# ---- cfg_param_bank_flat ----
==> cfg_param_bank_flat/pdn.png <==
Scale: 4 px per micron. Pins as bars on the die edge.
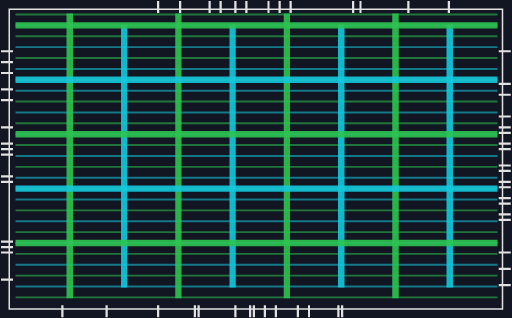
==> cfg_param_bank_flat/cell_classes.png <==
Scale: 3 px per micron. Fill, decap, tap and diode cells in grey.
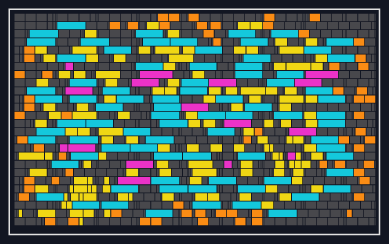
===== config.mk =====
export PLATFORM = sky130hd
export DESIGN_NAME = cfg_param_bank_flat
export DESIGN_NICKNAME = d
export VERILOG_FILES = /design/src/rtl/cfg_param_bank_if.sv /design/src/rtl/cfg_param_bank.sv /design/src/flat_wrapper.sv
export SDC_FILE = /design/constraint.sdc
export NUM_CORES = 1
export LEC_CHECK = 0
export CAP_MARGIN = 20
export CELL_PAD_IN_SITES_DETAIL_PLACEMENT = 0
export CELL_PAD_IN_SITES_GLOBAL_PLACEMENT = 2
export CORE_ASPECT_RATIO = 0.6
export CORE_UTILIZATION = 40
export DETAILED_ROUTE_END_ITERATION = 6
export PLACE_DENSITY_LB_ADDON = 0.25
export RECOVER_POWER = 25
export SLEW_MARGIN = 20
export SYNTH_ARGS = -nofsm -noshare
export SYNTH_HDL_FRONTEND = slang
export SYNTH_SLANG_ARGS = --single-unit

===== constraint.sdc =====
create_clock -name clk -period 2.95 [get_ports clk]
set_input_delay 0.295 -clock clk [delete_from_list [all_inputs] [get_ports clk]]
set_output_delay 0.295 -clock clk [all_outputs]
set_load 0.01 [all_outputs]

===== src/rtl/cfg_param_bank_if.sv =====
// Write / apply / readback bus of cfg_param_bank.
// Optional lock/locked pair when CFG_PARAM_BANK_LOCK_EN is defined.
interface cfg_param_bank_if #(
    parameter int WIDTH    = 8,
    parameter int CHANNELS = 4,
    parameter int ADDR_W   = 2
);
    logic                      wr_valid;
    logic                      wr_ready;
    logic [ADDR_W-1:0]         wr_addr;
    logic [WIDTH-1:0]          wr_data;
    logic                      apply;
    logic [ADDR_W-1:0]         rd_addr;
    logic                      rd_shadow;
    logic [WIDTH-1:0]          rd_data;
    logic [CHANNELS*WIDTH-1:0] cfg_out;
    logic                      pending;
    logic                      done;
    logic                      err;
`ifdef CFG_PARAM_BANK_LOCK_EN
    logic                      lock;
    logic                      locked;

    modport master (
        output wr_valid, wr_addr, wr_data, apply, rd_addr, rd_shadow, lock,
        input  wr_ready, rd_data, cfg_out, pending, done, err, locked
    );
    modport slave (
        input  wr_valid, wr_addr, wr_data, apply, rd_addr, rd_shadow, lock,
        output wr_ready, rd_data, cfg_out, pending, done, err, locked
    );
`else
    modport master (
        output wr_valid, wr_addr, wr_data, apply, rd_addr, rd_shadow,
        input  wr_ready, rd_data, cfg_out, pending, done, err
    );
    modport slave (
        input  wr_valid, wr_addr, wr_data, apply, rd_addr, rd_shadow,
        output wr_ready, rd_data, cfg_out, pending, done, err
    );
`endif
endinterface


===== src/rtl/cfg_param_bank.sv =====
// Multi-channel runtime-tunable parameter bank: shadow writes, apply walk commits dirty channels.
// Optional write/apply lock enabled by defining CFG_PARAM_BANK_LOCK_EN.
module cfg_param_bank #(
    parameter int                          WIDTH    = 8,
    parameter int                          CHANNELS = 4,
    parameter int                          ADDR_W   = 2,
    parameter logic [CHANNELS*WIDTH-1:0]   DEFAULTS = 32'h4B32_190A
) (
    input  logic            clk,
    input  logic            rst_n,
    cfg_param_bank_if.slave cfg_bus
);
    typedef enum logic {
        IDLE  = 1'b0,
        APPLY = 1'b1
    } state_t;

    typedef logic [CHANNELS-1:0][WIDTH-1:0] bank_t;

    localparam logic [ADDR_W-1:0] LAST_IDX = ADDR_W'(CHANNELS - 1);
    localparam logic [ADDR_W:0]   CH_LIM   = (ADDR_W + 1)'(CHANNELS);

    state_t              state_q,   state_d;
    logic [ADDR_W-1:0]   index_q,   index_d;
    bank_t               shadow_q,  shadow_d;
    bank_t               active_q,  active_d;
    logic [CHANNELS-1:0] dirty_q,   dirty_d;
    logic [WIDTH-1:0]    rd_data_q, rd_data_d;
    logic                done_q,    done_d;
    logic                err_q,     err_d;

    logic wr_fire;
    logic wr_hit;
    logic frozen;

    assign wr_fire = cfg_bus.wr_valid && (state_q == IDLE);
    assign wr_hit  = ({1'b0, cfg_bus.wr_addr} < CH_LIM);

`ifdef CFG_PARAM_BANK_LOCK_EN
    logic locked_q, locked_d;

    // Sticky until reset: once set, nothing but rst_n clears it.
    always_comb locked_d = locked_q | (cfg_bus.lock && (state_q == IDLE));

    always_ff @(posedge clk or negedge rst_n) begin
        if (!rst_n) locked_q <= 1'b0;
        else        locked_q <= locked_d;
    end

    assign frozen         = locked_q;
    assign cfg_bus.locked = locked_q;
`else
    assign frozen = 1'b0;
`endif

    // NOTE: every combinational output gets a default first, so no path leaves it unassigned (no latch).
    always_comb begin
        state_d = state_q;
        index_d = index_q;
        done_d  = 1'b0;
        unique case (state_q)
            IDLE: begin
                if (cfg_bus.apply && !frozen) begin
                    state_d = APPLY;
                    index_d = '0;
                end
            end
            APPLY: begin
                if (index_q == LAST_IDX) begin
                    state_d = IDLE;
                    index_d = '0;
                    done_d  = 1'b1;
                end else begin
                    index_d = index_q + ADDR_W'(1);
                end
            end
            default: state_d = IDLE;
        endcase
    end

    // Writes only land in IDLE and commits only happen in APPLY, so the two never collide.
    always_comb begin
        shadow_d = shadow_q;
        active_d = active_q;
        dirty_d  = dirty_q;
        err_d    = wr_fire && (frozen || !wr_hit);
        for (int i = 0; i < CHANNELS; i++) begin
            if (wr_fire && !frozen && (cfg_bus.wr_addr == ADDR_W'(i))) begin
                shadow_d[i] = cfg_bus.wr_data;
                dirty_d[i]  = 1'b1;
            end
            if ((state_q == APPLY) && (index_q == ADDR_W'(i)) && dirty_q[i]) begin
                active_d[i] = shadow_q[i];
                dirty_d[i]  = 1'b0;
            end
        end
    end

    always_comb begin
        rd_data_d = '0;
        for (int i = 0; i < CHANNELS; i++) begin
            if (cfg_bus.rd_addr == ADDR_W'(i)) begin
                rd_data_d = cfg_bus.rd_shadow ? shadow_q[i] : active_q[i];
            end
        end
    end

    // NOTE: both banks are flop arrays reset to DEFAULTS, so cfg_out is valid straight out of reset.
    // NOTE: sequential state is updated with non-blocking assignments only.
    always_ff @(posedge clk or negedge rst_n) begin
        if (!rst_n) begin
            state_q   <= IDLE;
            index_q   <= '0;
            shadow_q  <= DEFAULTS;
            active_q  <= DEFAULTS;
            dirty_q   <= '0;
            rd_data_q <= '0;
            done_q    <= 1'b0;
            err_q     <= 1'b0;
        end else begin
            state_q   <= state_d;
            index_q   <= index_d;
            shadow_q  <= shadow_d;
            active_q  <= active_d;
            dirty_q   <= dirty_d;
            rd_data_q <= rd_data_d;
            done_q    <= done_d;
            err_q     <= err_d;
        end
    end

    assign cfg_bus.wr_ready = (state_q == IDLE);
    assign cfg_bus.rd_data  = rd_data_q;
    assign cfg_bus.cfg_out  = active_q;
    assign cfg_bus.pending  = |dirty_q;
    assign cfg_bus.done     = done_q;
    assign cfg_bus.err      = err_q;

endmodule


===== src/flat_wrapper.sv =====
// flat-port wrapper written by rule: the top's interface ports become plain ports
module cfg_param_bank_flat 
#(
    parameter int                          WIDTH    = 8,
    parameter int                          CHANNELS = 4,
    parameter int                          ADDR_W   = 2,
    parameter logic [CHANNELS*WIDTH-1:0]   DEFAULTS = 32'h4B32_190A
)
  (clk, rst_n, cfg_bus_wr_valid, cfg_bus_wr_addr, cfg_bus_wr_data, cfg_bus_apply, cfg_bus_rd_addr, cfg_bus_rd_shadow, cfg_bus_wr_ready, cfg_bus_rd_data, cfg_bus_cfg_out, cfg_bus_pending, cfg_bus_done, cfg_bus_err);
  cfg_param_bank_if #(.WIDTH(WIDTH), .CHANNELS(CHANNELS), .ADDR_W(ADDR_W)) cfg_bus_i ();
  input  logic clk;
  input  logic rst_n;
  input wire logic [$bits(cfg_bus_i.wr_valid)-1:0] cfg_bus_wr_valid;
  input wire logic [$bits(cfg_bus_i.wr_addr)-1:0] cfg_bus_wr_addr;
  input wire logic [$bits(cfg_bus_i.wr_data)-1:0] cfg_bus_wr_data;
  input wire logic [$bits(cfg_bus_i.apply)-1:0] cfg_bus_apply;
  input wire logic [$bits(cfg_bus_i.rd_addr)-1:0] cfg_bus_rd_addr;
  input wire logic [$bits(cfg_bus_i.rd_shadow)-1:0] cfg_bus_rd_shadow;
  output wire logic [$bits(cfg_bus_i.wr_ready)-1:0] cfg_bus_wr_ready;
  output wire logic [$bits(cfg_bus_i.rd_data)-1:0] cfg_bus_rd_data;
  output wire logic [$bits(cfg_bus_i.cfg_out)-1:0] cfg_bus_cfg_out;
  output wire logic [$bits(cfg_bus_i.pending)-1:0] cfg_bus_pending;
  output wire logic [$bits(cfg_bus_i.done)-1:0] cfg_bus_done;
  output wire logic [$bits(cfg_bus_i.err)-1:0] cfg_bus_err;
  assign cfg_bus_i.wr_valid = cfg_bus_wr_valid;
  assign cfg_bus_i.wr_addr = cfg_bus_wr_addr;
  assign cfg_bus_i.wr_data = cfg_bus_wr_data;
  assign cfg_bus_i.apply = cfg_bus_apply;
  assign cfg_bus_i.rd_addr = cfg_bus_rd_addr;
  assign cfg_bus_i.rd_shadow = cfg_bus_rd_shadow;
  assign cfg_bus_wr_ready = cfg_bus_i.wr_ready;
  assign cfg_bus_rd_data = cfg_bus_i.rd_data;
  assign cfg_bus_cfg_out = cfg_bus_i.cfg_out;
  assign cfg_bus_pending = cfg_bus_i.pending;
  assign cfg_bus_done = cfg_bus_i.done;
  assign cfg_bus_err = cfg_bus_i.err;
  cfg_param_bank #(.WIDTH(WIDTH), .CHANNELS(CHANNELS), .ADDR_W(ADDR_W), .DEFAULTS(DEFAULTS)) u_core (.clk(clk), .rst_n(rst_n), .cfg_bus(cfg_bus_i));
endmodule

==> results.json <==
{
  "reg2reg_depth": 2,
  "synth-warning-count": 0,
  "cts.repair.resized": 0,
  "p_int_mw": 3.65,
  "fin_cells": 403,
  "tns_ns": 0,
  "critPathTopFamily": "simple AND/OR/NAND/NOR gates",
  "seq_area_sq_um": 2030,
  "cp_slowest_stage_delay_ns": 0.52,
  "hold_path_depth": 1,
  "holdCritPathClass": "reg2reg",
  "gp_congestion": 0.749,
  "syn_nets": 239,
  "ant_nets": 0,
  "initial_utilization_pct": 41.2,
  "setup_slack_ns": 0.919,
  "crit_buf_inv": 1,
  "root_buffer": "clkbuf_16",
  "largest_class": "registers",
  "drc": 0,
  "wire_per_inst_microns": 19.2,
  "rr_startpoint": "u_core.state_q",
  "reg2reg_to": "u_core.cfg_bus.cfg_out[19]",
  "worstSetupEndpoint": "cfg_bus_pending",
  "sw_frac_of_total_pct": 28.0,
  "drtPass1Iterations": 4,
  "warning_count": 29,
  "grt_pass1_wl_microns": 12100,
  "violations": "max-capacitance violations, max-slew violations",
  "common_cells": "mux2_2 (70), dfrtp_1 (56), dfstp_2 (24)",
  "cp-startpoint": "u_core.dirty_q[3]",
  "ys_chip_area_sq_um": 3510,
  "clock_latency_ns": 0.33,
  "period_minus_slack_ns": 2.03,
  "power.group.top": "registers",
  "grt_pass1_vias": 2124,
  "final_hold_viol_count": 0,
  "place_area_sq_um": 4250,
  "n_all_inverters": 4,
  "diodes": 0,
  "yosys.area.top_type_share_pct": 39.9,
  "wl_microns": 7740,
  "netlist_area_sq_um": 3510,
  "drv_cap": 1,
  "p_leak_nw": 1.91,
  "drv_slew": 81,
  "hold_end": "u_core.dirty_q[3]",
  "fin_util_pct": 53.9,
  "worstPathMaxFanout": 3,
  "p_comb_mw": 1.65,
  "wl_met3_microns": 378,
  "area_leaders": "dfrtp_1 (40%), mux2_2 (22%), dfstp_2 (18%)",
  "setup.worst_path.start_class": "register",
  "final_cell_mix": "mux2_2 (70), clkdlybuf4s50_1 (58), dfrtp_1 (56)",
  "hp-start": "u_core.dirty_q[3]",
  "power_clock_mw": 1.26,
  "path_cells": "or4_1 -> clkdlybuf4s50_1",
  "n_all_buffers": 66,
  "post_cts_buffers": 0,
  "status": "finished with violations",
  "cts_sinks": 80,
  "synth_cell_type_count": 29,
  "cp-end-kind": "primary output",
  "p_per_area_nw_per_um2": 1100,
  "layout-drive-gt1-share_pct": 46.4,
  "setup_viol": 0,
  "tightest_slew_ns": 1.95,
  "drt-initial-drc-count": 74,
  "power.total_mw": 5.07
}
Notes on cfg_param_bank_flat/pdn.png above:
Key: VDD = cyan; VSS = green
5 straps on met5. 27 met1 rails follow the rows. 8 straps on met4. The core has 26 rows. 61 signal pins sit on the boundary.

Notes on cfg_param_bank_flat/cell_classes.png above:
Key: all other logic = yellow [cells 129, share of their area 32%]; clock drivers and dummy loads = magenta [cells 16, share of their area 7.8%]; flip-flops = cyan [cells 80, share of their area 46%]; other buffers and delay cells = orange [cells 66, share of their area 14%]
CORE AREA: 8520 sq um
placement row count: 26
design area: 4600 sq um
fraction of area in registers: 44.2%


# ---- data_bus_arbiter ----
==> data_bus_arbiter/clock_map.png <==
Scale: 2 px per micron.
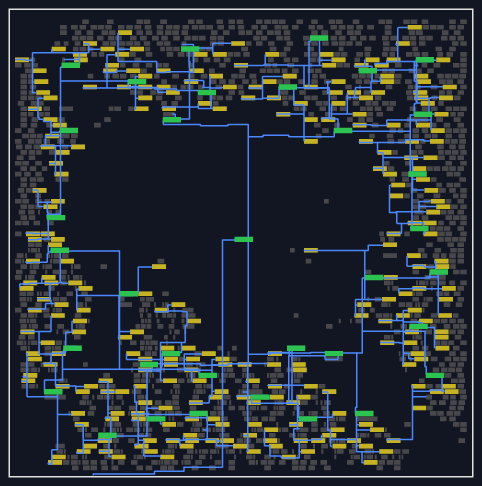
==> data_bus_arbiter/final_placement.png <==
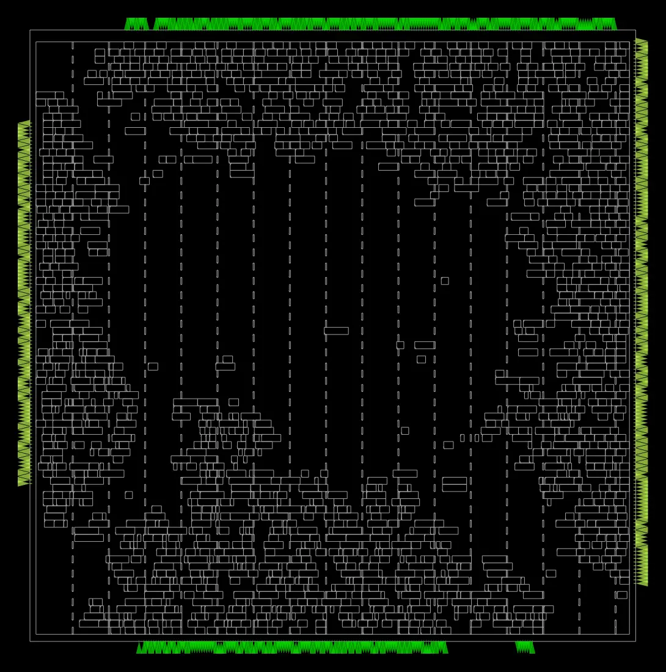
==> data_bus_arbiter/metal_stack.png <==
Scale: 1.5 px per micron. Two of the layers only.
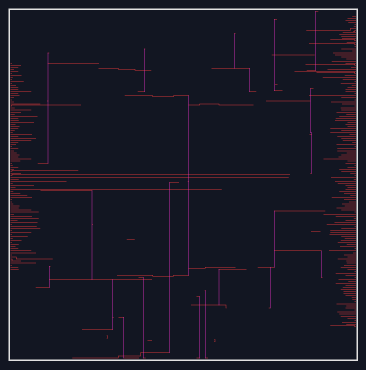
**config.mk**
```make
export PLATFORM = sky130hd
export DESIGN_NAME = data_bus_arbiter
export DESIGN_NICKNAME = d
export VERILOG_FILES = /design/src/rtl/data_bus_pkg.sv /design/src/rtl/data_bus_arbiter_rr_pick2.sv /design/src/rtl/data_bus_arbiter.sv
export SDC_FILE = /design/constraint.sdc
export NUM_CORES = 1
export LEC_CHECK = 0
export ABC_CLOCK_PERIOD_IN_PS = 5100
export CORE_AREA = 2 2 229 231
export CTS_CLUSTER_DIAMETER = 60
export DETAILED_ROUTE_END_ITERATION = 16
export DIE_AREA = 0 0 231 233
export SYNTH_ARGS = -nofsm -noshare
export SYNTH_HDL_FRONTEND = slang
export SYNTH_SLANG_ARGS = --single-unit
```
**constraint.sdc**
```tcl
create_clock -name clk -period 5.1 [get_ports clk]
set_input_delay 0.765 -clock clk [delete_from_list [all_inputs] [get_ports clk]]
set_output_delay 0.765 -clock clk [all_outputs]
set_load 0.1 [all_outputs]
```
**src/rtl/data_bus_pkg.sv**
```systemverilog
// data_bus_pkg: shared types and constants for the data bus arbiter
package data_bus_pkg;
  typedef enum logic [1:0] {IDLE, ACCESS, RESP} state_t;
  localparam logic M0 = 1'b0;
  localparam logic M1 = 1'b1;
  localparam logic RW_READ = 1'b0;
  localparam logic RW_WRITE = 1'b1;
  localparam int ADDR_W_DEF = 64;
  localparam int DATA_W_DEF = 64;
endpackage

```
**src/rtl/data_bus_arbiter_rr_pick2.sv**
```systemverilog
// rr_pick2: two-way round-robin picker, the requester not named by ptr wins a tie
module rr_pick2 (
  input  logic [1:0] req,
  input  logic       ptr,
  output logic       grant,
  output logic       valid
);
  // a lone requester wins; on contention the one that was not served last wins
  always_comb begin
    grant = &req ? ~ptr : req[1];
    valid = |req;
  end
endmodule

```
**src/rtl/data_bus_arbiter.sv**
```systemverilog
// data_bus_arbiter: round-robin sharing of data_bus between m0 and m1, one transaction at a time
module data_bus_arbiter import data_bus_pkg::*; #(
  parameter int ADDR_W  = ADDR_W_DEF,
  parameter int DATA_W  = DATA_W_DEF,
  parameter int LATENCY = 1
) (
  input  logic              clk,
  input  logic              reset,
  input  logic              m0_req,
  input  logic              m0_rw,
  input  logic [ADDR_W-1:0] m0_addr,
  input  logic [DATA_W-1:0] m0_wdata,
  output logic              m0_ack,
  output logic [DATA_W-1:0] m0_rdata,
  output logic              m0_err,
  input  logic              m1_req,
  input  logic              m1_rw,
  input  logic [ADDR_W-1:0] m1_addr,
  input  logic [DATA_W-1:0] m1_wdata,
  output logic              m1_ack,
  output logic [DATA_W-1:0] m1_rdata,
  output logic              m1_err,
  output logic              bus_rw,
  output logic [ADDR_W-1:0] bus_addr,
  output logic [DATA_W-1:0] bus_write,
  input  logic [DATA_W-1:0] bus_read,
  input  logic              bus_exception,
  output logic              busy
);
  if (LATENCY < 1 || LATENCY > 15) begin : g_bad_latency
    $error("data_bus_arbiter: LATENCY must be within 1..15");
  end
  state_t     state;
  logic       ptr;
  logic       owner;
  logic [3:0] cnt;
  logic       grant;
  logic       valid;
  rr_pick2 u_pick (
    .req   ({m1_req, m0_req}),
    .ptr   (ptr),
    .grant (grant),
    .valid (valid)
  );
  assign busy = state != IDLE;
  // transaction FSM: latch winner in IDLE, hold bus for LATENCY cycles, ack in RESP
  always_ff @(posedge clk) begin
    if (reset) begin
      state     <= IDLE;
      ptr       <= M1;
      owner     <= M0;
      cnt       <= '0;
      bus_rw    <= 1'b0;
      bus_addr  <= '0;
      bus_write <= '0;
      m0_ack    <= 1'b0;
      m0_rdata  <= '0;
      m0_err    <= 1'b0;
      m1_ack    <= 1'b0;
      m1_rdata  <= '0;
      m1_err    <= 1'b0;
    end else begin
      m0_ack <= 1'b0;
      m1_ack <= 1'b0;
      bus_rw <= 1'b0;
      case (state)
        IDLE: if (valid) begin
          owner     <= grant;
          bus_rw    <= grant ? m1_rw : m0_rw;
          bus_addr  <= grant ? m1_addr : m0_addr;
          bus_write <= grant ? m1_wdata : m0_wdata;
          cnt       <= 4'(LATENCY - 1);
          state     <= ACCESS;
        end
        ACCESS: if (cnt == 4'd0) begin
          if (owner == M1) begin
            m1_rdata <= bus_read;
            m1_err   <= bus_exception;
            m1_ack   <= 1'b1;
          end else begin
            m0_rdata <= bus_read;
            m0_err   <= bus_exception;
            m0_ack   <= 1'b1;
          end
          state <= RESP;
        end else begin
          cnt <= cnt - 4'd1;
        end
        RESP: begin
          ptr   <= owner;
          state <= IDLE;
        end
        default: state <= IDLE;
      endcase
    end
  end
endmodule

```
==> results.json <==
{
  "dp.cells": 2185,
  "ant_nets": 0,
  "power.group.top": "the clock network",
  "ys_chip_area_sq_um": 10500,
  "design_area_sq_um": 18300,
  "holdCritPathClass": "reg2reg",
  "common_cells": "dfxtp_1 (269), mux2i_1 (260), nand2_1 (198)",
  "path_cells": "nor2_1 -> inv_1 -> clkdlybuf4s50_1",
  "wl_met3_microns": 3420,
  "status": "finished clean",
  "p_per_area_nw_per_um2": 387,
  "yosys-stat-cells": 978,
  "grt_pass1_vias": 9486,
  "ff_count": 269,
  "clkbuf_count": 47,
  "top_logic_kind": "multiplexers",
  "syn_avg_cell_area_sq_um": 10.7,
  "crit_buf_inv": 2,
  "p_sw_mw": 2.57,
  "logic_area_sq_um": 4760,
  "seq_area_sq_um": 5390,
  "synthAoiAreaFrac_pct": 11.5,
  "wire_per_inst_microns": 17.7,
  "track_usage_pct": 13.9,
  "io_pins": 589,
  "drv_slew": 0,
  "dp_hpwl_microns": 30100,
  "max_freq_mhz": 299,
  "area_growth_pct": 74.4,
  "n_all_buffers": 608,
  "via_count": 9303,
  "hold_end": "m1_rdata[17]",
  "cp-startpoint": "state[1]",
  "area_leaders": "dfxtp_1 (51%), mux2i_1 (25%), o2bb2ai_1 (11%)",
  "tns_ns": 0,
  "p_int_mw": 4.51,
  "drtPass1Iterations": 4,
  "setup_viol": 0,
  "n_all_inverters": 5,
  "setup_slack_ns": 1.75,
  "cts_tree": "built",
  "relSlewSlack_pct": 22.3,
  "p_leak_nw": 6.90,
  "netlist_area_sq_um": 10500,
  "crit_path_top_delay_cell": "clkdlybuf4s50_1",
  "synth-edff-count": 0,
  "synth_cell_type_count": 30,
  "clk_path_buf_depth": 3,
  "tightest_slew_ns": 1.17,
  "nonClkBufAreaFrac_pct": 33.1,
  "synth_cells": 978,
  "combPwrFrac_pct": 30.2,
  "grt_max_degree": 131,
  "synth-warning-count": 0,
  "dieWidth_microns": 231,
  "root_buffer": "clkbuf_16",
  "reg2reg_to": "m1_rdata[26]"
}
About data_bus_arbiter/clock_map.png:
Key: flip-flops = yellow [count 269]; clock wires = blue [length 4240 microns]; cells driving clock nets = green [count 35]
Position of the flops: widely spread. There are 36 routed clock nets.
clk pwr: 2.61 mW
clock share of power: 36.8%
skew final: 0.0228 ns
clk ins delay skew pair: 0.53 ns

About data_bus_arbiter/final_placement.png:
# fillers: 5100
placement row count: 83
fraction of area in registers: 29.4%
post-layout util: 35.8%
final std cells w/o fill: 2250

About data_bus_arbiter/metal_stack.png:
Key: met3 = red [wire length 3420 microns]; met4 = magenta [wire length 898 microns]


# ---- fetch_ctrl ----
===== config.mk =====
export PLATFORM = sky130hd
export DESIGN_NAME = fetch_ctrl
export DESIGN_NICKNAME = d
export VERILOG_FILES = /design/src/rtl/fetch_ctrl.sv
export SDC_FILE = /design/constraint.sdc
export NUM_CORES = 1
export LEC_CHECK = 0
export CAP_MARGIN = 40
export CORE_MARGIN = 4
export CORE_UTILIZATION = 53
export CTS_CLUSTER_DIAMETER = 80
export CTS_CLUSTER_SIZE = 14
export DETAILED_ROUTE_END_ITERATION = 12
export GPL_TIMING_DRIVEN = 0
export HOLD_SLACK_MARGIN = 0.02
export PLACE_DENSITY = 0.93
export SLEW_MARGIN = 10
export SYNTH_ARGS = -nofsm -noshare
export SYNTH_HDL_FRONTEND = slang
export SYNTH_SLANG_ARGS = --single-unit

===== constraint.sdc =====
create_clock -name clk -period 3.6 [get_ports clk]
set_input_delay 0.54 -clock clk [delete_from_list [all_inputs] [get_ports clk]]
set_output_delay 0.54 -clock clk [all_outputs]
set_load 0.02 [all_outputs]

===== src/rtl/fetch_ctrl.sv =====
// Instruction-fetch sequencer: drives imem from the pc register, captures the
// returned word/fault into a 2-entry queue, and hands entries to decode.
module fetch_ctrl #(
  parameter logic [63:0] RESET_PC = 64'h0,
  parameter int unsigned DEPTH    = 2
) (
  input  logic        clk,
  input  logic        rst_n,
  input  logic        fetch_en,
  input  logic        redirect_en,
  input  logic [63:0] redirect_pc,
  output logic [63:0] imem_addr,
  input  logic [31:0] imem_instr,
  input  logic        imem_exc_en,
  input  logic [3:0]  imem_exc_code,
  input  logic [63:0] imem_exc_val,
  output logic        out_valid,
  input  logic        out_ready,
  output logic [31:0] out_instr,
  output logic [63:0] out_pc,
  output logic        out_exc_en,
  output logic [3:0]  out_exc_code,
  output logic [63:0] out_exc_val,
  output logic        faulted
);

  localparam logic [0:0]  ST_RUN   = 1'b0;
  localparam logic [0:0]  ST_FAULT = 1'b1;
  localparam logic [31:0] NOP      = 32'h0000_0013;

  typedef struct packed {
    logic [31:0] instr;
    logic [63:0] pc;
    logic        exc_en;
    logic [3:0]  exc_code;
    logic [63:0] exc_val;
  } entry_t;

  logic [63:0] pc;
  logic [1:0]  count;
  logic [0:0]  state;
  entry_t      q [2];

  logic        pop;
  logic        fetch;
  logic        misaligned;
  logic        fault_now;
  entry_t      new_entry;

  always_comb begin
    pop        = (count != 2'd0) && out_ready;
    fetch      = (state == ST_RUN) && fetch_en && !redirect_en &&
                 (({30'd0, count} < DEPTH) || pop);
    misaligned = (pc[1:0] != 2'b00);
    fault_now  = misaligned || imem_exc_en;
  end

  // A misaligned pc never reaches memory semantics: imem inputs are ignored.
  always_comb begin
    new_entry    = '0;
    new_entry.pc = pc;
    if (misaligned) begin
      new_entry.instr    = NOP;
      new_entry.exc_en   = 1'b1;
      new_entry.exc_code = 4'd0;
      new_entry.exc_val  = pc;
    end else if (imem_exc_en) begin
      new_entry.instr    = NOP;
      new_entry.exc_en   = 1'b1;
      new_entry.exc_code = imem_exc_code;
      new_entry.exc_val  = imem_exc_val;
    end else begin
      new_entry.instr    = imem_instr;
      new_entry.exc_en   = 1'b0;
      new_entry.exc_code = imem_exc_code;
      new_entry.exc_val  = imem_exc_val;
    end
  end

  // pc holds on a fault so imem_addr keeps pointing at the faulting address.
  always_ff @(posedge clk or negedge rst_n) begin
    if (!rst_n) begin
      pc    <= RESET_PC;
      state <= ST_RUN;
    end else if (redirect_en) begin
      pc    <= redirect_pc;
      state <= ST_RUN;
    end else if (fetch) begin
      if (fault_now) begin
        state <= ST_FAULT;
      end else begin
        pc <= pc + 64'd4;
      end
    end
  end

  // Shift-style queue: q[0] is always the head entry.
  always_ff @(posedge clk or negedge rst_n) begin
    if (!rst_n) begin
      count <= 2'd0;
      for (int unsigned i = 0; i < 2; i++) begin
        q[i] <= '0;
      end
    end else if (redirect_en) begin
      count <= 2'd0;
    end else begin
      case ({fetch, pop})
        2'b10: begin
          if (count == 2'd0) begin
            q[0] <= new_entry;
          end else begin
            q[1] <= new_entry;
          end
          count <= count + 2'd1;
        end
        2'b01: begin
          q[0]  <= q[1];
          count <= count - 2'd1;
        end
        2'b11: begin
          if (count == 2'd1) begin
            q[0] <= new_entry;
          end else begin
            q[0] <= q[1];
            q[1] <= new_entry;
          end
        end
        default: ;
      endcase
    end
  end

  assign imem_addr    = pc;
  assign out_valid    = (count != 2'd0);
  assign out_instr    = q[0].instr;
  assign out_pc       = q[0].pc;
  assign out_exc_en   = q[0].exc_en;
  assign out_exc_code = q[0].exc_code;
  assign out_exc_val  = q[0].exc_val;
  assign faulted      = (state == ST_FAULT);

endmodule


==> results.json <==
{
  "fin_cells": 3369,
  "hold_buffers": 1,
  "n_fill_cell": 2850,
  "ant_nets": 0,
  "largest_reg_flops": 165,
  "period_minus_slack_ns": 3.49,
  "power.group.top": "combinational logic",
  "reg2reg_setup_slack_ns": 0.11,
  "syn_nets": 2574,
  "nonClkBufAreaFrac_pct": 25.5,
  "crit_buf_inv": 5,
  "ys_sh_adder_pct": 0.186,
  "status": "finished clean",
  "cts_tree": "built",
  "finClkSkew_ns": 0.0198,
  "crit_path_top_delay_cell": "clkbuf_1",
  "diodes": 7,
  "setup.worst_path.start_class": "register",
  "area_leaders": "dfrtp_1 (49%), nand2_1 (11%), buf_4 (8.5%)",
  "reg2reg_depth": 11,
  "clock_area_share_pct": 3.60,
  "rr_startpoint": "count[1]",
  "max_freq_mhz": 286,
  "grt-ovfl-total": 0,
  "wl_met1_microns": 28300,
  "drv_slew": 0,
  "async_flop_share_pct": 100,
  "grt_antenna_before_repair": 9,
  "cp-end-kind": "register",
  "vdd_ir_drop_max_mv": 0.442,
  "synth-warning-count": 0,
  "die_h_microns": 203,
  "holdCritPathClass": "reg2reg",
  "met2_usage_pct": 56.4,
  "crit_arrival_ns": 3.90,
  "layout.nets": 3022,
  "top_register": "q",
  "p_int_mw": 12.5,
  "dp.cells": 3322
}
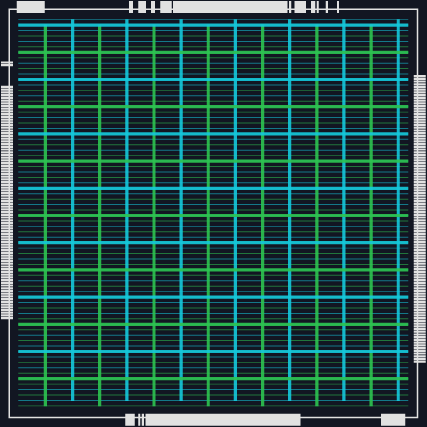
(fetch_ctrl/pdn.png)
Scale: 2 px per micron. Pins as bars on the die edge.
Key: VSS = green; VDD = cyan
401 signal pins sit on the boundary. 14 straps on met4. 72 met1 rails follow the rows. 14 straps on met5.

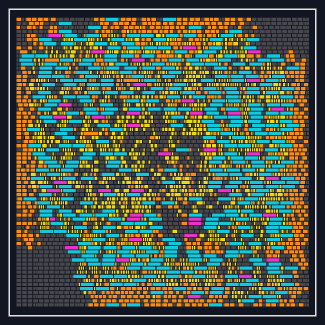
(fetch_ctrl/cell_classes.png)
Scale: 1.5 px per micron. Fill, decap, tap and diode cells in grey.
Key: flip-flops = cyan [cells 397, share of their area 39%]; other buffers and delay cells = orange [cells 827, share of their area 26%]; clock drivers and dummy loads = magenta [cells 38, share of their area 3.7%]; all other logic = yellow [cells 1589, share of their area 31%]
placement row count: 71
design area: 26100 sq um
post-layout util: 69.2%
CORE AREA: 37700 sq um
fraction of area in registers: 38.1%


# ---- acc_burst_ctrl_flat ----
--- config.mk ---
export PLATFORM = sky130hd
export DESIGN_NAME = acc_burst_ctrl_flat
export DESIGN_NICKNAME = d
export VERILOG_FILES = /design/src/rtl/acc_burst_ctrl_if.sv /design/src/rtl/acc_burst_ctrl.sv /design/src/flat_wrapper.sv
export SDC_FILE = /design/constraint.sdc
export NUM_CORES = 1
export LEC_CHECK = 0
export CAP_MARGIN = 5
export CORE_MARGIN = 4
export CORE_UTILIZATION = 45
export CTS_CLUSTER_SIZE = 25
export DETAILED_ROUTE_END_ITERATION = 16
export PLACE_DENSITY = 0.81
export SETUP_SLACK_MARGIN = 0.15
export SLEW_MARGIN = 20
export SYNTH_ARGS = -nofsm -noshare
export SYNTH_HDL_FRONTEND = slang
export SYNTH_SLANG_ARGS = --single-unit
export TNS_END_PERCENT = 100
--- constraint.sdc ---
create_clock -name clk -period 3.3 [get_ports clk]
set_input_delay 0.66 -clock clk [delete_from_list [all_inputs] [get_ports clk]]
set_output_delay 0.66 -clock clk [all_outputs]
set_load 0.02 [all_outputs]
--- src/rtl/acc_burst_ctrl_if.sv ---
// acc_burst_ctrl_if
//   Handshake bundle for acc_burst_ctrl: the sample input stream and the result output stream.
//   Signals:
//     s_valid / s_data / s_ready       : sample stream (producer -> controller)
//     res_valid / res_data / res_ready : result stream (controller -> consumer)
//   Modports:
//     master : the side that feeds samples and consumes results (system / testbench)
//     slave  : the controller itself
interface acc_burst_ctrl_if #(
  parameter int WIDTH = 8
) ();
  logic             s_valid;
  logic [WIDTH-1:0] s_data;
  logic             s_ready;
  logic             res_valid;
  logic [WIDTH-1:0] res_data;
  logic             res_ready;

  modport master (
    output s_valid, s_data, res_ready,
    input  s_ready, res_valid, res_data
  );

  modport slave (
    input  s_valid, s_data, res_ready,
    output s_ready, res_valid, res_data
  );
endinterface

--- src/rtl/acc_burst_ctrl.sv ---
// acc_burst_ctrl
//   Feeds an external accumulator from a small sample FIFO, one sample per cycle,
//   and collects the sum after every BURST_LEN samples. The sum is presented on a
//   valid/ready result port. Once the result is accepted, the accumulator is cleared
//   for the next burst.
//   Ports:
//     clk, rst    : clock and synchronous active-high reset
//     bus         : slave side of acc_burst_ctrl_if (sample in, result out)
//     acc_in      : accumulator data input (FIFO head)
//     acc_ce      : accumulator enable; one pulse per consumed sample
//     acc_clr     : accumulator clear; the system ORs it with rst
//     acc_out     : accumulator running sum
//     fifo_level  : number of samples held in the FIFO
module acc_burst_ctrl #(
  parameter int WIDTH     = 8,
  parameter int DEPTH     = 4,
  parameter int BURST_LEN = 4
) (
  input  logic                   clk,
  input  logic                   rst,
  acc_burst_ctrl_if.slave        bus,
  output logic [WIDTH-1:0]       acc_in,
  output logic                   acc_ce,
  output logic                   acc_clr,
  input  logic [WIDTH-1:0]       acc_out,
  output logic [$clog2(DEPTH):0] fifo_level
);
  localparam int AW = $clog2(DEPTH);
  localparam int CW = (BURST_LEN > 1) ? $clog2(BURST_LEN) : 1;

  typedef enum logic [1:0] {ACCUM, SETTLE, RESULT, CLEAR} state_t;

  state_t           state_reg;
  logic [CW-1:0]    count_reg;
  logic             res_valid_reg;
  logic [WIDTH-1:0] res_data_reg;

  logic [WIDTH-1:0] mem [DEPTH];
  logic [AW-1:0]    wr_ptr_reg;
  logic [AW-1:0]    rd_ptr_reg;
  logic [AW:0]      level_reg;

  logic full;
  logic empty;
  logic push;
  logic pop;

  assign full  = (level_reg == (AW+1)'(DEPTH));
  assign empty = (level_reg == '0);
  // A full FIFO refuses a push even when a pop happens in the same cycle.
  assign push  = bus.s_valid && !full;
  assign pop   = acc_ce;

  // Samples are only consumed while accumulating, so nothing leaks across bursts.
  assign acc_ce        = (state_reg == ACCUM) && !empty;
  assign acc_clr       = (state_reg == CLEAR);
  assign acc_in        = mem[rd_ptr_reg];
  assign bus.s_ready   = !full;
  assign bus.res_valid = res_valid_reg;
  assign bus.res_data  = res_data_reg;
  assign fifo_level    = level_reg;

  // Storage needs no reset; occupancy is tracked by level_reg.
  always_ff @(posedge clk) begin
    if (push) begin
      mem[wr_ptr_reg] <= bus.s_data;
    end
  end

  // Pointers are AW bits wide, so they wrap mod DEPTH on their own.
  always_ff @(posedge clk) begin
    if (rst) begin
      wr_ptr_reg <= '0;
      rd_ptr_reg <= '0;
      level_reg  <= '0;
    end else begin
      if (push) wr_ptr_reg <= wr_ptr_reg + AW'(1);
      if (pop)  rd_ptr_reg <= rd_ptr_reg + AW'(1);
      case ({push, pop})
        2'b10:   level_reg <= level_reg + (AW+1)'(1);
        2'b01:   level_reg <= level_reg - (AW+1)'(1);
        default: level_reg <= level_reg;
      endcase
    end
  end

  always_ff @(posedge clk) begin
    if (rst) begin
      state_reg     <= ACCUM;
      count_reg     <= '0;
      res_valid_reg <= 1'b0;
      res_data_reg  <= '0;
    end else begin
      case (state_reg)
        ACCUM: begin
          if (acc_ce) begin
            if (count_reg == CW'(BURST_LEN - 1)) begin
              count_reg <= '0;
              state_reg <= SETTLE;
            end else begin
              count_reg <= count_reg + CW'(1);
            end
          end
        end
        // The last sample's add lands on the edge entering this state,
        // so acc_out is final here.
        SETTLE: begin
          res_data_reg  <= acc_out;
          res_valid_reg <= 1'b1;
          state_reg     <= RESULT;
        end
        RESULT: begin
          if (bus.res_ready) begin
            res_valid_reg <= 1'b0;
            state_reg     <= CLEAR;
          end
        end
        CLEAR: begin
          state_reg <= ACCUM;
        end
        default: begin
          state_reg <= ACCUM;
        end
      endcase
    end
  end
endmodule

--- src/flat_wrapper.sv ---
// flat-port wrapper written by rule: the top's interface ports become plain ports
module acc_burst_ctrl_flat 
#(
  parameter int WIDTH     = 8,
  parameter int DEPTH     = 4,
  parameter int BURST_LEN = 4
)
  (clk, rst, acc_in, acc_ce, acc_clr, acc_out, fifo_level, bus_s_valid, bus_s_data, bus_res_ready, bus_s_ready, bus_res_valid, bus_res_data);
  acc_burst_ctrl_if #(.WIDTH(WIDTH)) bus_i ();
  input  logic clk;
  input  logic rst;
  output logic [WIDTH-1:0] acc_in;
  output logic acc_ce;
  output logic acc_clr;
  input  logic [WIDTH-1:0] acc_out;
  output logic [$clog2(DEPTH):0] fifo_level;
  input wire logic [$bits(bus_i.s_valid)-1:0] bus_s_valid;
  input wire logic [$bits(bus_i.s_data)-1:0] bus_s_data;
  input wire logic [$bits(bus_i.res_ready)-1:0] bus_res_ready;
  output wire logic [$bits(bus_i.s_ready)-1:0] bus_s_ready;
  output wire logic [$bits(bus_i.res_valid)-1:0] bus_res_valid;
  output wire logic [$bits(bus_i.res_data)-1:0] bus_res_data;
  assign bus_i.s_valid = bus_s_valid;
  assign bus_i.s_data = bus_s_data;
  assign bus_i.res_ready = bus_res_ready;
  assign bus_s_ready = bus_i.s_ready;
  assign bus_res_valid = bus_i.res_valid;
  assign bus_res_data = bus_i.res_data;
  acc_burst_ctrl #(.WIDTH(WIDTH), .DEPTH(DEPTH), .BURST_LEN(BURST_LEN)) u_core (.clk(clk), .rst(rst), .bus(bus_i), .acc_in(acc_in), .acc_ce(acc_ce), .acc_clr(acc_clr), .acc_out(acc_out), .fifo_level(fifo_level));
endmodule
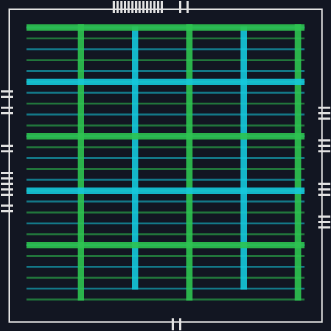
(acc_burst_ctrl_flat/pdn.png)
Scale: 4 px per micron. Pins as bars on the die edge.
Key: VSS = green; VDD = cyan
5 straps on met5. 5 straps on met4. 26 met1 rails follow the rows.

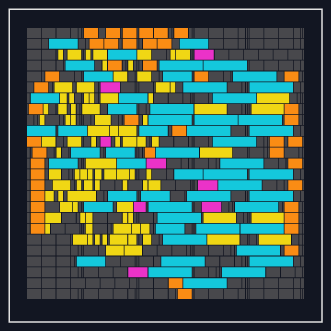
(acc_burst_ctrl_flat/cell_classes.png)
Scale: 4 px per micron. Fill, decap, tap and diode cells in grey.
Key: all other logic = yellow [cells 91, share of their area 29%]; other buffers and delay cells = orange [cells 43, share of their area 16%]; clock drivers and dummy loads = magenta [cells 8, share of their area 3.7%]; flip-flops = cyan [cells 54, share of their area 52%]

==> results.json <==
{
  "status": "finished clean",
  "cts_sinks": 54,
  "fin_util_pct": 58.9,
  "cts_made_buffers": 5,
  "area_growth_pct": 26.9,
  "synth_top_flop_cell": "edfxtp_1",
  "synth-edff-count": 32,
  "n_fill_cell": 382,
  "cp-end-kind": "primary output",
  "seq_area_share_pct": 50.4,
  "nonClkBufAreaFrac_pct": 15.4,
  "hp-start": "u_core.count_reg[0]",
  "ant_nets": 0,
  "netlist_area_sq_um": 2190,
  "cts.repair.resized": 0,
  "die_h_microns": 77.8,
  "rr_startpoint": "u_core.state_reg[0]",
  "coreArea_sq_um": 4720,
  "top_usage_layer": "met2",
  "cts_tree": "built",
  "crit_buf_inv": 1,
  "wire_per_inst_microns": 14.0,
  "layout-drive-gt1-share_pct": 11.2,
  "xor_share_pct": 1.60,
  "hold_buffers": 0,
  "rows": 25,
  "crit_path_top_delay_cell": "dfxtp_1",
  "yosys.area.top_type_share_pct": 43.8,
  "cp_slowest_stage_delay_ns": 0.65,
  "logic_area_sq_um": 729,
  "warning_count": 32,
  "most_common_cell": "edfxtp_1",
  "post_cts_buffers": 0,
  "p_per_area_nw_per_um2": 716
}

# ---- wb_daq_slave_regs ----
==> wb_daq_slave_regs/pdn.png <==
Scale: 1.5 px per micron. Pins as bars on the die edge.
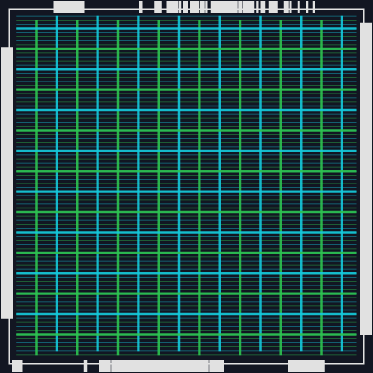
==> wb_daq_slave_regs/cell_classes.png <==
Scale: 1 px per micron. Fill, decap, tap and diode cells in grey.
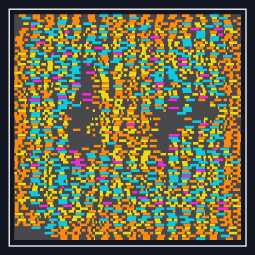
==> wb_daq_slave_regs/clock_map.png <==
Scale: 2 px per micron.
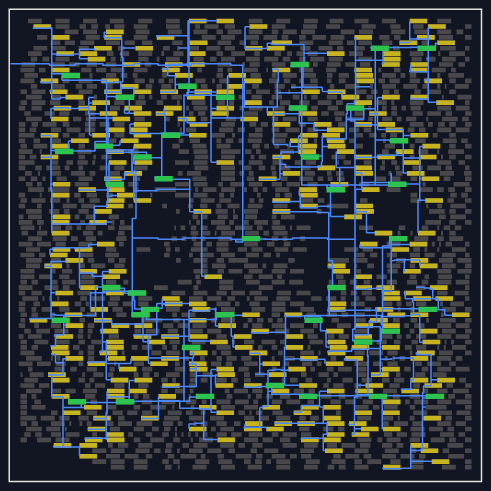
<file path="src/rtl/wb_daq_slave_regs.sv">
// -----------------------------------------------------------------------------
// wb_daq_slave_regs
//
// Wishbone B3 classic slave register file for the DAQ subsystem. It holds the
// global DAQ control word plus four per-channel DMA address registers and four
// per-channel control registers. These drive the DAQ datapath as static outputs.
// It also returns four live, read-only channel status words and raises a
// registered level interrupt.
//
// Register map (byte offsets, wb_adr_i[1:0] ignored):
//   0x00            DAQ_CONTROL          RW
//   0x04..0x10      CH0..CH3 ADDRESS     RW
//   0x14..0x20      CH0..CH3 CONTROL     RW
//   0x24..0x30      CH0..CH3 STATUS      RO (live input)
//   other           unmapped, reads 0
//
// Optional build macro: WB_DAQ_SLAVE_ERR_EN
//   When defined, two kinds of cycle complete with a wb_err_o pulse instead of
//   an ack, and leave all registers unchanged:
//     - accesses to unmapped offsets
//     - writes to STATUS offsets
//   When undefined, wb_err_o is tied 0 and those cycles are acked.
//
// Ports:
//   wb_clk, wb_rst            bus clock, asynchronous active-low reset
//   wb_adr_i .. wb_bte_i      Wishbone slave inputs (cti/bte ignored)
//   wb_dat_o, wb_ack_o,
//   wb_err_o, wb_rty_o        Wishbone slave outputs (rty tied 0)
//   daq_control_reg           global control word
//   daq_channelN_address_reg  channel N DMA address (N = 0..3)
//   daq_channelN_control_reg  channel N control     (N = 0..3)
//   daq_channelN_status_reg   channel N status input (N = 0..3)
//   interrupt                 DAQ_CONTROL[0] & |(CHk_CONTROL[1] & CHk_STATUS[0])
// -----------------------------------------------------------------------------
module wb_daq_slave_regs #(
    parameter int dw = 32,
    parameter int aw = 8
) (
    input  logic          wb_clk,
    input  logic          wb_rst,
    input  logic [aw-1:0] wb_adr_i,
    input  logic [dw-1:0] wb_dat_i,
    input  logic [3:0]    wb_sel_i,
    input  logic          wb_we_i,
    input  logic          wb_cyc_i,
    input  logic          wb_stb_i,
    input  logic [2:0]    wb_cti_i,
    input  logic [1:0]    wb_bte_i,
    output logic [dw-1:0] wb_dat_o,
    output logic          wb_ack_o,
    output logic          wb_err_o,
    output logic          wb_rty_o,
    output logic [31:0]   daq_control_reg,
    output logic [31:0]   daq_channel0_address_reg,
    output logic [31:0]   daq_channel1_address_reg,
    output logic [31:0]   daq_channel2_address_reg,
    output logic [31:0]   daq_channel3_address_reg,
    output logic [31:0]   daq_channel0_control_reg,
    output logic [31:0]   daq_channel1_control_reg,
    output logic [31:0]   daq_channel2_control_reg,
    output logic [31:0]   daq_channel3_control_reg,
    input  logic [31:0]   daq_channel0_status_reg,
    input  logic [31:0]   daq_channel1_status_reg,
    input  logic [31:0]   daq_channel2_status_reg,
    input  logic [31:0]   daq_channel3_status_reg,
    output logic          interrupt
);

    // Word indices into the map. RW registers occupy 0..8, STATUS 9..12.
    localparam int NUM_RW     = 9;
    localparam int STATUS_LO  = 9;
    localparam int STATUS_HI  = 12;

    // rw_regs[0] = DAQ_CONTROL, [1..4] = CHk ADDRESS, [5..8] = CHk CONTROL
    logic [31:0]   rw_regs [NUM_RW];
    logic [31:0]   status  [4];

    logic [aw-3:0] word_idx;
    logic          request;
    logic          is_rw;
    logic          access_fault;
    logic [31:0]   read_data;
    logic          irq_next;

    // Cycle-type, burst-type and byte-offset bits carry no meaning here.
    logic          unused_inputs;
    assign unused_inputs = &{1'b0, wb_cti_i, wb_bte_i, wb_adr_i[1:0]};

    assign status[0] = daq_channel0_status_reg;
    assign status[1] = daq_channel1_status_reg;
    assign status[2] = daq_channel2_status_reg;
    assign status[3] = daq_channel3_status_reg;

    assign word_idx = wb_adr_i[aw-1:2];

    // A new request is only taken while no response is on the bus, so a held
    // strobe is answered every second cycle.
    assign request = wb_cyc_i & wb_stb_i & ~wb_ack_o & ~wb_err_o;

    // NOTE: every signal written in always_comb gets a default at the top, so
    // no path through the case leaves it unassigned and infers a latch.
    always_comb begin
        read_data = '0;
        is_rw     = 1'b0;
        if (int'(word_idx) < NUM_RW) begin
            is_rw     = 1'b1;
            read_data = rw_regs[int'(word_idx)];
        end else if (int'(word_idx) <= STATUS_HI) begin
            read_data = status[int'(word_idx) - STATUS_LO];
        end
    end

`ifdef WB_DAQ_SLAVE_ERR_EN
    // Fault: an unmapped offset, or a write to a STATUS offset.
    assign access_fault = (int'(word_idx) > STATUS_HI) | (wb_we_i & ~is_rw);
`else
    assign access_fault = 1'b0;
`endif

    always_comb begin
        irq_next = 1'b0;
        for (int k = 0; k < 4; k++) begin
            irq_next = irq_next | (rw_regs[5 + k][1] & status[k][0]);
        end
        irq_next = irq_next & rw_regs[0][0];
    end

    // NOTE: sequential state is updated with non-blocking assignments only, so
    // every register samples pre-edge values regardless of statement order.
    always_ff @(posedge wb_clk or negedge wb_rst) begin
        if (!wb_rst) begin
            wb_ack_o  <= 1'b0;
            wb_err_o  <= 1'b0;
            wb_dat_o  <= '0;
            interrupt <= 1'b0;
            // NOTE: this register array is reset element by element. It is a
            // small set of flops with defined reset values, not a RAM.
            for (int i = 0; i < NUM_RW; i++) begin
                rw_regs[i] <= '0;
            end
        end else begin
            wb_ack_o  <= 1'b0;
            wb_err_o  <= 1'b0;
            wb_dat_o  <= '0;
            interrupt <= irq_next;
            if (request) begin
                if (access_fault) begin
                    wb_err_o <= 1'b1;
                end else begin
                    wb_ack_o <= 1'b1;
                    wb_dat_o <= read_data;
                    if (wb_we_i && is_rw) begin
                        for (int b = 0; b < 4; b++) begin
                            if (wb_sel_i[b]) begin
                                rw_regs[int'(word_idx)][8*b +: 8] <= wb_dat_i[8*b +: 8];
                            end
                        end
                    end
                end
            end
        end
    end

    assign wb_rty_o = 1'b0;

    assign daq_control_reg          = rw_regs[0];
    assign daq_channel0_address_reg = rw_regs[1];
    assign daq_channel1_address_reg = rw_regs[2];
    assign daq_channel2_address_reg = rw_regs[3];
    assign daq_channel3_address_reg = rw_regs[4];
    assign daq_channel0_control_reg = rw_regs[5];
    assign daq_channel1_control_reg = rw_regs[6];
    assign daq_channel2_control_reg = rw_regs[7];
    assign daq_channel3_control_reg = rw_regs[8];

endmodule

</file>
<file path="config.mk">
export PLATFORM = sky130hd
export DESIGN_NAME = wb_daq_slave_regs
export DESIGN_NICKNAME = d
export VERILOG_FILES = /design/src/rtl/wb_daq_slave_regs.sv
export SDC_FILE = /design/constraint.sdc
export NUM_CORES = 1
export LEC_CHECK = 0
export CAP_MARGIN = 20
export CELL_PAD_IN_SITES_DETAIL_PLACEMENT = 2
export CELL_PAD_IN_SITES_GLOBAL_PLACEMENT = 2
export CORE_MARGIN = 4
export CORE_UTILIZATION = 31
export DETAILED_ROUTE_END_ITERATION = 6
export PLACE_DENSITY = 0.86
export SYNTH_ARGS = -nofsm -noshare
export SYNTH_HDL_FRONTEND = slang
export SYNTH_SLANG_ARGS = --single-unit
</file>
<file path="constraint.sdc">
create_clock -name wb_clk -period 1.9 [get_ports wb_clk]
set_input_delay 0.38 -clock wb_clk [delete_from_list [all_inputs] [get_ports wb_clk]]
set_output_delay 0.38 -clock wb_clk [all_outputs]
set_load 0.1 [all_outputs]
</file>
==> results.json <==
{
  "status": "finished with violations",
  "violations": "negative setup slack",
  "p_leak_nw": 13.6,
  "setup_viol": 287,
  "drc": 0,
  "worstPathMaxFanout": 8,
  "combPwrFrac_pct": 12.5,
  "grt_pass1_wl_microns": 124000,
  "reg2reg_depth": 6,
  "n_fill_cell": 4356,
  "io_pins": 506,
  "clkSlewWorstSetupHoldPaths_ns": 0.07,
  "area_growth_pct": 81.1,
  "clock_area_share_pct": 4.79,
  "power_sequential_mw": 6.95,
  "p_per_area_nw_per_um2": 598,
  "cp_slowest_stage_delay_ns": 0.47,
  "synth_cells": 1111,
  "xor_share_pct": 0,
  "wl_microns": 86700,
  "hold_buffers": 1,
  "dp.cells": 2358,
  "gp_congestion": 0.890,
  "layout.nets": 1937,
  "tightest_slew_ns": 0.669,
  "clkbuf_count": 54,
  "grt_pass1_vias": 15837,
  "port_buffers": 496,
  "clock_latency_ns": 0.55,
  "fin_crit_sh_pct": 110,
  "synth-warning-count": 0,
  "ff_count": 322,
  "comb_cells": 725,
  "dpl_worst_slack_ns": -0.869,
  "setup_slack_ns": -0.197,
  "grt_antenna_before_repair": 6,
  "routed.top_layer": "met5",
  "rows": 83,
  "initial_utilization_pct": 31.3,
  "met2_usage_pct": 53.9,
  "wl_met3_microns": 5000,
  "synth-edff-count": 0,
  "fin_util_pct": 56.7,
  "worst-setup-path-type": "reg2reg",
  "p_sw_mw": 4.45,
  "drv_slew": 0,
  "path_cells": "and4b_1 -> buf_6 -> nand4_1 -> buf_4 -> nor2_8 -> mux2_2",
  "yosys.area.top_type_share_pct": 50.3,
  "grt_setup_unrepaired": "yes"
}
## Picture notes: wb_daq_slave_regs/pdn.png
Key: VDD = cyan; VSS = green
16 straps on met5. The core has 83 rows.
peak supply drop: 0.520 mV
Die H: 235 microns
CORE AREA: 51200 sq um
die width: 235 microns

## Picture notes: wb_daq_slave_regs/cell_classes.png
Key: other buffers and delay cells = orange [cells 659, share of their area 35%]; all other logic = yellow [cells 728, share of their area 31%]; flip-flops = cyan [cells 322, share of their area 29%]; clock drivers and dummy loads = magenta [cells 70, share of their area 4.9%]

## Picture notes: wb_daq_slave_regs/clock_map.png
Key: clock wires = blue [length 5140 microns]; cells driving clock nets = green [count 40]; flip-flops = yellow [count 322]
There are 41 routed clock nets.


# ---- ack_merge ----
==> ack_merge/metal_stack.png <==
Scale: 8 px per micron. Two of the layers only.
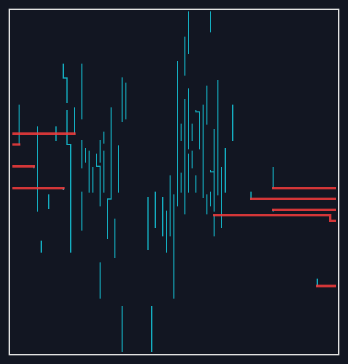
===== config.mk =====
export PLATFORM = sky130hd
export DESIGN_NAME = ack_merge
export DESIGN_NICKNAME = d
export VERILOG_FILES = /design/src/rtl/ack_merge.sv
export SDC_FILE = /design/constraint.sdc
export NUM_CORES = 1
export LEC_CHECK = 0
export ABC_CLOCK_PERIOD_IN_PS = 1780
export CAP_MARGIN = 15
export CORE_AREA = 2 2 39 41
export CTS_BUF_LIST = sky130_fd_sc_hd__clkbuf_8
export DETAILED_ROUTE_END_ITERATION = 8
export DIE_AREA = 0 0 41 43
export PLACE_DENSITY = 0.61
export SYNTH_ARGS = -nofsm -noshare
export SYNTH_HDL_FRONTEND = slang
export SYNTH_SLANG_ARGS = --single-unit
export TNS_END_PERCENT = 20

===== constraint.sdc =====
create_clock -name clk -period 1.78 [get_ports clk]
set_clock_uncertainty 0.1 [all_clocks]
set_input_delay 0.267 -clock clk [delete_from_list [all_inputs] [get_ports clk]]
set_output_delay 0.267 -clock clk [all_outputs]
set_load 0.01 [all_outputs]

===== src/rtl/ack_merge.sv =====
// Merges CH_NUM slave acks into one registered single-cycle ack with source index and errors.
// Optional no-ack timeout is enabled by defining ACK_TIMEOUT_EN.
module ack_merge #(
    parameter int CH_NUM  = 4,
    parameter int TIMEOUT = 16
) (
    input  logic                      clk,
    input  logic                      rst,
    input  logic                      req,
    input  logic [CH_NUM-1:0]         ack_in,
    output logic                      ack,
    output logic [$clog2(CH_NUM)-1:0] ack_src,
    output logic                      err_multi,
    output logic                      err_timeout,
    output logic                      busy
);

    localparam int SW = $clog2(CH_NUM);

    typedef enum logic [1:0] {StIdle, StWait, StDone} state_e;

    state_e        st_q, st_d;
    logic          ack_q, ack_d;
    logic [SW-1:0] src_q, src_d;
    logic          multi_q, multi_d;
    logic          tmo_q, tmo_d;
    logic [SW-1:0] low_idx;
    logic          multi_hit;
    logic          tmo_hit;

`ifdef ACK_TIMEOUT_EN
    localparam int CW = $clog2(TIMEOUT + 1);

    logic [CW-1:0] cnt_q, cnt_d;

    // Counts WAIT cycles; cleared everywhere else so a new request starts at 0.
    always_comb begin
        cnt_d = '0;
        if (st_q == StWait) begin
            cnt_d = cnt_q + CW'(1);
        end
    end

    always_ff @(posedge clk or negedge rst) begin
        if (!rst) begin
            cnt_q <= '0;
        end else begin
            cnt_q <= cnt_d;
        end
    end

    assign tmo_hit = (st_q == StWait) && (cnt_q == CW'(TIMEOUT - 1));
`else
    assign tmo_hit = 1'b0;
`endif

    // Descending scan leaves the lowest set index.
    always_comb begin
        low_idx = '0;
        for (int i = CH_NUM - 1; i >= 0; i--) begin
            if (ack_in[i]) begin
                low_idx = SW'(i);
            end
        end
    end

    assign multi_hit = (ack_in & (ack_in - CH_NUM'(1))) != '0;

    always_comb begin
        st_d    = st_q;
        ack_d   = 1'b0;
        src_d   = src_q;
        multi_d = multi_q;
        tmo_d   = tmo_q;
        case (st_q)
            StIdle: begin
                if (req) begin
                    st_d = StWait;
                end
            end
            StWait: begin
                if (!req) begin
                    st_d = StIdle;
                end else if (|ack_in) begin
                    st_d    = StDone;
                    ack_d   = 1'b1;
                    src_d   = low_idx;
                    multi_d = multi_hit;
                    tmo_d   = 1'b0;
                end else if (tmo_hit) begin
                    st_d    = StDone;
                    ack_d   = 1'b1;
                    src_d   = '0;
                    multi_d = 1'b0;
                    tmo_d   = 1'b1;
                end
            end
            StDone: begin
                if (!req) begin
                    st_d = StIdle;
                end
            end
            default: st_d = StIdle;
        endcase
    end

    always_ff @(posedge clk or negedge rst) begin
        if (!rst) begin
            st_q    <= StIdle;
            ack_q   <= 1'b0;
            src_q   <= '0;
            multi_q <= 1'b0;
            tmo_q   <= 1'b0;
        end else begin
            st_q    <= st_d;
            ack_q   <= ack_d;
            src_q   <= src_d;
            multi_q <= multi_d;
            tmo_q   <= tmo_d;
        end
    end

    assign ack         = ack_q;
    assign ack_src     = src_q;
    assign err_multi   = multi_q;
    assign err_timeout = tmo_q;
    assign busy        = (st_q != StIdle);

endmodule


==> results.json <==
{
  "dp_hpwl_microns": 543,
  "clkbuf_count": 3,
  "layout.nets": 57,
  "yosys.area.top_type_share_pct": 45.6,
  "wire_per_inst_microns": 10.6,
  "xor_share_pct": 2.66,
  "p_clk_share_pct": 37.0,
  "top_usage_layer": "met2",
  "holdCritPathClass": "in2async",
  "grt-ovfl-total": 0,
  "clock_latency_ns": 0.22,
  "worstPathMaxFanout": 4,
  "p_sw_mw": 0.132,
  "clk_path_buf_depth": 2,
  "n_all_inverters": 2,
  "n_all_buffers": 12,
  "synthAoiAreaFrac_pct": 19.4,
  "drc": 0,
  "io_pins": 13,
  "drt-vias-per-instance": 4.52,
  "cp_slowest_stage_delay_ns": 0.53,
  "final_cell_mix": "clkdlybuf4s50_1 (11), dfrtp_1 (6), nor2_1 (5)",
  "seq_area_share_pct": 30.0,
  "syn_avg_cell_area_sq_um": 9.68,
  "final_hold_viol_count": 0,
  "cts.htree.levels": 1,
  "reg2reg_to": "ack_src[0]",
  "ant_nets": 0,
  "rows": 14,
  "yosys-stat-cells": 34,
  "coreArea_sq_um": 1380,
  "combAreaFraction_pct": 32.7,
  "dpl_worst_slack_ns": 0.0921,
  "comb_cells": 25,
  "synth_flops": 6,
  "ff_count": 6,
  "lay_top_count": "clkdlybuf4s50_1",
  "p_comb_mw": 0.152,
  "wl_microns": 679,
  "design_area_sq_um": 500,
  "grt_antenna_before_repair": 0,
  "grt_pass1_wl_microns": 1080,
  "die_area_sq_um": 1760,
  "die_h_microns": 43,
  "post_cts_buffers": 0,
  "clock_area_share_pct": 8.25,
  "cts_sinks": 6,
  "critPathTopFamily": "buffers and inverters",
  "required_ns": 1.41,
  "hold_buffers": 0,
  "synth_top_flop_cell": "dfrtp_1",
  "wl_met3_microns": 60,
  "max_freq_mhz": 614,
  "fin_cells": 64,
  "status": "finished clean",
  "power_clock_mw": 0.197,
  "p_leak_nw": 0.215,
  "gp_congestion": 0.604,
  "power.group.top": "the clock network",
  "yosysTopAreaCell": "dfrtp_1",
  "drt-initial-drc-count": 3,
  "grt_use_met1_pct": 10.8,
  "top_logic_kind": "simple AND/OR/NAND/NOR gates",
  "fin_crit_sh_pct": 91.5,
  "met2_usage_pct": 13.1
}
## Picture notes: ack_merge/metal_stack.png
Key: met3 = red [wire length 60.9 microns]; met2 = cyan [wire length 325 microns]


# ---- ex_mem_stage ----
==> ex_mem_stage/clock_map.png <==
Scale: 4 px per micron.
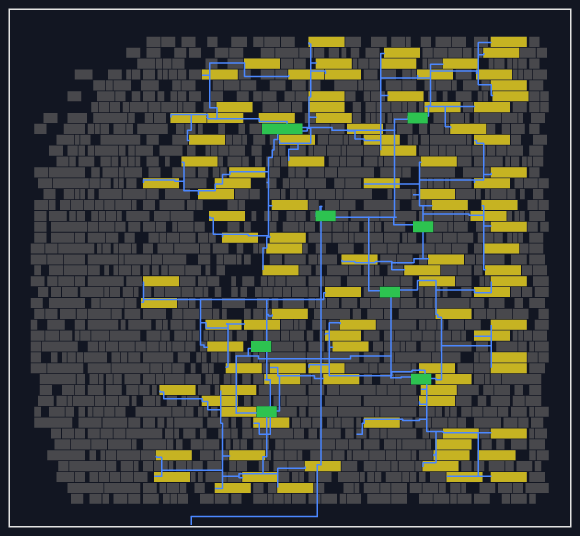
==> ex_mem_stage/final_placement.png <==
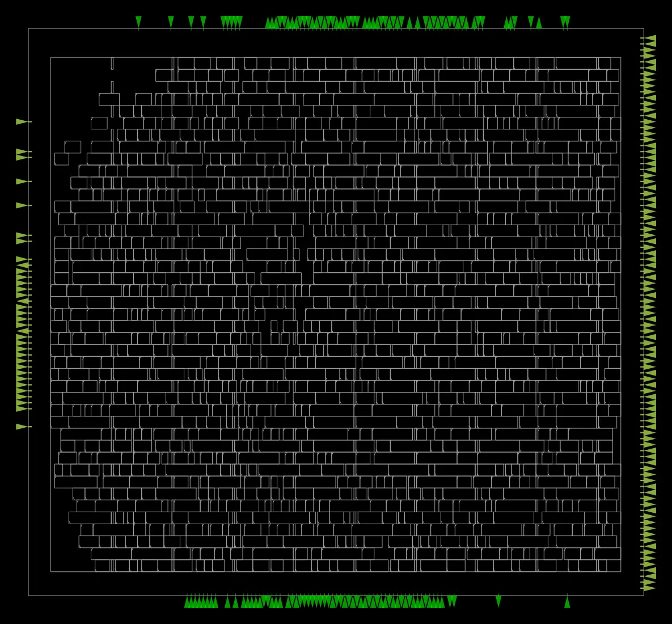
**src/rtl/risc_pkg.sv**
```systemverilog
// ============================================================================
// Module : risc_pkg
// Brief  : Shared EX/MEM payload type, branch funct3 codes, condition helper.
// Rev    : 1.0  initial release
// ============================================================================
`default_nettype none

package risc_pkg;

   localparam int c_xlen       = 32;
   localparam int c_reg_addr_w = 5;

   localparam logic [2:0] BR_BEQ  = 3'b000;
   localparam logic [2:0] BR_BNE  = 3'b001;
   localparam logic [2:0] BR_BLT  = 3'b100;
   localparam logic [2:0] BR_BGE  = 3'b101;
   localparam logic [2:0] BR_BLTU = 3'b110;
   localparam logic [2:0] BR_BGEU = 3'b111;

   typedef struct packed {
      logic [c_xlen-1:0]       result;
      logic [c_xlen-1:0]       store_data;
      logic [c_reg_addr_w-1:0] rd;
      logic                    mem_read;
      logic                    mem_write;
      logic                    reg_write;
   } ex_mem_t;

   // The ALU has already done SUB/SLT/SLTU, so only the zero flag and bit 0 matter.
   function automatic logic br_cond_taken(input logic [2:0] funct3,
                                          input logic       alu_lsb,
                                          input logic       alu_zero);
      logic taken;
      taken = 1'b0;
      case (funct3)
         BR_BEQ:           taken = alu_zero;
         BR_BNE:           taken = ~alu_zero;
         BR_BLT, BR_BLTU:  taken = alu_lsb;
         BR_BGE, BR_BGEU:  taken = ~alu_lsb;
         default:          taken = 1'b0;
      endcase
      return taken;
   endfunction

endpackage

`default_nettype wire

```
**src/rtl/br_resolve.sv**
```systemverilog
// ============================================================================
// Module : br_resolve
// Brief  : Combinational branch/jump resolution: taken flag, target, link.
// Rev    : 1.0  initial release
// ============================================================================
`default_nettype none

module br_resolve
   import risc_pkg::*;
#(
   parameter int XLEN = c_xlen
) (
   input  logic [2:0]      br_funct3,
   input  logic [XLEN-1:0] alu_o,
   input  logic            alu_zero,
   input  logic            is_branch,
   input  logic            is_jal,
   input  logic            is_jalr,
   input  logic [XLEN-1:0] pc,
   input  logic [XLEN-1:0] imm,
   output logic            taken,
   output logic [XLEN-1:0] target,
   output logic [XLEN-1:0] link
);

   // jalr outranks jal, which outranks a conditional branch.
   always_comb begin
      taken  = 1'b0;
      target = pc + imm;
      link   = pc + XLEN'(4);
      if (is_jalr) begin
         taken  = 1'b1;
         target = {alu_o[XLEN-1:1], 1'b0};
      end else if (is_jal) begin
         taken  = 1'b1;
      end else if (is_branch) begin
         taken  = br_cond_taken(br_funct3, alu_o[0], alu_zero);
      end
   end

endmodule

`default_nettype wire

```
**src/rtl/ex_mem_stage.sv**
```systemverilog
// ============================================================================
// Module : ex_mem_stage
// Brief  : EX->MEM pipeline register with branch redirect and valid/ready.
//          Define EX_MEM_SKID_EN for a 2-entry skid with a registered in_ready.
// Rev    : 1.0  initial release
// ============================================================================
`default_nettype none

module ex_mem_stage
   import risc_pkg::*;
#(
   parameter int XLEN       = c_xlen,
   parameter int REG_ADDR_W = c_reg_addr_w
) (
   input  logic                  clk,
   input  logic                  rst_n,
   input  logic                  flush,
   input  logic                  in_valid,
   output logic                  in_ready,
   input  logic [XLEN-1:0]       alu_o,
   input  logic                  alu_zero,
   input  logic [XLEN-1:0]       pc,
   input  logic [XLEN-1:0]       imm,
   input  logic [XLEN-1:0]       rs2_data,
   input  logic [REG_ADDR_W-1:0] rd,
   input  logic [2:0]            br_funct3,
   input  logic                  is_branch,
   input  logic                  is_jal,
   input  logic                  is_jalr,
   input  logic                  mem_read,
   input  logic                  mem_write,
   input  logic                  reg_write,
   output logic                  out_valid,
   input  logic                  out_ready,
   output logic [XLEN-1:0]       out_result,
   output logic [XLEN-1:0]       out_store_data,
   output logic [REG_ADDR_W-1:0] out_rd,
   output logic                  out_mem_read,
   output logic                  out_mem_write,
   output logic                  out_reg_write,
   output logic                  redirect_valid,
   output logic [XLEN-1:0]       redirect_pc
);

   logic            w_taken;
   logic [XLEN-1:0] w_target;
   logic [XLEN-1:0] w_link;
   logic            w_accept;
   logic            w_emit;
   ex_mem_t         w_in_beat;
   ex_mem_t         r_main;
   logic            r_main_valid;
   logic            r_redirect_valid;
   logic [XLEN-1:0] r_redirect_pc;

   br_resolve #(.XLEN(XLEN)) u_br_resolve (
      .br_funct3 (br_funct3),
      .alu_o     (alu_o),
      .alu_zero  (alu_zero),
      .is_branch (is_branch),
      .is_jal    (is_jal),
      .is_jalr   (is_jalr),
      .pc        (pc),
      .imm       (imm),
      .taken     (w_taken),
      .target    (w_target),
      .link      (w_link)
   );

   assign w_accept = in_valid & in_ready & ~flush;
   assign w_emit   = r_main_valid & out_ready;

   // A pure branch never writes a register; any jump keeps its link write.
   always_comb begin
      w_in_beat            = '0;
      w_in_beat.result     = (is_jal | is_jalr) ? w_link : alu_o;
      w_in_beat.store_data = rs2_data;
      w_in_beat.rd         = rd;
      w_in_beat.mem_read   = mem_read;
      w_in_beat.mem_write  = mem_write;
      w_in_beat.reg_write  = reg_write & ~(is_branch & ~is_jal & ~is_jalr);
   end

`ifdef EX_MEM_SKID_EN
   ex_mem_t r_skid;
   logic    r_skid_valid;

   // The skid slot only fills when main is held, so in_ready never sees out_ready.
   always_ff @(posedge clk or negedge rst_n) begin
      if (!rst_n) begin
         r_main_valid <= 1'b0;
         r_skid_valid <= 1'b0;
         r_main       <= '0;
         r_skid       <= '0;
      end else if (flush) begin
         r_main_valid <= 1'b0;
         r_skid_valid <= 1'b0;
      end else if (w_accept) begin
         if (!r_main_valid || w_emit) begin
            r_main       <= w_in_beat;
            r_main_valid <= 1'b1;
         end else begin
            r_skid       <= w_in_beat;
            r_skid_valid <= 1'b1;
         end
      end else if (w_emit) begin
         if (r_skid_valid) begin
            r_main       <= r_skid;
            r_skid_valid <= 1'b0;
         end else begin
            r_main_valid <= 1'b0;
         end
      end
   end

   assign in_ready = ~r_skid_valid;
`else
   always_ff @(posedge clk or negedge rst_n) begin
      if (!rst_n) begin
         r_main_valid <= 1'b0;
         r_main       <= '0;
      end else if (flush) begin
         r_main_valid <= 1'b0;
      end else if (w_accept) begin
         r_main       <= w_in_beat;
         r_main_valid <= 1'b1;
      end else if (w_emit) begin
         r_main_valid <= 1'b0;
      end
   end

   assign in_ready = ~r_main_valid | out_ready;
`endif

   // Tied to acceptance, so a stalled beat cannot re-fire its redirect.
   always_ff @(posedge clk or negedge rst_n) begin
      if (!rst_n) begin
         r_redirect_valid <= 1'b0;
         r_redirect_pc    <= '0;
      end else begin
         r_redirect_valid <= w_accept & w_taken;
         if (w_accept && w_taken) begin
            r_redirect_pc <= w_target;
         end
      end
   end

   assign out_valid      = r_main_valid;
   assign out_result     = r_main.result;
   assign out_store_data = r_main.store_data;
   assign out_rd         = r_main.rd;
   assign out_mem_read   = r_main.mem_read;
   assign out_mem_write  = r_main.mem_write;
   assign out_reg_write  = r_main.reg_write;
   assign redirect_valid = r_redirect_valid;
   assign redirect_pc    = r_redirect_pc;

endmodule

`default_nettype wire
```
**config.mk**
```make
export PLATFORM = sky130hd
export DESIGN_NAME = ex_mem_stage
export DESIGN_NICKNAME = d
export VERILOG_FILES = /design/src/rtl/risc_pkg.sv /design/src/rtl/br_resolve.sv /design/src/rtl/ex_mem_stage.sv
export SDC_FILE = /design/constraint.sdc
export NUM_CORES = 1
export LEC_CHECK = 0
export CAP_MARGIN = 20
export CORE_AREA = 5 5 135 124
export CTS_BUF_LIST = sky130_fd_sc_hd__clkbuf_8
export CTS_CLUSTER_DIAMETER = 200
export CTS_CLUSTER_SIZE = 10
export DETAILED_ROUTE_END_ITERATION = 6
export DIE_AREA = 0 0 140 129
export GPL_TIMING_DRIVEN = 0
export HOLD_SLACK_MARGIN = 0.03
export PLACE_DENSITY_LB_ADDON = 0.25
export SETUP_SLACK_MARGIN = 0.5
export SYNTH_ARGS = -nofsm -noshare
export SYNTH_HDL_FRONTEND = slang
export SYNTH_SLANG_ARGS = --single-unit
```
**constraint.sdc**
```tcl
create_clock -name clk -period 2 [get_ports clk]
set_input_delay 0.5 -clock clk [delete_from_list [all_inputs] [get_ports clk]]
set_output_delay 0.5 -clock clk [all_outputs]
set_load 0.05 [all_outputs]
```
==> results.json <==
{
  "status": "finished with violations",
  "violations": "negative setup slack",
  "vdd_ir_drop_max_mv": 0.477,
  "routed.top_layer": "met4",
  "synth-edff-count": 0,
  "p_comb_mw": 5.08,
  "clock_area_share_pct": 1.32,
  "setup_viol": 27,
  "synth_cells": 827,
  "n_all_inverters": 11,
  "drtPass1Iterations": 5,
  "drc": 0,
  "yosysTopAreaCell": "dfrtp_1",
  "path_cells": "buf_8 -> ha_4 -> fa_2 -> a211oi_4 -> o21ai_4 -> nand3_2 -> and2_4 -> o221ai_4 -> a31oi_4 -> buf_6 -> o21ai_2 -> xnor2_2 -> o22ai_1",
  "max_freq_mhz": 387,
  "nWellTaps": 202,
  "dp.cells": 1283,
  "most_common_cell": "nand2_1",
  "cts_sinks": 106,
  "setup_slack_ns": -0.581,
  "critPathTopFamily": "AND-OR/OR-AND gates",
  "drt-initial-drc-count": 703,
  "seq_area_sq_um": 2650,
  "worstSetupEndpoint": "redirect_pc[26]",
  "wire_per_inst_microns": 22.9,
  "ys_chip_area_sq_um": 6670,
  "dr_wl_met2_microns": 16400,
  "tightest_slew_ns": 0.791,
  "cp-startpoint": "pc[0]",
  "clkbuf_count": 10,
  "setup.worst_path.start_class": "input pin",
  "p_leak_nw": 5.87,
  "final_hold_viol_count": 0,
  "power.total_mw": 9.11,
  "synth_top_flop_cell": "dfrtp_1",
  "grt_max_degree": 58,
  "n_all_buffers": 429,
  "met2_usage_pct": 54.4,
  "fin_crit_sh_pct": 129
}
About ex_mem_stage/clock_map.png:
Key: flip-flops = yellow [count 106]; clock wires = blue [length 1330 microns]; cells driving clock nets = green [count 9]
There are 10 routed clock nets.
clk ins delay skew pair: 0.38 ns
clk pwr: 1.25 mW
skew final: 0.0150 ns
clock share of power: 13.7%

About ex_mem_stage/final_placement.png:
fraction of area in registers: 20.6%
# fillers: 772
final std cells w/o fill: 1429
placement row count: 43


# ---- barrel_dispenser_flat ----
## src/rtl/barrel_dispenser_if.sv

```systemverilog
`default_nettype none
// ---------------------------------------------------------------------------
// barrel_dispenser_if : spawn offer / despawn bus between dispenser and movers
// Revision 1.0
// ---------------------------------------------------------------------------
interface barrel_dispenser_if #(
  parameter int ID_W = 3
);
  logic            spawn_valid;
  logic            spawn_ready;
  logic [ID_W-1:0] spawn_id;
  logic [9:0]      spawn_x;
  logic [8:0]      spawn_y;
  logic            despawn_valid;
  logic [ID_W-1:0] despawn_id;

  modport master (
    output spawn_valid, spawn_id, spawn_x, spawn_y,
    input  spawn_ready, despawn_valid, despawn_id
  );

  modport slave (
    input  spawn_valid, spawn_id, spawn_x, spawn_y,
    output spawn_ready, despawn_valid, despawn_id
  );
endinterface
`default_nettype wire

```

## src/rtl/barrel_dispenser.sv

```systemverilog
`default_nettype none
// ---------------------------------------------------------------------------
// barrel_dispenser : turns Kong HOLD->DROP steps into barrel spawn offers
// Optional post-spawn cooldown enabled by DISPENSER_COOLDOWN_EN. Revision 1.0
// ---------------------------------------------------------------------------
module barrel_dispenser #(
  parameter int N_BARRELS = 8,
  parameter int ID_W      = 3,
  parameter int X_OFFSET  = 40,
  parameter int Y_OFFSET  = 30
`ifdef DISPENSER_COOLDOWN_EN
  ,
  parameter int COOLDOWN  = 16
`endif
) (
  input  wire logic                 clk,
  input  wire logic                 rst_n,
  input  wire logic                 kong_state_i,
  input  wire logic [1:0]           kong_anim_i,
  input  wire logic [9:0]           kong_x_i,
  input  wire logic [8:0]           kong_y_i,
  barrel_dispenser_if.master        bus,
  output logic [N_BARRELS-1:0]      active_mask_o,
  output logic [7:0]                thrown_count_o,
  output logic [7:0]                miss_count_o
);

  localparam int DEC_W = 1 << ID_W;

  typedef enum logic [1:0] {
    S_IDLE  = 2'd0,
    S_OFFER = 2'd1,
    S_COOL  = 2'd2
  } state_t;

  state_t                state_q, state_d;
  logic [1:0]            prev_anim_q;
  logic                  kong_state_q;
  logic [ID_W-1:0]       spawn_id_q, spawn_id_d;
  logic [9:0]            spawn_x_q, spawn_x_d;
  logic [8:0]            spawn_y_q, spawn_y_d;
  logic [N_BARRELS-1:0]  active_q, active_d;
  logic [7:0]            thrown_q, thrown_d;
  logic [7:0]            miss_q, miss_d;
`ifdef DISPENSER_COOLDOWN_EN
  logic [7:0]            cool_q, cool_d;
`endif

  logic                  drop_ev;
  logic                  round_start;
  logic                  hs;
  logic                  free_found;
  logic [ID_W-1:0]       free_id;
  logic [DEC_W-1:0]      dsp_dec;
  logic [DEC_W-1:0]      set_dec;
  logic [N_BARRELS-1:0]  dsp_clr;

  assign drop_ev     = (prev_anim_q == 2'b10) && (kong_anim_i == 2'b11) && kong_state_i;
  assign round_start = kong_state_i && !kong_state_q;
  assign hs          = (state_q == S_OFFER) && bus.spawn_ready && kong_state_i;

  // Decoding into a power-of-two vector drops out-of-range ids for free.
  assign dsp_dec = DEC_W'(1) << bus.despawn_id;
  assign set_dec = DEC_W'(1) << spawn_id_q;
  assign dsp_clr = bus.despawn_valid ? dsp_dec[N_BARRELS-1:0] : '0;

  always_comb begin
    free_found = 1'b0;
    free_id    = '0;
    for (int i = N_BARRELS - 1; i >= 0; i--) begin
      if (!active_q[i]) begin
        free_found = 1'b1;
        free_id    = ID_W'(i);
      end
    end
  end

  always_comb begin
    state_d    = state_q;
    spawn_id_d = spawn_id_q;
    spawn_x_d  = spawn_x_q;
    spawn_y_d  = spawn_y_q;
    active_d   = active_q & ~dsp_clr;
    thrown_d   = thrown_q;
    miss_d     = miss_q;
`ifdef DISPENSER_COOLDOWN_EN
    cool_d     = cool_q;
`endif

    if (round_start) begin
      thrown_d = 8'd0;
      miss_d   = 8'd0;
    end

    case (state_q)
      S_IDLE: begin
        if (drop_ev) begin
          if (free_found) begin
            state_d    = S_OFFER;
            spawn_id_d = free_id;
            spawn_x_d  = kong_x_i + 10'(X_OFFSET);
            spawn_y_d  = kong_y_i + 9'(Y_OFFSET);
          end else if (miss_d != 8'hFF) begin
            miss_d = miss_d + 8'd1;
          end
        end
      end
      S_OFFER: begin
        if (drop_ev && (miss_d != 8'hFF)) begin
          miss_d = miss_d + 8'd1;
        end
        if (hs) begin
          active_d = active_d | set_dec[N_BARRELS-1:0];
          if (thrown_d != 8'hFF) begin
            thrown_d = thrown_d + 8'd1;
          end
`ifdef DISPENSER_COOLDOWN_EN
          if (COOLDOWN == 0) begin
            state_d = S_IDLE;
          end else begin
            state_d = S_COOL;
            cool_d  = 8'(COOLDOWN - 1);
          end
`else
          state_d = S_IDLE;
`endif
        end
      end
`ifdef DISPENSER_COOLDOWN_EN
      S_COOL: begin
        if (drop_ev && (miss_d != 8'hFF)) begin
          miss_d = miss_d + 8'd1;
        end
        if (cool_q == 8'd0) begin
          state_d = S_IDLE;
        end else begin
          cool_d = cool_q - 8'd1;
        end
      end
`endif
      default: state_d = S_IDLE;
    endcase

    // Round end wins over everything: withdraw the offer and free the pool.
    if (!kong_state_i) begin
      state_d  = S_IDLE;
      active_d = '0;
    end
  end

  always_ff @(posedge clk or negedge rst_n) begin
    if (!rst_n) begin
      state_q      <= S_IDLE;
      prev_anim_q  <= 2'b00;
      kong_state_q <= 1'b0;
      spawn_id_q   <= '0;
      spawn_x_q    <= '0;
      spawn_y_q    <= '0;
      active_q     <= '0;
      thrown_q     <= 8'd0;
      miss_q       <= 8'd0;
`ifdef DISPENSER_COOLDOWN_EN
      cool_q       <= 8'd0;
`endif
    end else begin
      state_q      <= state_d;
      prev_anim_q  <= kong_anim_i;
      kong_state_q <= kong_state_i;
      spawn_id_q   <= spawn_id_d;
      spawn_x_q    <= spawn_x_d;
      spawn_y_q    <= spawn_y_d;
      active_q     <= active_d;
      thrown_q     <= thrown_d;
      miss_q       <= miss_d;
`ifdef DISPENSER_COOLDOWN_EN
      cool_q       <= cool_d;
`endif
    end
  end

  assign bus.spawn_valid = (state_q == S_OFFER);
  assign bus.spawn_id    = spawn_id_q;
  assign bus.spawn_x     = spawn_x_q;
  assign bus.spawn_y     = spawn_y_q;
  assign active_mask_o   = active_q;
  assign thrown_count_o  = thrown_q;
  assign miss_count_o    = miss_q;

endmodule
`default_nettype wire

```

## src/flat_wrapper.sv

```systemverilog
// flat-port wrapper written by rule: the top's interface ports become plain ports
module barrel_dispenser_flat 
#(
  parameter int N_BARRELS = 8,
  parameter int ID_W      = 3,
  parameter int X_OFFSET  = 40,
  parameter int Y_OFFSET  = 30

)
  (clk, rst_n, kong_state_i, kong_anim_i, kong_x_i, kong_y_i, active_mask_o, thrown_count_o, miss_count_o, bus_spawn_valid, bus_spawn_id, bus_spawn_x, bus_spawn_y, bus_spawn_ready, bus_despawn_valid, bus_despawn_id);
  barrel_dispenser_if #(.ID_W(ID_W)) bus_i ();
  input  wire logic clk;
  input  wire logic rst_n;
  input  wire logic kong_state_i;
  input  wire logic [1:0] kong_anim_i;
  input  wire logic [9:0] kong_x_i;
  input  wire logic [8:0] kong_y_i;
  output logic [N_BARRELS-1:0] active_mask_o;
  output logic [7:0] thrown_count_o;
  output logic [7:0] miss_count_o;
  output wire logic [$bits(bus_i.spawn_valid)-1:0] bus_spawn_valid;
  output wire logic [$bits(bus_i.spawn_id)-1:0] bus_spawn_id;
  output wire logic [$bits(bus_i.spawn_x)-1:0] bus_spawn_x;
  output wire logic [$bits(bus_i.spawn_y)-1:0] bus_spawn_y;
  input wire logic [$bits(bus_i.spawn_ready)-1:0] bus_spawn_ready;
  input wire logic [$bits(bus_i.despawn_valid)-1:0] bus_despawn_valid;
  input wire logic [$bits(bus_i.despawn_id)-1:0] bus_despawn_id;
  assign bus_spawn_valid = bus_i.spawn_valid;
  assign bus_spawn_id = bus_i.spawn_id;
  assign bus_spawn_x = bus_i.spawn_x;
  assign bus_spawn_y = bus_i.spawn_y;
  assign bus_i.spawn_ready = bus_spawn_ready;
  assign bus_i.despawn_valid = bus_despawn_valid;
  assign bus_i.despawn_id = bus_despawn_id;
  barrel_dispenser #(.N_BARRELS(N_BARRELS), .ID_W(ID_W), .X_OFFSET(X_OFFSET), .Y_OFFSET(Y_OFFSET)) u_core (.clk(clk), .rst_n(rst_n), .kong_state_i(kong_state_i), .kong_anim_i(kong_anim_i), .kong_x_i(kong_x_i), .kong_y_i(kong_y_i), .bus(bus_i), .active_mask_o(active_mask_o), .thrown_count_o(thrown_count_o), .miss_count_o(miss_count_o));
endmodule
```

## config.mk

```make
export PLATFORM = sky130hd
export DESIGN_NAME = barrel_dispenser_flat
export DESIGN_NICKNAME = d
export VERILOG_FILES = /design/src/rtl/barrel_dispenser_if.sv /design/src/rtl/barrel_dispenser.sv /design/src/flat_wrapper.sv
export SDC_FILE = /design/constraint.sdc
export NUM_CORES = 1
export LEC_CHECK = 0
export CAP_MARGIN = 20
export CORE_ASPECT_RATIO = 0.6
export CORE_UTILIZATION = 49
export CTS_BUF_LIST = sky130_fd_sc_hd__clkbuf_8
export DETAILED_ROUTE_END_ITERATION = 16
export HOLD_SLACK_MARGIN = 0.08
export PLACE_DENSITY = 0.83
export SLEW_MARGIN = 40
export SYNTH_ARGS = -nofsm -noshare
export SYNTH_HDL_FRONTEND = slang
export SYNTH_SLANG_ARGS = --single-unit
```

## constraint.sdc

```tcl
create_clock -name clk -period 2.78 [get_ports clk]
set_input_delay 0.556 -clock clk [delete_from_list [all_inputs] [get_ports clk]]
set_output_delay 0.556 -clock clk [all_outputs]
set_load 0.01 [all_outputs]
```

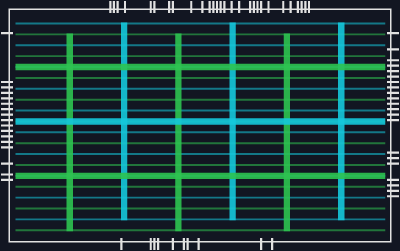
(barrel_dispenser_flat/pdn.png)
Scale: 4 px per micron. Pins as bars on the die edge.
Key: VSS = green; VDD = cyan
6 straps on met4. 3 straps on met5. 20 met1 rails follow the rows. The core has 19 rows.

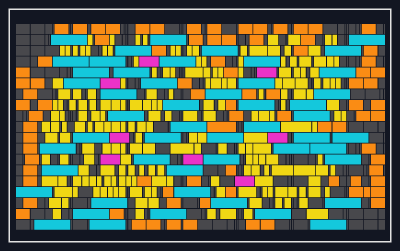
(barrel_dispenser_flat/cell_classes.png)
Scale: 4 px per micron. Fill, decap, tap and diode cells in grey.
Key: all other logic = yellow [cells 202, share of their area 36%]; flip-flops = cyan [cells 50, share of their area 36%]; other buffers and delay cells = orange [cells 84, share of their area 24%]; clock drivers and dummy loads = magenta [cells 8, share of their area 3.2%]
CORE AREA: 4780 sq um
placement row count: 19
fraction of area in registers: 35.6%
design area: 3510 sq um
post-layout util: 73.6%

==> results.json <==
{
  "crit_buf_inv": 1,
  "drc": 0,
  "reg2reg_to": "u_core.miss_count_o[1]",
  "mux_share_pct": 0.886,
  "met2_usage_pct": 35.6,
  "drt-initial-drc-count": 109,
  "via_count": 2286,
  "hp-start": "u_core.bus.spawn_y[0]",
  "ys_seq_share_pct": 49.2,
  "yosysTopAreaCell": "dfrtp_1",
  "path_depth": 8,
  "reg2reg_depth": 7,
  "grt_setup_unrepaired": "no",
  "finClkSkew_ns": 0.0103,
  "dp_hpwl_microns": 4620,
  "critPathTopFamily": "simple AND/OR/NAND/NOR gates",
  "synth_top_flop_cell": "dfrtp_1",
  "synth_flops": 50,
  "dp.cells": 398,
  "cp-startpoint": "kong_state_i",
  "largest_class": "registers",
  "async_flop_share_pct": 100,
  "grt_antenna_before_repair": 0,
  "clk_path_buf_depth": 2,
  "nonClkBufAreaFrac_pct": 23.6,
  "wire_per_inst_microns": 15.0,
  "warning_count": 26,
  "drv_cap": 0,
  "wl_met1_microns": 2940,
  "common_cells": "dfrtp_1 (50), nand2_1 (48), nand3_1 (19)",
  "top_usage_layer": "met2",
  "p_leak_nw": 1.46,
  "holdCritPathClass": "reg2reg",
  "status": "finished clean",
  "cts_sinks": 50,
  "rr_startpoint": "u_core.kong_state_q",
  "gp_congestion": 0.906,
  "dieWidth_microns": 95.0,
  "cts_made_buffers": 5,
  "cts.repair.resized": 0,
  "top_logic_kind": "simple AND/OR/NAND/NOR gates",
  "cts.htree.levels": 2,
  "hold_path_depth": 2,
  "seq_area_sq_um": 1250,
  "port_buffers": 75,
  "post_cts_buffers": 0
}
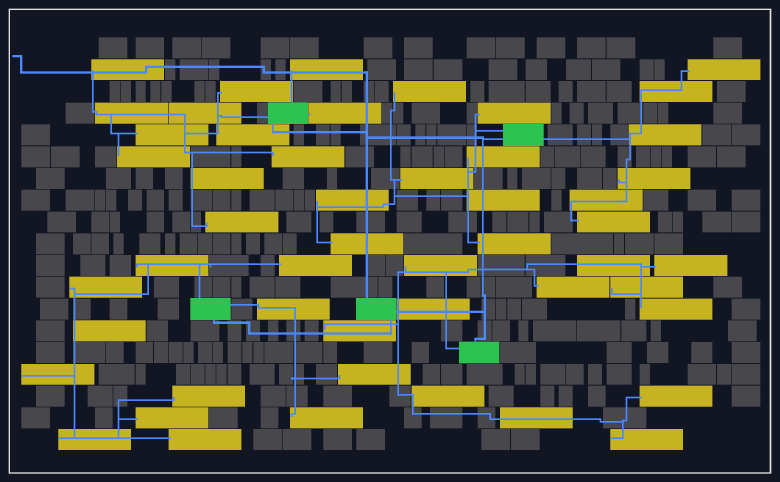
(barrel_dispenser_flat/clock_map.png)
Scale: 8 px per micron.
Key: cells driving clock nets = green [count 5]; clock wires = blue [length 634 microns]; flip-flops = yellow [count 50]
Position of the flops: widely spread.


# ---- pipe_scoreboard_flat ----
==> pipe_scoreboard_flat/pdn.png <==
Scale: 3 px per micron. Pins as bars on the die edge.
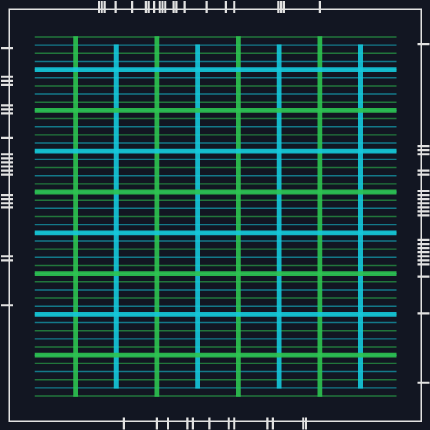
### config.mk
export PLATFORM = sky130hd
export DESIGN_NAME = pipe_scoreboard_flat
export DESIGN_NICKNAME = d
export VERILOG_FILES = /design/src/rtl/pipe_scoreboard_if.sv /design/src/rtl/pipe_scoreboard.sv /design/src/flat_wrapper.sv
export SDC_FILE = /design/constraint.sdc
export NUM_CORES = 1
export LEC_CHECK = 0
export ABC_AREA = 1
export CAP_MARGIN = 20
export CORE_MARGIN = 8
export CORE_UTILIZATION = 64
export CTS_CLUSTER_SIZE = 16
export DETAILED_ROUTE_END_ITERATION = 10
export PLACE_DENSITY = 0.87
export SKIP_CTS_REPAIR_TIMING = 1
export SYNTH_ARGS = -nofsm -noshare
export SYNTH_HDL_FRONTEND = slang
export SYNTH_SLANG_ARGS = --single-unit
### constraint.sdc
create_clock -name clk_i -period 6.85 [get_ports clk_i]
set_input_delay 1.0275 -clock clk_i [delete_from_list [all_inputs] [get_ports clk_i]]
set_output_delay 1.0275 -clock clk_i [all_outputs]
set_load 0.1 [all_outputs]
### src/rtl/pipe_scoreboard_if.sv
`default_nettype none
// ============================================================================
// Module      : pipe_scoreboard_if
// Description : Issue-side bundle between the ID stage and the register
//               scoreboard. The master (ID/control) presents the instruction
//               in ID. The slave (scoreboard) answers with issue/stall
//               decisions, register pending state and a stall counter.
// Ports       : none (signals only)
//               master: drives issue_* and flush_i;
//                       receives issue_ok_o, stall_o, busy_o, pending_o,
//                       lat_err_o and stall_cnt_o
//               slave : mirror of master
// Revision    : 1.0  initial release
// ============================================================================
interface pipe_scoreboard_if #(
    parameter int NREG = 32,
    parameter int AW   = 5,
    parameter int LW   = 3,
    parameter int SCW  = 16
);
    logic            issue_valid_i;
    logic [AW-1:0]   issue_rs_i;
    logic [AW-1:0]   issue_rt_i;
    logic            issue_rs_use_i;
    logic            issue_rt_use_i;
    logic            issue_wr_i;
    logic [AW-1:0]   issue_rd_i;
    logic [LW-1:0]   issue_lat_i;
    logic            flush_i;
    logic            issue_ok_o;
    logic            stall_o;
    logic            busy_o;
    logic [NREG-1:0] pending_o;
    logic            lat_err_o;
    logic [SCW-1:0]  stall_cnt_o;

    modport master (
        output issue_valid_i, issue_rs_i, issue_rt_i, issue_rs_use_i,
               issue_rt_use_i, issue_wr_i, issue_rd_i, issue_lat_i, flush_i,
        input  issue_ok_o, stall_o, busy_o, pending_o, lat_err_o, stall_cnt_o
    );

    modport slave (
        input  issue_valid_i, issue_rs_i, issue_rt_i, issue_rs_use_i,
               issue_rt_use_i, issue_wr_i, issue_rd_i, issue_lat_i, flush_i,
        output issue_ok_o, stall_o, busy_o, pending_o, lat_err_o, stall_cnt_o
    );
endinterface
`default_nettype wire

### src/rtl/pipe_scoreboard.sv
`default_nettype none
// ============================================================================
// Module      : pipe_scoreboard
// Description : Register scoreboard for the ID stage. It keeps a countdown
//               per architectural register for variable-latency producers,
//               and a write-back slot occupancy vector. Each cycle it decides
//               whether the instruction in ID issues or stalls (RAW, WAW or
//               write-port conflict). It also counts stall cycles, saturating.
// Ports       : clk_i  - clock, rising edge
//               rst_i  - asynchronous reset, active low
//               sb     - pipe_scoreboard_if.slave (issue request in,
//                        issue_ok/stall/busy/pending/lat_err/stall_cnt out)
// Revision    : 1.0  initial release
// ============================================================================
module pipe_scoreboard #(
    parameter int NREG    = 32,
    parameter int AW      = 5,
    parameter int MAX_LAT = 7,
    parameter int LW      = 3,
    parameter int SCW     = 16
) (
    input  logic             clk_i,
    input  logic             rst_i,
    pipe_scoreboard_if.slave sb
);
    localparam int c_slots = MAX_LAT + 1;

    // cnt[r] is the number of cycles, counted from the current cycle, before
    // register r is bypassable. A producer issued with latency L is therefore
    // loaded with L-1, so a consumer issued exactly L cycles later finds 0.
    logic [LW-1:0]      r_cnt [NREG];
    logic [c_slots-1:0] r_slot;
    logic [SCW-1:0]     r_stall_cnt;

    logic [LW-1:0]      w_lat;
    logic               w_lat_bad;
    logic               w_rd_nz;
    logic               w_raw;
    logic               w_waw;
    logic               w_port;
    logic               w_active;
    logic               w_stall;
    logic               w_ok;
    logic               w_track;
    logic [c_slots-1:0] w_slot_nxt;
    logic [NREG-1:0]    w_pending;

    // The range check is done one bit wider so that it remains a real
    // comparison when MAX_LAT fills the whole latency field.
    always_comb begin
        w_lat_bad = (sb.issue_lat_i == '0) ||
                    ({1'b0, sb.issue_lat_i} > (LW+1)'(MAX_LAT));
        if (sb.issue_lat_i == '0) begin
            w_lat = LW'(1);
        end else if ({1'b0, sb.issue_lat_i} > (LW+1)'(MAX_LAT)) begin
            w_lat = LW'(MAX_LAT);
        end else begin
            w_lat = sb.issue_lat_i;
        end
    end

    assign w_rd_nz = (sb.issue_rd_i != '0);

    assign w_raw = (sb.issue_rs_use_i && (sb.issue_rs_i != '0) && (r_cnt[sb.issue_rs_i] != '0)) ||
                   (sb.issue_rt_use_i && (sb.issue_rt_i != '0) && (r_cnt[sb.issue_rt_i] != '0));

    // An older write to the same register that completes after this one.
    assign w_waw  = sb.issue_wr_i && w_rd_nz && (r_cnt[sb.issue_rd_i] > w_lat);

    // Another write already owns the write-back port in the cycle this one would use.
    assign w_port = sb.issue_wr_i && w_rd_nz && r_slot[w_lat];

    // Gating with rst_i forces the combinational outputs low during reset;
    // flush_i masks both the stall and the issue of the squashed instruction.
    assign w_active = rst_i && sb.issue_valid_i && !sb.flush_i;
    assign w_stall  = w_active && (w_raw || w_waw || w_port);
    assign w_ok     = w_active && !w_stall;
    assign w_track  = w_ok && sb.issue_wr_i && w_rd_nz;

    always_comb begin
        w_slot_nxt = r_slot >> 1;
        if (w_track) begin
            w_slot_nxt[w_lat - LW'(1)] = 1'b1;
        end
    end

    always_ff @(posedge clk_i or negedge rst_i) begin
        if (!rst_i) begin
            for (int r = 0; r < NREG; r++) begin
                r_cnt[r] <= '0;
            end
            r_slot      <= '0;
            r_stall_cnt <= '0;
        end else begin
            r_cnt[0] <= '0;
            for (int r = 1; r < NREG; r++) begin
                if (w_track && (sb.issue_rd_i == AW'(r))) begin
                    r_cnt[r] <= w_lat - LW'(1);
                end else if (r_cnt[r] != '0) begin
                    r_cnt[r] <= r_cnt[r] - LW'(1);
                end
            end
            r_slot <= w_slot_nxt;
            if (w_stall && (r_stall_cnt != '1)) begin
                r_stall_cnt <= r_stall_cnt + SCW'(1);
            end
        end
    end

    for (genvar r = 0; r < NREG; r++) begin : g_pend
        assign w_pending[r] = (r_cnt[r] != '0);
    end

    assign sb.issue_ok_o  = w_ok;
    assign sb.stall_o     = w_stall;
    assign sb.pending_o   = w_pending;
    assign sb.busy_o      = |w_pending;
    assign sb.lat_err_o   = w_ok && sb.issue_wr_i && w_lat_bad;
    assign sb.stall_cnt_o = r_stall_cnt;
endmodule
`default_nettype wire

### src/flat_wrapper.sv
// flat-port wrapper written by rule: the top's interface ports become plain ports
module pipe_scoreboard_flat 
#(
    parameter int NREG    = 32,
    parameter int AW      = 5,
    parameter int MAX_LAT = 7,
    parameter int LW      = 3,
    parameter int SCW     = 16
)
  (clk_i, rst_i, sb_issue_valid_i, sb_issue_rs_i, sb_issue_rt_i, sb_issue_rs_use_i, sb_issue_rt_use_i, sb_issue_wr_i, sb_issue_rd_i, sb_issue_lat_i, sb_flush_i, sb_issue_ok_o, sb_stall_o, sb_busy_o, sb_pending_o, sb_lat_err_o, sb_stall_cnt_o);
  pipe_scoreboard_if #(.NREG(NREG), .AW(AW), .LW(LW), .SCW(SCW)) sb_i ();
  input  logic clk_i;
  input  logic rst_i;
  input wire logic [$bits(sb_i.issue_valid_i)-1:0] sb_issue_valid_i;
  input wire logic [$bits(sb_i.issue_rs_i)-1:0] sb_issue_rs_i;
  input wire logic [$bits(sb_i.issue_rt_i)-1:0] sb_issue_rt_i;
  input wire logic [$bits(sb_i.issue_rs_use_i)-1:0] sb_issue_rs_use_i;
  input wire logic [$bits(sb_i.issue_rt_use_i)-1:0] sb_issue_rt_use_i;
  input wire logic [$bits(sb_i.issue_wr_i)-1:0] sb_issue_wr_i;
  input wire logic [$bits(sb_i.issue_rd_i)-1:0] sb_issue_rd_i;
  input wire logic [$bits(sb_i.issue_lat_i)-1:0] sb_issue_lat_i;
  input wire logic [$bits(sb_i.flush_i)-1:0] sb_flush_i;
  output wire logic [$bits(sb_i.issue_ok_o)-1:0] sb_issue_ok_o;
  output wire logic [$bits(sb_i.stall_o)-1:0] sb_stall_o;
  output wire logic [$bits(sb_i.busy_o)-1:0] sb_busy_o;
  output wire logic [$bits(sb_i.pending_o)-1:0] sb_pending_o;
  output wire logic [$bits(sb_i.lat_err_o)-1:0] sb_lat_err_o;
  output wire logic [$bits(sb_i.stall_cnt_o)-1:0] sb_stall_cnt_o;
  assign sb_i.issue_valid_i = sb_issue_valid_i;
  assign sb_i.issue_rs_i = sb_issue_rs_i;
  assign sb_i.issue_rt_i = sb_issue_rt_i;
  assign sb_i.issue_rs_use_i = sb_issue_rs_use_i;
  assign sb_i.issue_rt_use_i = sb_issue_rt_use_i;
  assign sb_i.issue_wr_i = sb_issue_wr_i;
  assign sb_i.issue_rd_i = sb_issue_rd_i;
  assign sb_i.issue_lat_i = sb_issue_lat_i;
  assign sb_i.flush_i = sb_flush_i;
  assign sb_issue_ok_o = sb_i.issue_ok_o;
  assign sb_stall_o = sb_i.stall_o;
  assign sb_busy_o = sb_i.busy_o;
  assign sb_pending_o = sb_i.pending_o;
  assign sb_lat_err_o = sb_i.lat_err_o;
  assign sb_stall_cnt_o = sb_i.stall_cnt_o;
  pipe_scoreboard #(.NREG(NREG), .AW(AW), .MAX_LAT(MAX_LAT), .LW(LW), .SCW(SCW)) u_core (.clk_i(clk_i), .rst_i(rst_i), .sb(sb_i));
endmodule
==> results.json <==
{
  "grt_antenna_before_repair": 0,
  "n_all_inverters": 201,
  "area_leaders": "dfrtp_1 (31%), nand2_1 (12%), ha_1 (9.0%)",
  "most_common_cell": "nand2_1",
  "path_cells": "clkdlybuf4s50_1 -> nor2_1 -> buf_4 -> inv_1 -> o22ai_1 -> o21ai_0 -> o21ai_0 -> a2111oi_0 -> o21ai_0 -> ha_1 -> nand2_1 -> o21ai_0 -> nand2_1 -> o21ai_1 -> nand2_1 -> nand2_1 -> nor2_2 -> nor2_1 -> buf_4",
  "final_hold_viol_count": 0,
  "dr_wl_met2_microns": 13600,
  "met2_usage_pct": 50.4,
  "power.group.top": "combinational logic",
  "die_area_sq_um": 18700,
  "power_sequential_mw": 1.26,
  "sw_frac_of_total_pct": 52.3,
  "area_growth_pct": 15.4,
  "seq_power_share_pct": 22.8,
  "n_all_buffers": 87,
  "wl_met1_microns": 11900,
  "crit_path_top_delay_cell": "clkdlybuf4s50_1",
  "synth_top_flop_cell": "dfrtp_1",
  "drt-initial-drc-count": 1007,
  "p_per_area_nw_per_um2": 513,
  "met3_usage_pct": 8.52,
  "cts_made_buffers": 17,
  "common_cells": "nand2_1 (307), inv_1 (193), dfrtp_1 (116)",
  "top_logic_kind": "simple AND/OR/NAND/NOR gates",
  "largest_reg_flops": 93,
  "lay_top_count": "nand2_1",
  "grt_setup_unrepaired": "no",
  "holdCritPathClass": "in2async",
  "drtPass1Iterations": 8,
  "design_area_sq_um": 10800,
  "worst-setup-path-type": "in2out",
  "yosysTopAreaCell": "dfrtp_1",
  "dp_hpwl_microns": 21200,
  "cp-startpoint": "sb_issue_rd_i[1]",
  "syn_avg_cell_area_sq_um": 7.27,
  "synthAoiAreaFrac_pct": 14.0,
  "power.total_mw": 5.54,
  "top_register": "u_core.r_cnt",
  "seq_area_share_pct": 26.9,
  "synth_flops": 116,
  "cts_sinks": 116,
  "place_area_sq_um": 10200,
  "cts_tree": "built",
  "max_freq_mhz": 168,
  "clock_area_share_pct": 5.29,
  "layout-drive-gt1-share_pct": 7.30,
  "ys_seq_share_pct": 31.1,
  "syn_nets": 1377,
  "whs_ns": 0.459,
  "crit_buf_inv": 4,
  "rows": 44,
  "diodes": 0,
  "p_leak_nw": 5.32,
  "status": "finished clean",
  "synth_cell_type_count": 46,
  "grt-ovfl-total": 0,
  "ys_sh_adder_pct": 8.97,
  "cts.htree.levels": 4
}
## Picture notes: pipe_scoreboard_flat/pdn.png
Key: VDD = cyan; VSS = green
45 met1 rails follow the rows. 8 straps on met5. 8 straps on met4. The core has 44 rows.
Die H: 137 microns
peak supply drop: 0.410 mV
die width: 137 microns
CORE AREA: 14400 sq um


# ---- ae_program_sequencer ----
==> src/rtl/ae_program_sequencer.sv <==
// Fetch/issue sequencer for the autoencoder datapath: walks instruction
// memory, paces each data op through EXEC/WB, and resolves LOOP/HALT itself.
module ae_program_sequencer #(
    parameter int PC_W     = 16,
    parameter int IMEM_LAT = 1,
    parameter int EXEC_CYC = 2,
    parameter int LOOP_W   = 12
) (
    input  logic            clock,
    input  logic            reset,
    input  logic            start,
    output logic [PC_W-1:0] imem_addr,
    input  logic [15:0]     imem_data,
    output logic [15:0]     instr_q,
    output logic            sel_en,
    output logic            wb_en,
    output logic            busy,
    output logic            done,
    output logic            err
);

    typedef enum logic [2:0] {
        IDLE,
        FETCH,
        DECODE,
        EXEC,
        WB,
        HALTED
    } state_t;

    localparam int CMAX  = (IMEM_LAT > EXEC_CYC) ? IMEM_LAT : EXEC_CYC;
    localparam int CNT_W = (CMAX > 1) ? $clog2(CMAX + 1) : 1;

    localparam logic [CNT_W-1:0] FETCH_LAST = CNT_W'(IMEM_LAT - 1);
    localparam logic [CNT_W-1:0] EXEC_LAST  = CNT_W'(EXEC_CYC - 1);

    localparam logic [3:0] OP_HALT  = 4'hF;
    localparam logic [3:0] OP_LSET  = 4'hE;
    localparam logic [3:0] OP_LBACK = 4'hD;

    state_t            state, state_d;
    logic [PC_W-1:0]   pc, pc_d;
    logic [LOOP_W-1:0] loop_cnt, loop_d;
    logic [CNT_W-1:0]  wait_cnt, wait_d;
    logic [15:0]       instr_d;
    logic              err_d;
    logic              advance;
    logic [PC_W-1:0]   pc_inc;
    logic              pc_last;

    assign pc_inc  = pc + 1'b1;
    assign pc_last = &pc;

    always_ff @(posedge clock) begin
        if (reset) begin
            state    <= IDLE;
            pc       <= '0;
            loop_cnt <= '0;
            wait_cnt <= '0;
            instr_q  <= '0;
            err      <= 1'b0;
        end else begin
            state    <= state_d;
            pc       <= pc_d;
            loop_cnt <= loop_d;
            wait_cnt <= wait_d;
            instr_q  <= instr_d;
            err      <= err_d;
        end
    end

    always_comb begin
        state_d = state;
        pc_d    = pc;
        loop_d  = loop_cnt;
        wait_d  = wait_cnt;
        instr_d = instr_q;
        err_d   = err;
        advance = 1'b0;

        unique case (state)
            IDLE, HALTED: begin
                if (start) begin
                    state_d = FETCH;
                    pc_d    = '0;
                    loop_d  = '0;
                    wait_d  = '0;
                    err_d   = 1'b0;
                end
            end
            FETCH: begin
                if (wait_cnt == FETCH_LAST) begin
                    instr_d = imem_data;
                    wait_d  = '0;
                    state_d = DECODE;
                end else begin
                    wait_d = wait_cnt + 1'b1;
                end
            end
            DECODE: begin
                unique case (1'b1)
                    instr_q[15:12] == OP_HALT: state_d = HALTED;
                    instr_q[15:12] == OP_LSET: begin
                        loop_d  = LOOP_W'(instr_q[11:0]);
                        advance = 1'b1;
                    end
                    instr_q[15:12] == OP_LBACK: begin
                        if (loop_cnt != '0) begin
                            loop_d  = loop_cnt - 1'b1;
                            pc_d    = PC_W'(instr_q[11:0]);
                            state_d = FETCH;
                        end else begin
                            advance = 1'b1;
                        end
                    end
                    default: state_d = EXEC;
                endcase
            end
            EXEC: begin
                if (wait_cnt == EXEC_LAST) begin
                    wait_d  = '0;
                    state_d = WB;
                end else begin
                    wait_d = wait_cnt + 1'b1;
                end
            end
            WB:      advance = 1'b1;
            default: state_d = IDLE;
        endcase

        // Running off the end of the address space ends the program as an error.
        if (advance) begin
            pc_d = pc_inc;
            if (pc_last) begin
                err_d   = 1'b1;
                state_d = HALTED;
            end else begin
                state_d = FETCH;
            end
        end
    end

    always_comb begin
        imem_addr = pc;
        sel_en    = (state == EXEC) && (wait_cnt == '0);
        wb_en     = (state == WB);
        busy      = (state != IDLE) && (state != HALTED);
        done      = (state == HALTED);
    end

endmodule

==> config.mk <==
export PLATFORM = sky130hd
export DESIGN_NAME = ae_program_sequencer
export DESIGN_NICKNAME = d
export VERILOG_FILES = /design/src/rtl/ae_program_sequencer.sv
export SDC_FILE = /design/constraint.sdc
export NUM_CORES = 1
export LEC_CHECK = 0
export CAP_MARGIN = 25
export CORE_MARGIN = 2
export CORE_UTILIZATION = 52
export CTS_CLUSTER_DIAMETER = 60
export DETAILED_ROUTE_END_ITERATION = 16
export PLACE_DENSITY = 0.88
export SLEW_MARGIN = 5
export SYNTH_ARGS = -nofsm -noshare
export SYNTH_HDL_FRONTEND = slang
export SYNTH_SLANG_ARGS = --single-unit
==> constraint.sdc <==
create_clock -name clock -period 2.7 [get_ports clock]
set_input_delay 0.675 -clock clock [delete_from_list [all_inputs] [get_ports clock]]
set_output_delay 0.675 -clock clock [all_outputs]
set_load 0.02 [all_outputs]
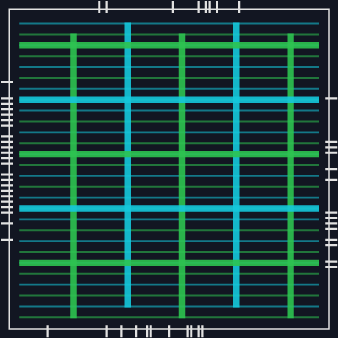
(ae_program_sequencer/pdn.png)
Scale: 4 px per micron. Pins as bars on the die edge.
Key: VDD = cyan; VSS = green
5 straps on met5. 56 signal pins sit on the boundary. The core has 27 rows. 28 met1 rails follow the rows. 5 straps on met4.
peak supply drop: 0.458 mV
die width: 79.5 microns
CORE AREA: 5510 sq um
Die H: 79.5 microns

==> results.json <==
{
  "status": "finished clean",
  "nWellTaps": 72,
  "max_freq_mhz": 391,
  "worst-setup-path-type": "reg2out",
  "clk_path_buf_depth": 2,
  "p_clk_share_pct": 22.3,
  "drt-vias-per-instance": 6.46,
  "drv_cap": 0,
  "grt_antenna_before_repair": 0,
  "worstSetupEndpoint": "wb_en",
  "clkSlewWorstSetupHoldPaths_ns": 0.09,
  "power.total_mw": 2.90,
  "die_area_sq_um": 6330,
  "n_fill_cell": 459,
  "top_logic_kind": "simple AND/OR/NAND/NOR gates",
  "via_count": 3313,
  "wl_met1_microns": 3480,
  "ff_count": 50,
  "layout-drive-gt1-share_pct": 8.39,
  "combPwrFrac_pct": 44.8,
  "final_cell_mix": "nand2_1 (56), clkdlybuf4s50_1 (55), dfxtp_1 (50)",
  "netlist_area_sq_um": 2970,
  "yosys-stat-cells": 390,
  "sw_frac_of_total_pct": 40.8,
  "cp-startpoint": "state[0]",
  "cts_tree": "built",
  "cp_slowest_stage_delay_ns": 0.61,
  "port_buffers": 55,
  "whs_ns": 0.461,
  "io_pins": 56,
  "cts.repair.resized": 0,
  "yosysTopAreaCell": "dfxtp_1",
  "place_area_sq_um": 3600,
  "power_clock_mw": 0.647,
  "setup.worst_path.start_class": "register",
  "final_hold_viol_count": 0,
  "n_all_buffers": 70,
  "cts.htree.levels": 2,
  "hold_path_depth": 2,
  "async_flop_share_pct": 0,
  "routed.top_layer": "met4",
  "drt-initial-drc-count": 434,
  "root_buffer": "clkbuf_8",
  "diodes": 0,
  "area_leaders": "dfxtp_1 (34%), a21oi_1 (7.1%), nand2_1 (7.1%)",
  "grt-ovfl-total": 0,
  "path_depth": 3,
  "synthAoiAreaFrac_pct": 23.7,
  "p_int_mw": 1.72,
  "crit_path_top_delay_cell": "clkdlybuf4s50_1",
  "layout.nets": 465,
  "synth_flops": 50,
  "seq_area_share_pct": 26.8,
  "finClkSkew_ns": 0.0121,
  "tightest_slew_ns": 0.623,
  "cts_sinks": 50,
  "wl_met3_microns": 957,
  "dp_hpwl_microns": 5970,
  "critPathTopFamily": "buffers and inverters",
  "reg2reg_depth": 6,
  "grt_max_degree": 23,
  "relSlewSlack_pct": 58.2,
  "p_leak_nw": 1.32,
  "post_cts_buffers": 0,
  "drv_slew": 0,
  "drc": 0,
  "common_cells": "nand2_1 (56), dfxtp_1 (50), a21oi_1 (42)"
}

# ---- pan_sequencer ----
<file path="config.mk">
export PLATFORM = sky130hd
export DESIGN_NAME = pan_sequencer
export DESIGN_NICKNAME = d
export VERILOG_FILES = /design/src/rtl/pan_sequencer.sv
export SDC_FILE = /design/constraint.sdc
export NUM_CORES = 1
export LEC_CHECK = 0
export CORE_ASPECT_RATIO = 0.5
export CORE_MARGIN = 2
export CORE_UTILIZATION = 40
export CTS_BUF_LIST = sky130_fd_sc_hd__clkbuf_4 sky130_fd_sc_hd__clkbuf_8
export DETAILED_ROUTE_END_ITERATION = 8
export PLACE_DENSITY_LB_ADDON = 0.08
export RECOVER_POWER = 100
export SETUP_SLACK_MARGIN = 0.05
export SLEW_MARGIN = 20
export SYNTH_ARGS = -nofsm -noshare
export SYNTH_HDL_FRONTEND = slang
export SYNTH_SLANG_ARGS = --single-unit
</file>
<file path="constraint.sdc">
create_clock -name i_clk -period 3.7 [get_ports i_clk]
set_input_delay 0.37 -clock i_clk [delete_from_list [all_inputs] [get_ports i_clk]]
set_output_delay 0.37 -clock i_clk [all_outputs]
set_load 0.02 [all_outputs]
</file>
<file path="src/rtl/pan_sequencer.sv">
// Pan position sequencer: walks a programmable {pos, dwell} table, advancing on
// accepted audio samples, and drives the registered pan code to the panning datapath.
module pan_sequencer #(
  parameter int unsigned         NUM_STEPS     = 4,
  parameter int unsigned         IDX_W         = 2,
  parameter int unsigned         DWELL_W       = 16,
  parameter logic [1:0]          DEFAULT_POS   = 2'd1,
  parameter logic [DWELL_W-1:0]  DEFAULT_DWELL = DWELL_W'(4800)
) (
  input  logic               i_clk,
  input  logic               i_rst_n,
  input  logic               i_enable,
  input  logic               i_loop_mode,
  input  logic [IDX_W-1:0]   i_last_step,
  input  logic               i_sample_tick,
  input  logic               i_cfg_wr,
  input  logic [IDX_W-1:0]   i_cfg_addr,
  input  logic [1:0]         i_cfg_pos,
  input  logic [DWELL_W-1:0] i_cfg_dwell,
  output logic [1:0]         o_pan_pos,
  output logic [IDX_W-1:0]   o_step_idx,
  output logic               o_step_done,
  output logic               o_busy,
  output logic               o_seq_done
);

  typedef enum logic [1:0] {StIdle, StRun, StDone} state_t;

  state_t             r_state;
  logic [1:0]         r_tab_pos   [NUM_STEPS];
  logic [DWELL_W-1:0] r_tab_dwell [NUM_STEPS];
  logic [DWELL_W-1:0] r_dwell;
  logic [DWELL_W-1:0] r_cnt;

  logic [DWELL_W-1:0] w_dwell_m1;
  logic               w_boundary;
  logic               w_at_last;
  logic [IDX_W-1:0]   w_next_idx;

  // Reads below see the pre-write table, so a same-cycle reload uses the old entry.
  always_ff @(posedge i_clk or negedge i_rst_n) begin
    if (!i_rst_n) begin
      for (int i = 0; i < NUM_STEPS; i++) begin
        r_tab_pos[i]   <= DEFAULT_POS;
        r_tab_dwell[i] <= DEFAULT_DWELL;
      end
    end else if (i_cfg_wr) begin
      r_tab_pos[i_cfg_addr]   <= i_cfg_pos;
      r_tab_dwell[i_cfg_addr] <= i_cfg_dwell;
    end
  end

  // A dwell of zero behaves as one: every tick is a boundary.
  assign w_dwell_m1 = (r_dwell == '0) ? '0 : r_dwell - DWELL_W'(1);
  assign w_boundary = i_sample_tick && (r_cnt == w_dwell_m1);
  assign w_at_last  = (o_step_idx >= i_last_step);
  assign w_next_idx = w_at_last ? '0 : o_step_idx + IDX_W'(1);

  always_ff @(posedge i_clk or negedge i_rst_n) begin
    if (!i_rst_n) begin
      r_state     <= StIdle;
      r_dwell     <= '0;
      r_cnt       <= '0;
      o_pan_pos   <= DEFAULT_POS;
      o_step_idx  <= '0;
      o_step_done <= 1'b0;
      o_busy      <= 1'b0;
      o_seq_done  <= 1'b0;
    end else begin
      o_step_done <= 1'b0;
      unique case (r_state)
        StIdle: begin
          o_pan_pos <= DEFAULT_POS;
          if (i_enable) begin
            r_state    <= StRun;
            o_busy     <= 1'b1;
            o_pan_pos  <= r_tab_pos[0];
            r_dwell    <= r_tab_dwell[0];
            r_cnt      <= '0;
            o_step_idx <= '0;
          end
        end
        StRun: begin
          if (!i_enable) begin
            r_state    <= StIdle;
            o_busy     <= 1'b0;
            o_pan_pos  <= DEFAULT_POS;
            r_cnt      <= '0;
            o_step_idx <= '0;
          end else if (w_boundary) begin
            o_step_done <= 1'b1;
            if (w_at_last && !i_loop_mode) begin
              r_state    <= StDone;
              o_busy     <= 1'b0;
              o_seq_done <= 1'b1;
            end else begin
              o_step_idx <= w_next_idx;
              o_pan_pos  <= r_tab_pos[w_next_idx];
              r_dwell    <= r_tab_dwell[w_next_idx];
              r_cnt      <= '0;
            end
          end else if (i_sample_tick && !(&r_cnt)) begin
            r_cnt <= r_cnt + DWELL_W'(1);
          end
        end
        StDone: begin
          if (!i_enable) begin
            r_state    <= StIdle;
            o_seq_done <= 1'b0;
            o_pan_pos  <= DEFAULT_POS;
            r_cnt      <= '0;
            o_step_idx <= '0;
          end
        end
        default: r_state <= StIdle;
      endcase
    end
  end

endmodule

</file>
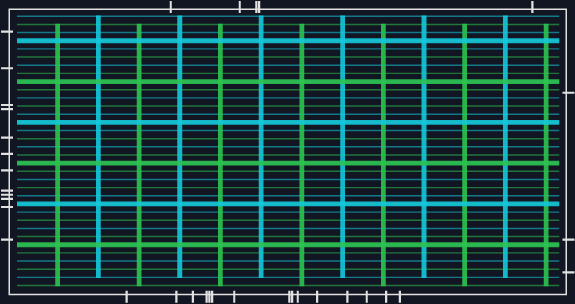
(pan_sequencer/pdn.png)
Scale: 3 px per micron. Pins as bars on the die edge.
Key: VSS = green; VDD = cyan
13 straps on met4. 34 met1 rails follow the rows. 6 straps on met5. The core has 33 rows. 35 signal pins sit on the boundary.

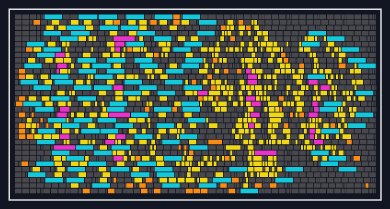
(pan_sequencer/cell_classes.png)
Scale: 2 px per micron. Fill, decap, tap and diode cells in grey.
Key: clock drivers and dummy loads = magenta [cells 32, share of their area 6.1%]; other buffers and delay cells = orange [cells 71, share of their area 7.9%]; flip-flops = cyan [cells 113, share of their area 38%]; all other logic = yellow [cells 482, share of their area 48%]
placement row count: 33
fraction of area in registers: 36.9%
CORE AREA: 16200 sq um
design area: 7730 sq um

==> results.json <==
{
  "xor_share_pct": 1.07,
  "grt_antenna_before_repair": 0,
  "comb_cells": 471,
  "p_comb_mw": 2.01,
  "n_fill_cell": 1518,
  "top_logic_kind": "multiplexers",
  "top_usage_layer": "met1",
  "wl_microns": 17600,
  "io_pins": 35,
  "post_cts_buffers": 0,
  "finClkSkew_ns": 0.0182,
  "crit_arrival_ns": 3.80,
  "cp-startpoint": "r_dwell[0]",
  "seq_power_share_pct": 34.7,
  "largest_reg_flops": 64,
  "drv_slew": 65,
  "clock_latency_ns": 0.44,
  "mux_share_pct": 21.0,
  "drv_cap": 1,
  "violations": "max-capacitance violations, max-slew violations",
  "status": "finished with violations",
  "synthAoiAreaFrac_pct": 12.9,
  "crit_buf_inv": 1
}
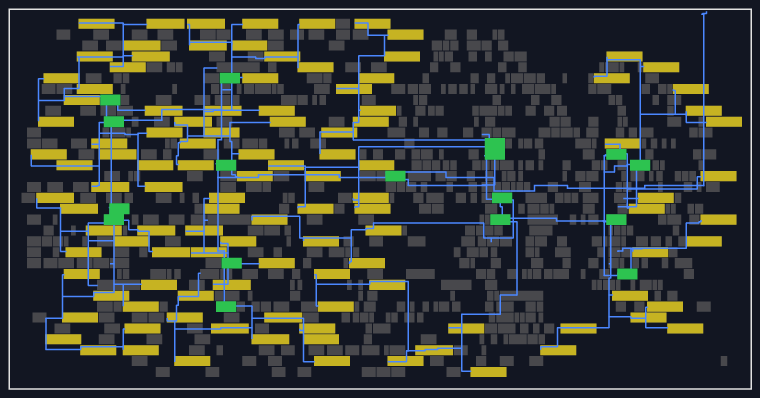
(pan_sequencer/clock_map.png)
Scale: 4 px per micron.
Key: clock wires = blue [length 1780 microns]; flip-flops = yellow [count 113]; cells driving clock nets = green [count 17]
Position of the flops: widely spread.


# ---- uart_rx ----
==> uart_rx/pdn.png <==
Scale: 4 px per micron. Pins as bars on the die edge.
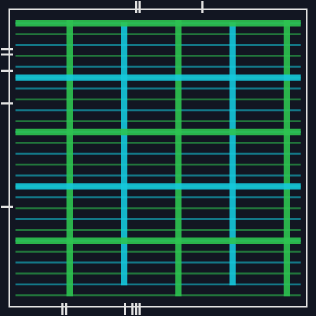
==> uart_rx/cell_classes.png <==
Scale: 4 px per micron. Fill, decap, tap and diode cells in grey.
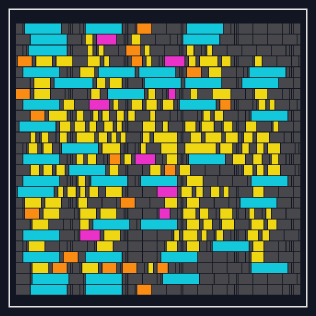
==> uart_rx/clock_map.png <==
Scale: 8 px per micron.
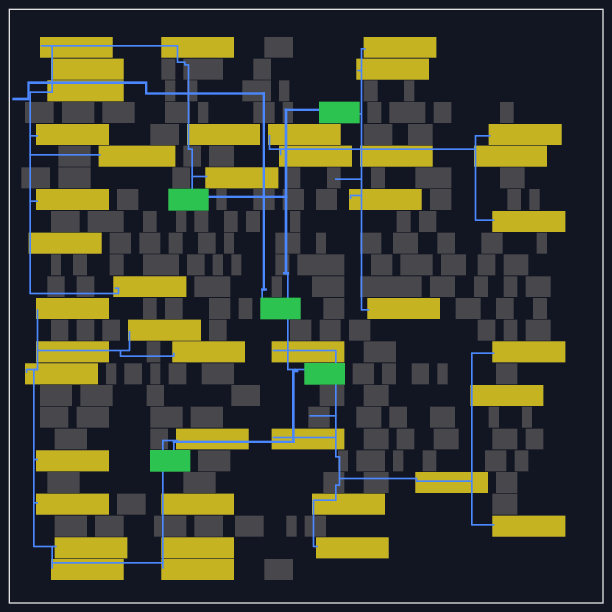
--- config.mk ---
export PLATFORM = sky130hd
export DESIGN_NAME = uart_rx
export DESIGN_NICKNAME = d
export VERILOG_FILES = /design/src/rtl/uart_rx.sv
export SDC_FILE = /design/constraint.sdc
export NUM_CORES = 1
export LEC_CHECK = 0
export ABC_CLOCK_PERIOD_IN_PS = 2700
export CAP_MARGIN = 30
export CELL_PAD_IN_SITES_DETAIL_PLACEMENT = 1
export CELL_PAD_IN_SITES_GLOBAL_PLACEMENT = 2
export CORE_UTILIZATION = 41
export CTS_BUF_LIST = sky130_fd_sc_hd__clkbuf_8
export DETAILED_ROUTE_END_ITERATION = 10
export PLACE_DENSITY_LB_ADDON = 0.3
export SYNTH_ARGS = -nofsm -noshare
export SYNTH_HDL_FRONTEND = slang
export SYNTH_SLANG_ARGS = --single-unit
--- constraint.sdc ---
create_clock -name clk -period 2.7 [get_ports clk]
set_clock_uncertainty 0.05 [all_clocks]
set_input_delay 0.54 -clock clk [delete_from_list [all_inputs] [get_ports clk]]
set_output_delay 0.54 -clock clk [all_outputs]
set_load 0.01 [all_outputs]
--- src/rtl/uart_rx.sv ---
// 8N1 UART receiver: 2-flop input synchronizer, mid-bit sampling FSM,
// one-cycle rx_valid / frame_error pulses and a held rx_byte register.
module uart_rx #(
  parameter int CLKS_PER_BIT = 868
) (
  input  logic       clk,
  input  logic       rst,
  input  logic       rx_serial,
  output logic [7:0] rx_byte,
  output logic       rx_valid,
  output logic       frame_error,
  output logic       busy
);

  localparam logic [15:0] HALF_BIT = 16'((CLKS_PER_BIT - 1) / 2);
  localparam logic [15:0] FULL_BIT = 16'(CLKS_PER_BIT - 1);

  typedef enum logic [2:0] {
    IDLE,
    START,
    DATA,
    STOP,
    WAIT_HIGH
  } state_t;

  state_t      state, state_next;
  logic [15:0] cnt, cnt_next;
  logic [2:0]  bit_idx, bit_idx_next;
  logic [7:0]  shift, shift_next;
  logic [7:0]  rx_byte_next;
  logic        rx_valid_next, frame_error_next;
  logic        sync1, sync2;
  logic        line;

  // Reset to 1 so an idle (high) line never looks like a start bit after reset.
  always_ff @(posedge clk or posedge rst) begin
    if (rst) begin
      sync1 <= 1'b1;
      sync2 <= 1'b1;
    end else begin
      sync1 <= rx_serial;
      sync2 <= sync1;
    end
  end

  assign line = sync2;
  assign busy = (state != IDLE);

  // NOTE: all state uses non-blocking assignments so every flop samples pre-edge values.
  always_ff @(posedge clk or posedge rst) begin
    if (rst) begin
      state       <= IDLE;
      cnt         <= '0;
      bit_idx     <= '0;
      shift       <= '0;
      rx_byte     <= '0;
      rx_valid    <= 1'b0;
      frame_error <= 1'b0;
    end else begin
      state       <= state_next;
      cnt         <= cnt_next;
      bit_idx     <= bit_idx_next;
      shift       <= shift_next;
      rx_byte     <= rx_byte_next;
      rx_valid    <= rx_valid_next;
      frame_error <= frame_error_next;
    end
  end

  // NOTE: every output of this block gets a default first so no latch is inferred.
  always_comb begin
    state_next       = state;
    cnt_next         = cnt + 16'd1;
    bit_idx_next     = bit_idx;
    shift_next       = shift;
    rx_byte_next     = rx_byte;
    rx_valid_next    = 1'b0;
    frame_error_next = 1'b0;

    unique case (state)
      IDLE: begin
        cnt_next = '0;
        if (!line) state_next = START;
      end
      START: begin
        if (cnt == HALF_BIT) state_next = line ? IDLE : DATA;
      end
      DATA: begin
        if (cnt == FULL_BIT) begin
          shift_next[bit_idx] = line;
          bit_idx_next        = bit_idx + 3'd1;
          cnt_next            = '0;
          if (bit_idx == 3'd7) state_next = STOP;
        end
      end
      STOP: begin
        if (cnt == FULL_BIT) begin
          if (line) begin
            rx_byte_next  = shift;
            rx_valid_next = 1'b1;
            state_next    = IDLE;
          end else begin
            frame_error_next = 1'b1;
            state_next       = WAIT_HIGH;
          end
        end
      end
      WAIT_HIGH: begin
        // A break keeps us here, so it reports only the single frame_error above.
        cnt_next = '0;
        if (line) state_next = IDLE;
      end
      default: state_next = IDLE;
    endcase

    if (state_next != state) begin
      cnt_next     = '0;
      bit_idx_next = '0;
    end
  end

endmodule

==> results.json <==
{
  "gp_congestion": 0.874,
  "vdd_ir_drop_max_mv": 0.241,
  "power.total_mw": 1.07,
  "tightest_slew_ns": 0.535,
  "syn_nets": 201,
  "whs_ns": 0.314,
  "drc": 0,
  "grt_antenna_before_repair": 0,
  "seq_power_share_pct": 59.3,
  "synth_cells": 194,
  "crit_arrival_ns": 2.64,
  "relSlewSlack_pct": 64.3,
  "synth_cell_type_count": 45,
  "cpMostUsedCell": "or4_4",
  "status": "finished clean",
  "netlist_area_sq_um": 2130,
  "root_buffer": "clkbuf_8",
  "async_flop_share_pct": 100,
  "period_minus_slack_ns": 2.51,
  "grt_setup_unrepaired": "no",
  "post_cts_buffers": 0,
  "critPathTopFamily": "simple AND/OR/NAND/NOR gates",
  "logic_area_sq_um": 1010,
  "synth_flops": 42,
  "fin_cells": 278,
  "ys_chip_area_sq_um": 2130,
  "n_all_buffers": 18,
  "most_common_cell": "dfrtp_1",
  "setup.worst_path.start_class": "register",
  "power_sequential_mw": 0.635,
  "grt_pass1_vias": 1672
}
## Picture notes: uart_rx/pdn.png
Key: VDD = cyan; VSS = green
5 straps on met4. 26 met1 rails follow the rows. 5 straps on met5. 14 signal pins sit on the boundary. The core has 25 rows.

## Picture notes: uart_rx/cell_classes.png
Key: flip-flops = cyan [cells 42, share of their area 45%]; other buffers and delay cells = orange [cells 18, share of their area 7.1%]; all other logic = yellow [cells 143, share of their area 44%]; clock drivers and dummy loads = magenta [cells 8, share of their area 4.0%]

## Picture notes: uart_rx/clock_map.png
Key: clock wires = blue [length 511 microns]; flip-flops = yellow [count 42]; cells driving clock nets = green [count 5]
There are 6 routed clock nets. Position of the flops: widely spread.



==> layout pictures side by side <==
Cell classes on the final placement.
shot_01.png
Scale: 2 px per micron. Fill, decap, tap and diode cells in grey.
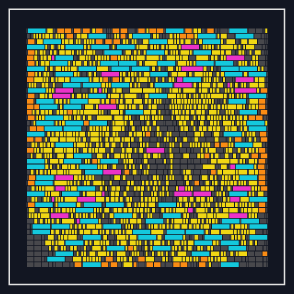
shot_02.png
Scale: 6 px per micron. Fill, decap, tap and diode cells in grey.
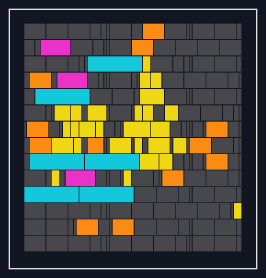
shot_03.png
Scale: 3 px per micron. Fill, decap, tap and diode cells in grey.
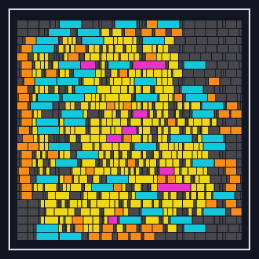
shot_04.png
Scale: 2 px per micron. Fill, decap, tap and diode cells in grey.
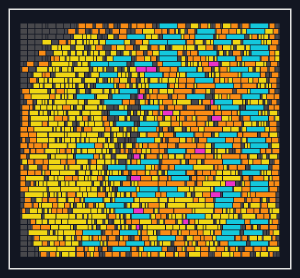
shot_05.png
Scale: 1 px per micron. Fill, decap, tap and diode cells in grey.
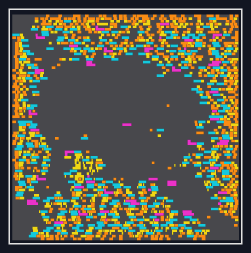
- ae_program_sequencer = shot_03.png
- ex_mem_stage = shot_04.png
- ack_merge = shot_02.png
- data_bus_arbiter = shot_05.png
- pipe_scoreboard_flat = shot_01.png


==> layout pictures side by side <==
PDN straps and rails.
picture 1
Scale: 8 px per micron. Pins as bars on the die edge.
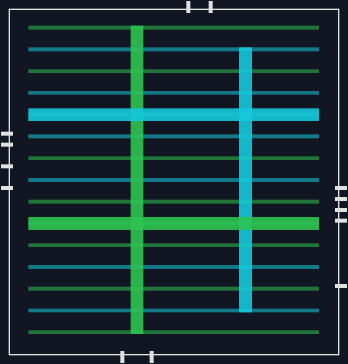
picture 2
Scale: 3 px per micron. Pins as bars on the die edge.
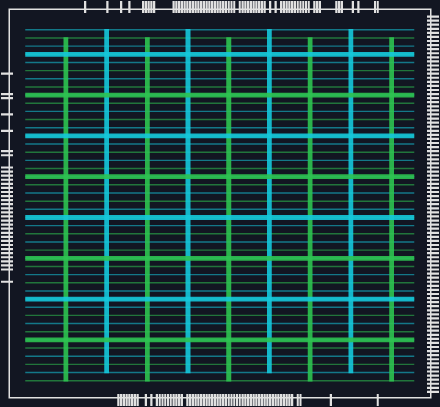
picture 3
Scale: 1.5 px per micron. Pins as bars on the die edge.
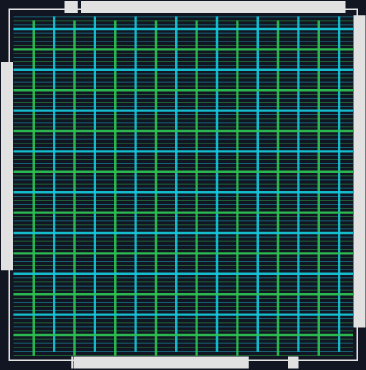
For ack_merge, see picture 1.
For data_bus_arbiter, see picture 3.
For ex_mem_stage, see picture 2.

Key to picture 1:
Key: VDD = cyan; VSS = green
13 signal pins sit on the boundary. 15 met1 rails follow the rows.

Power and IR drop assume default switching activity.
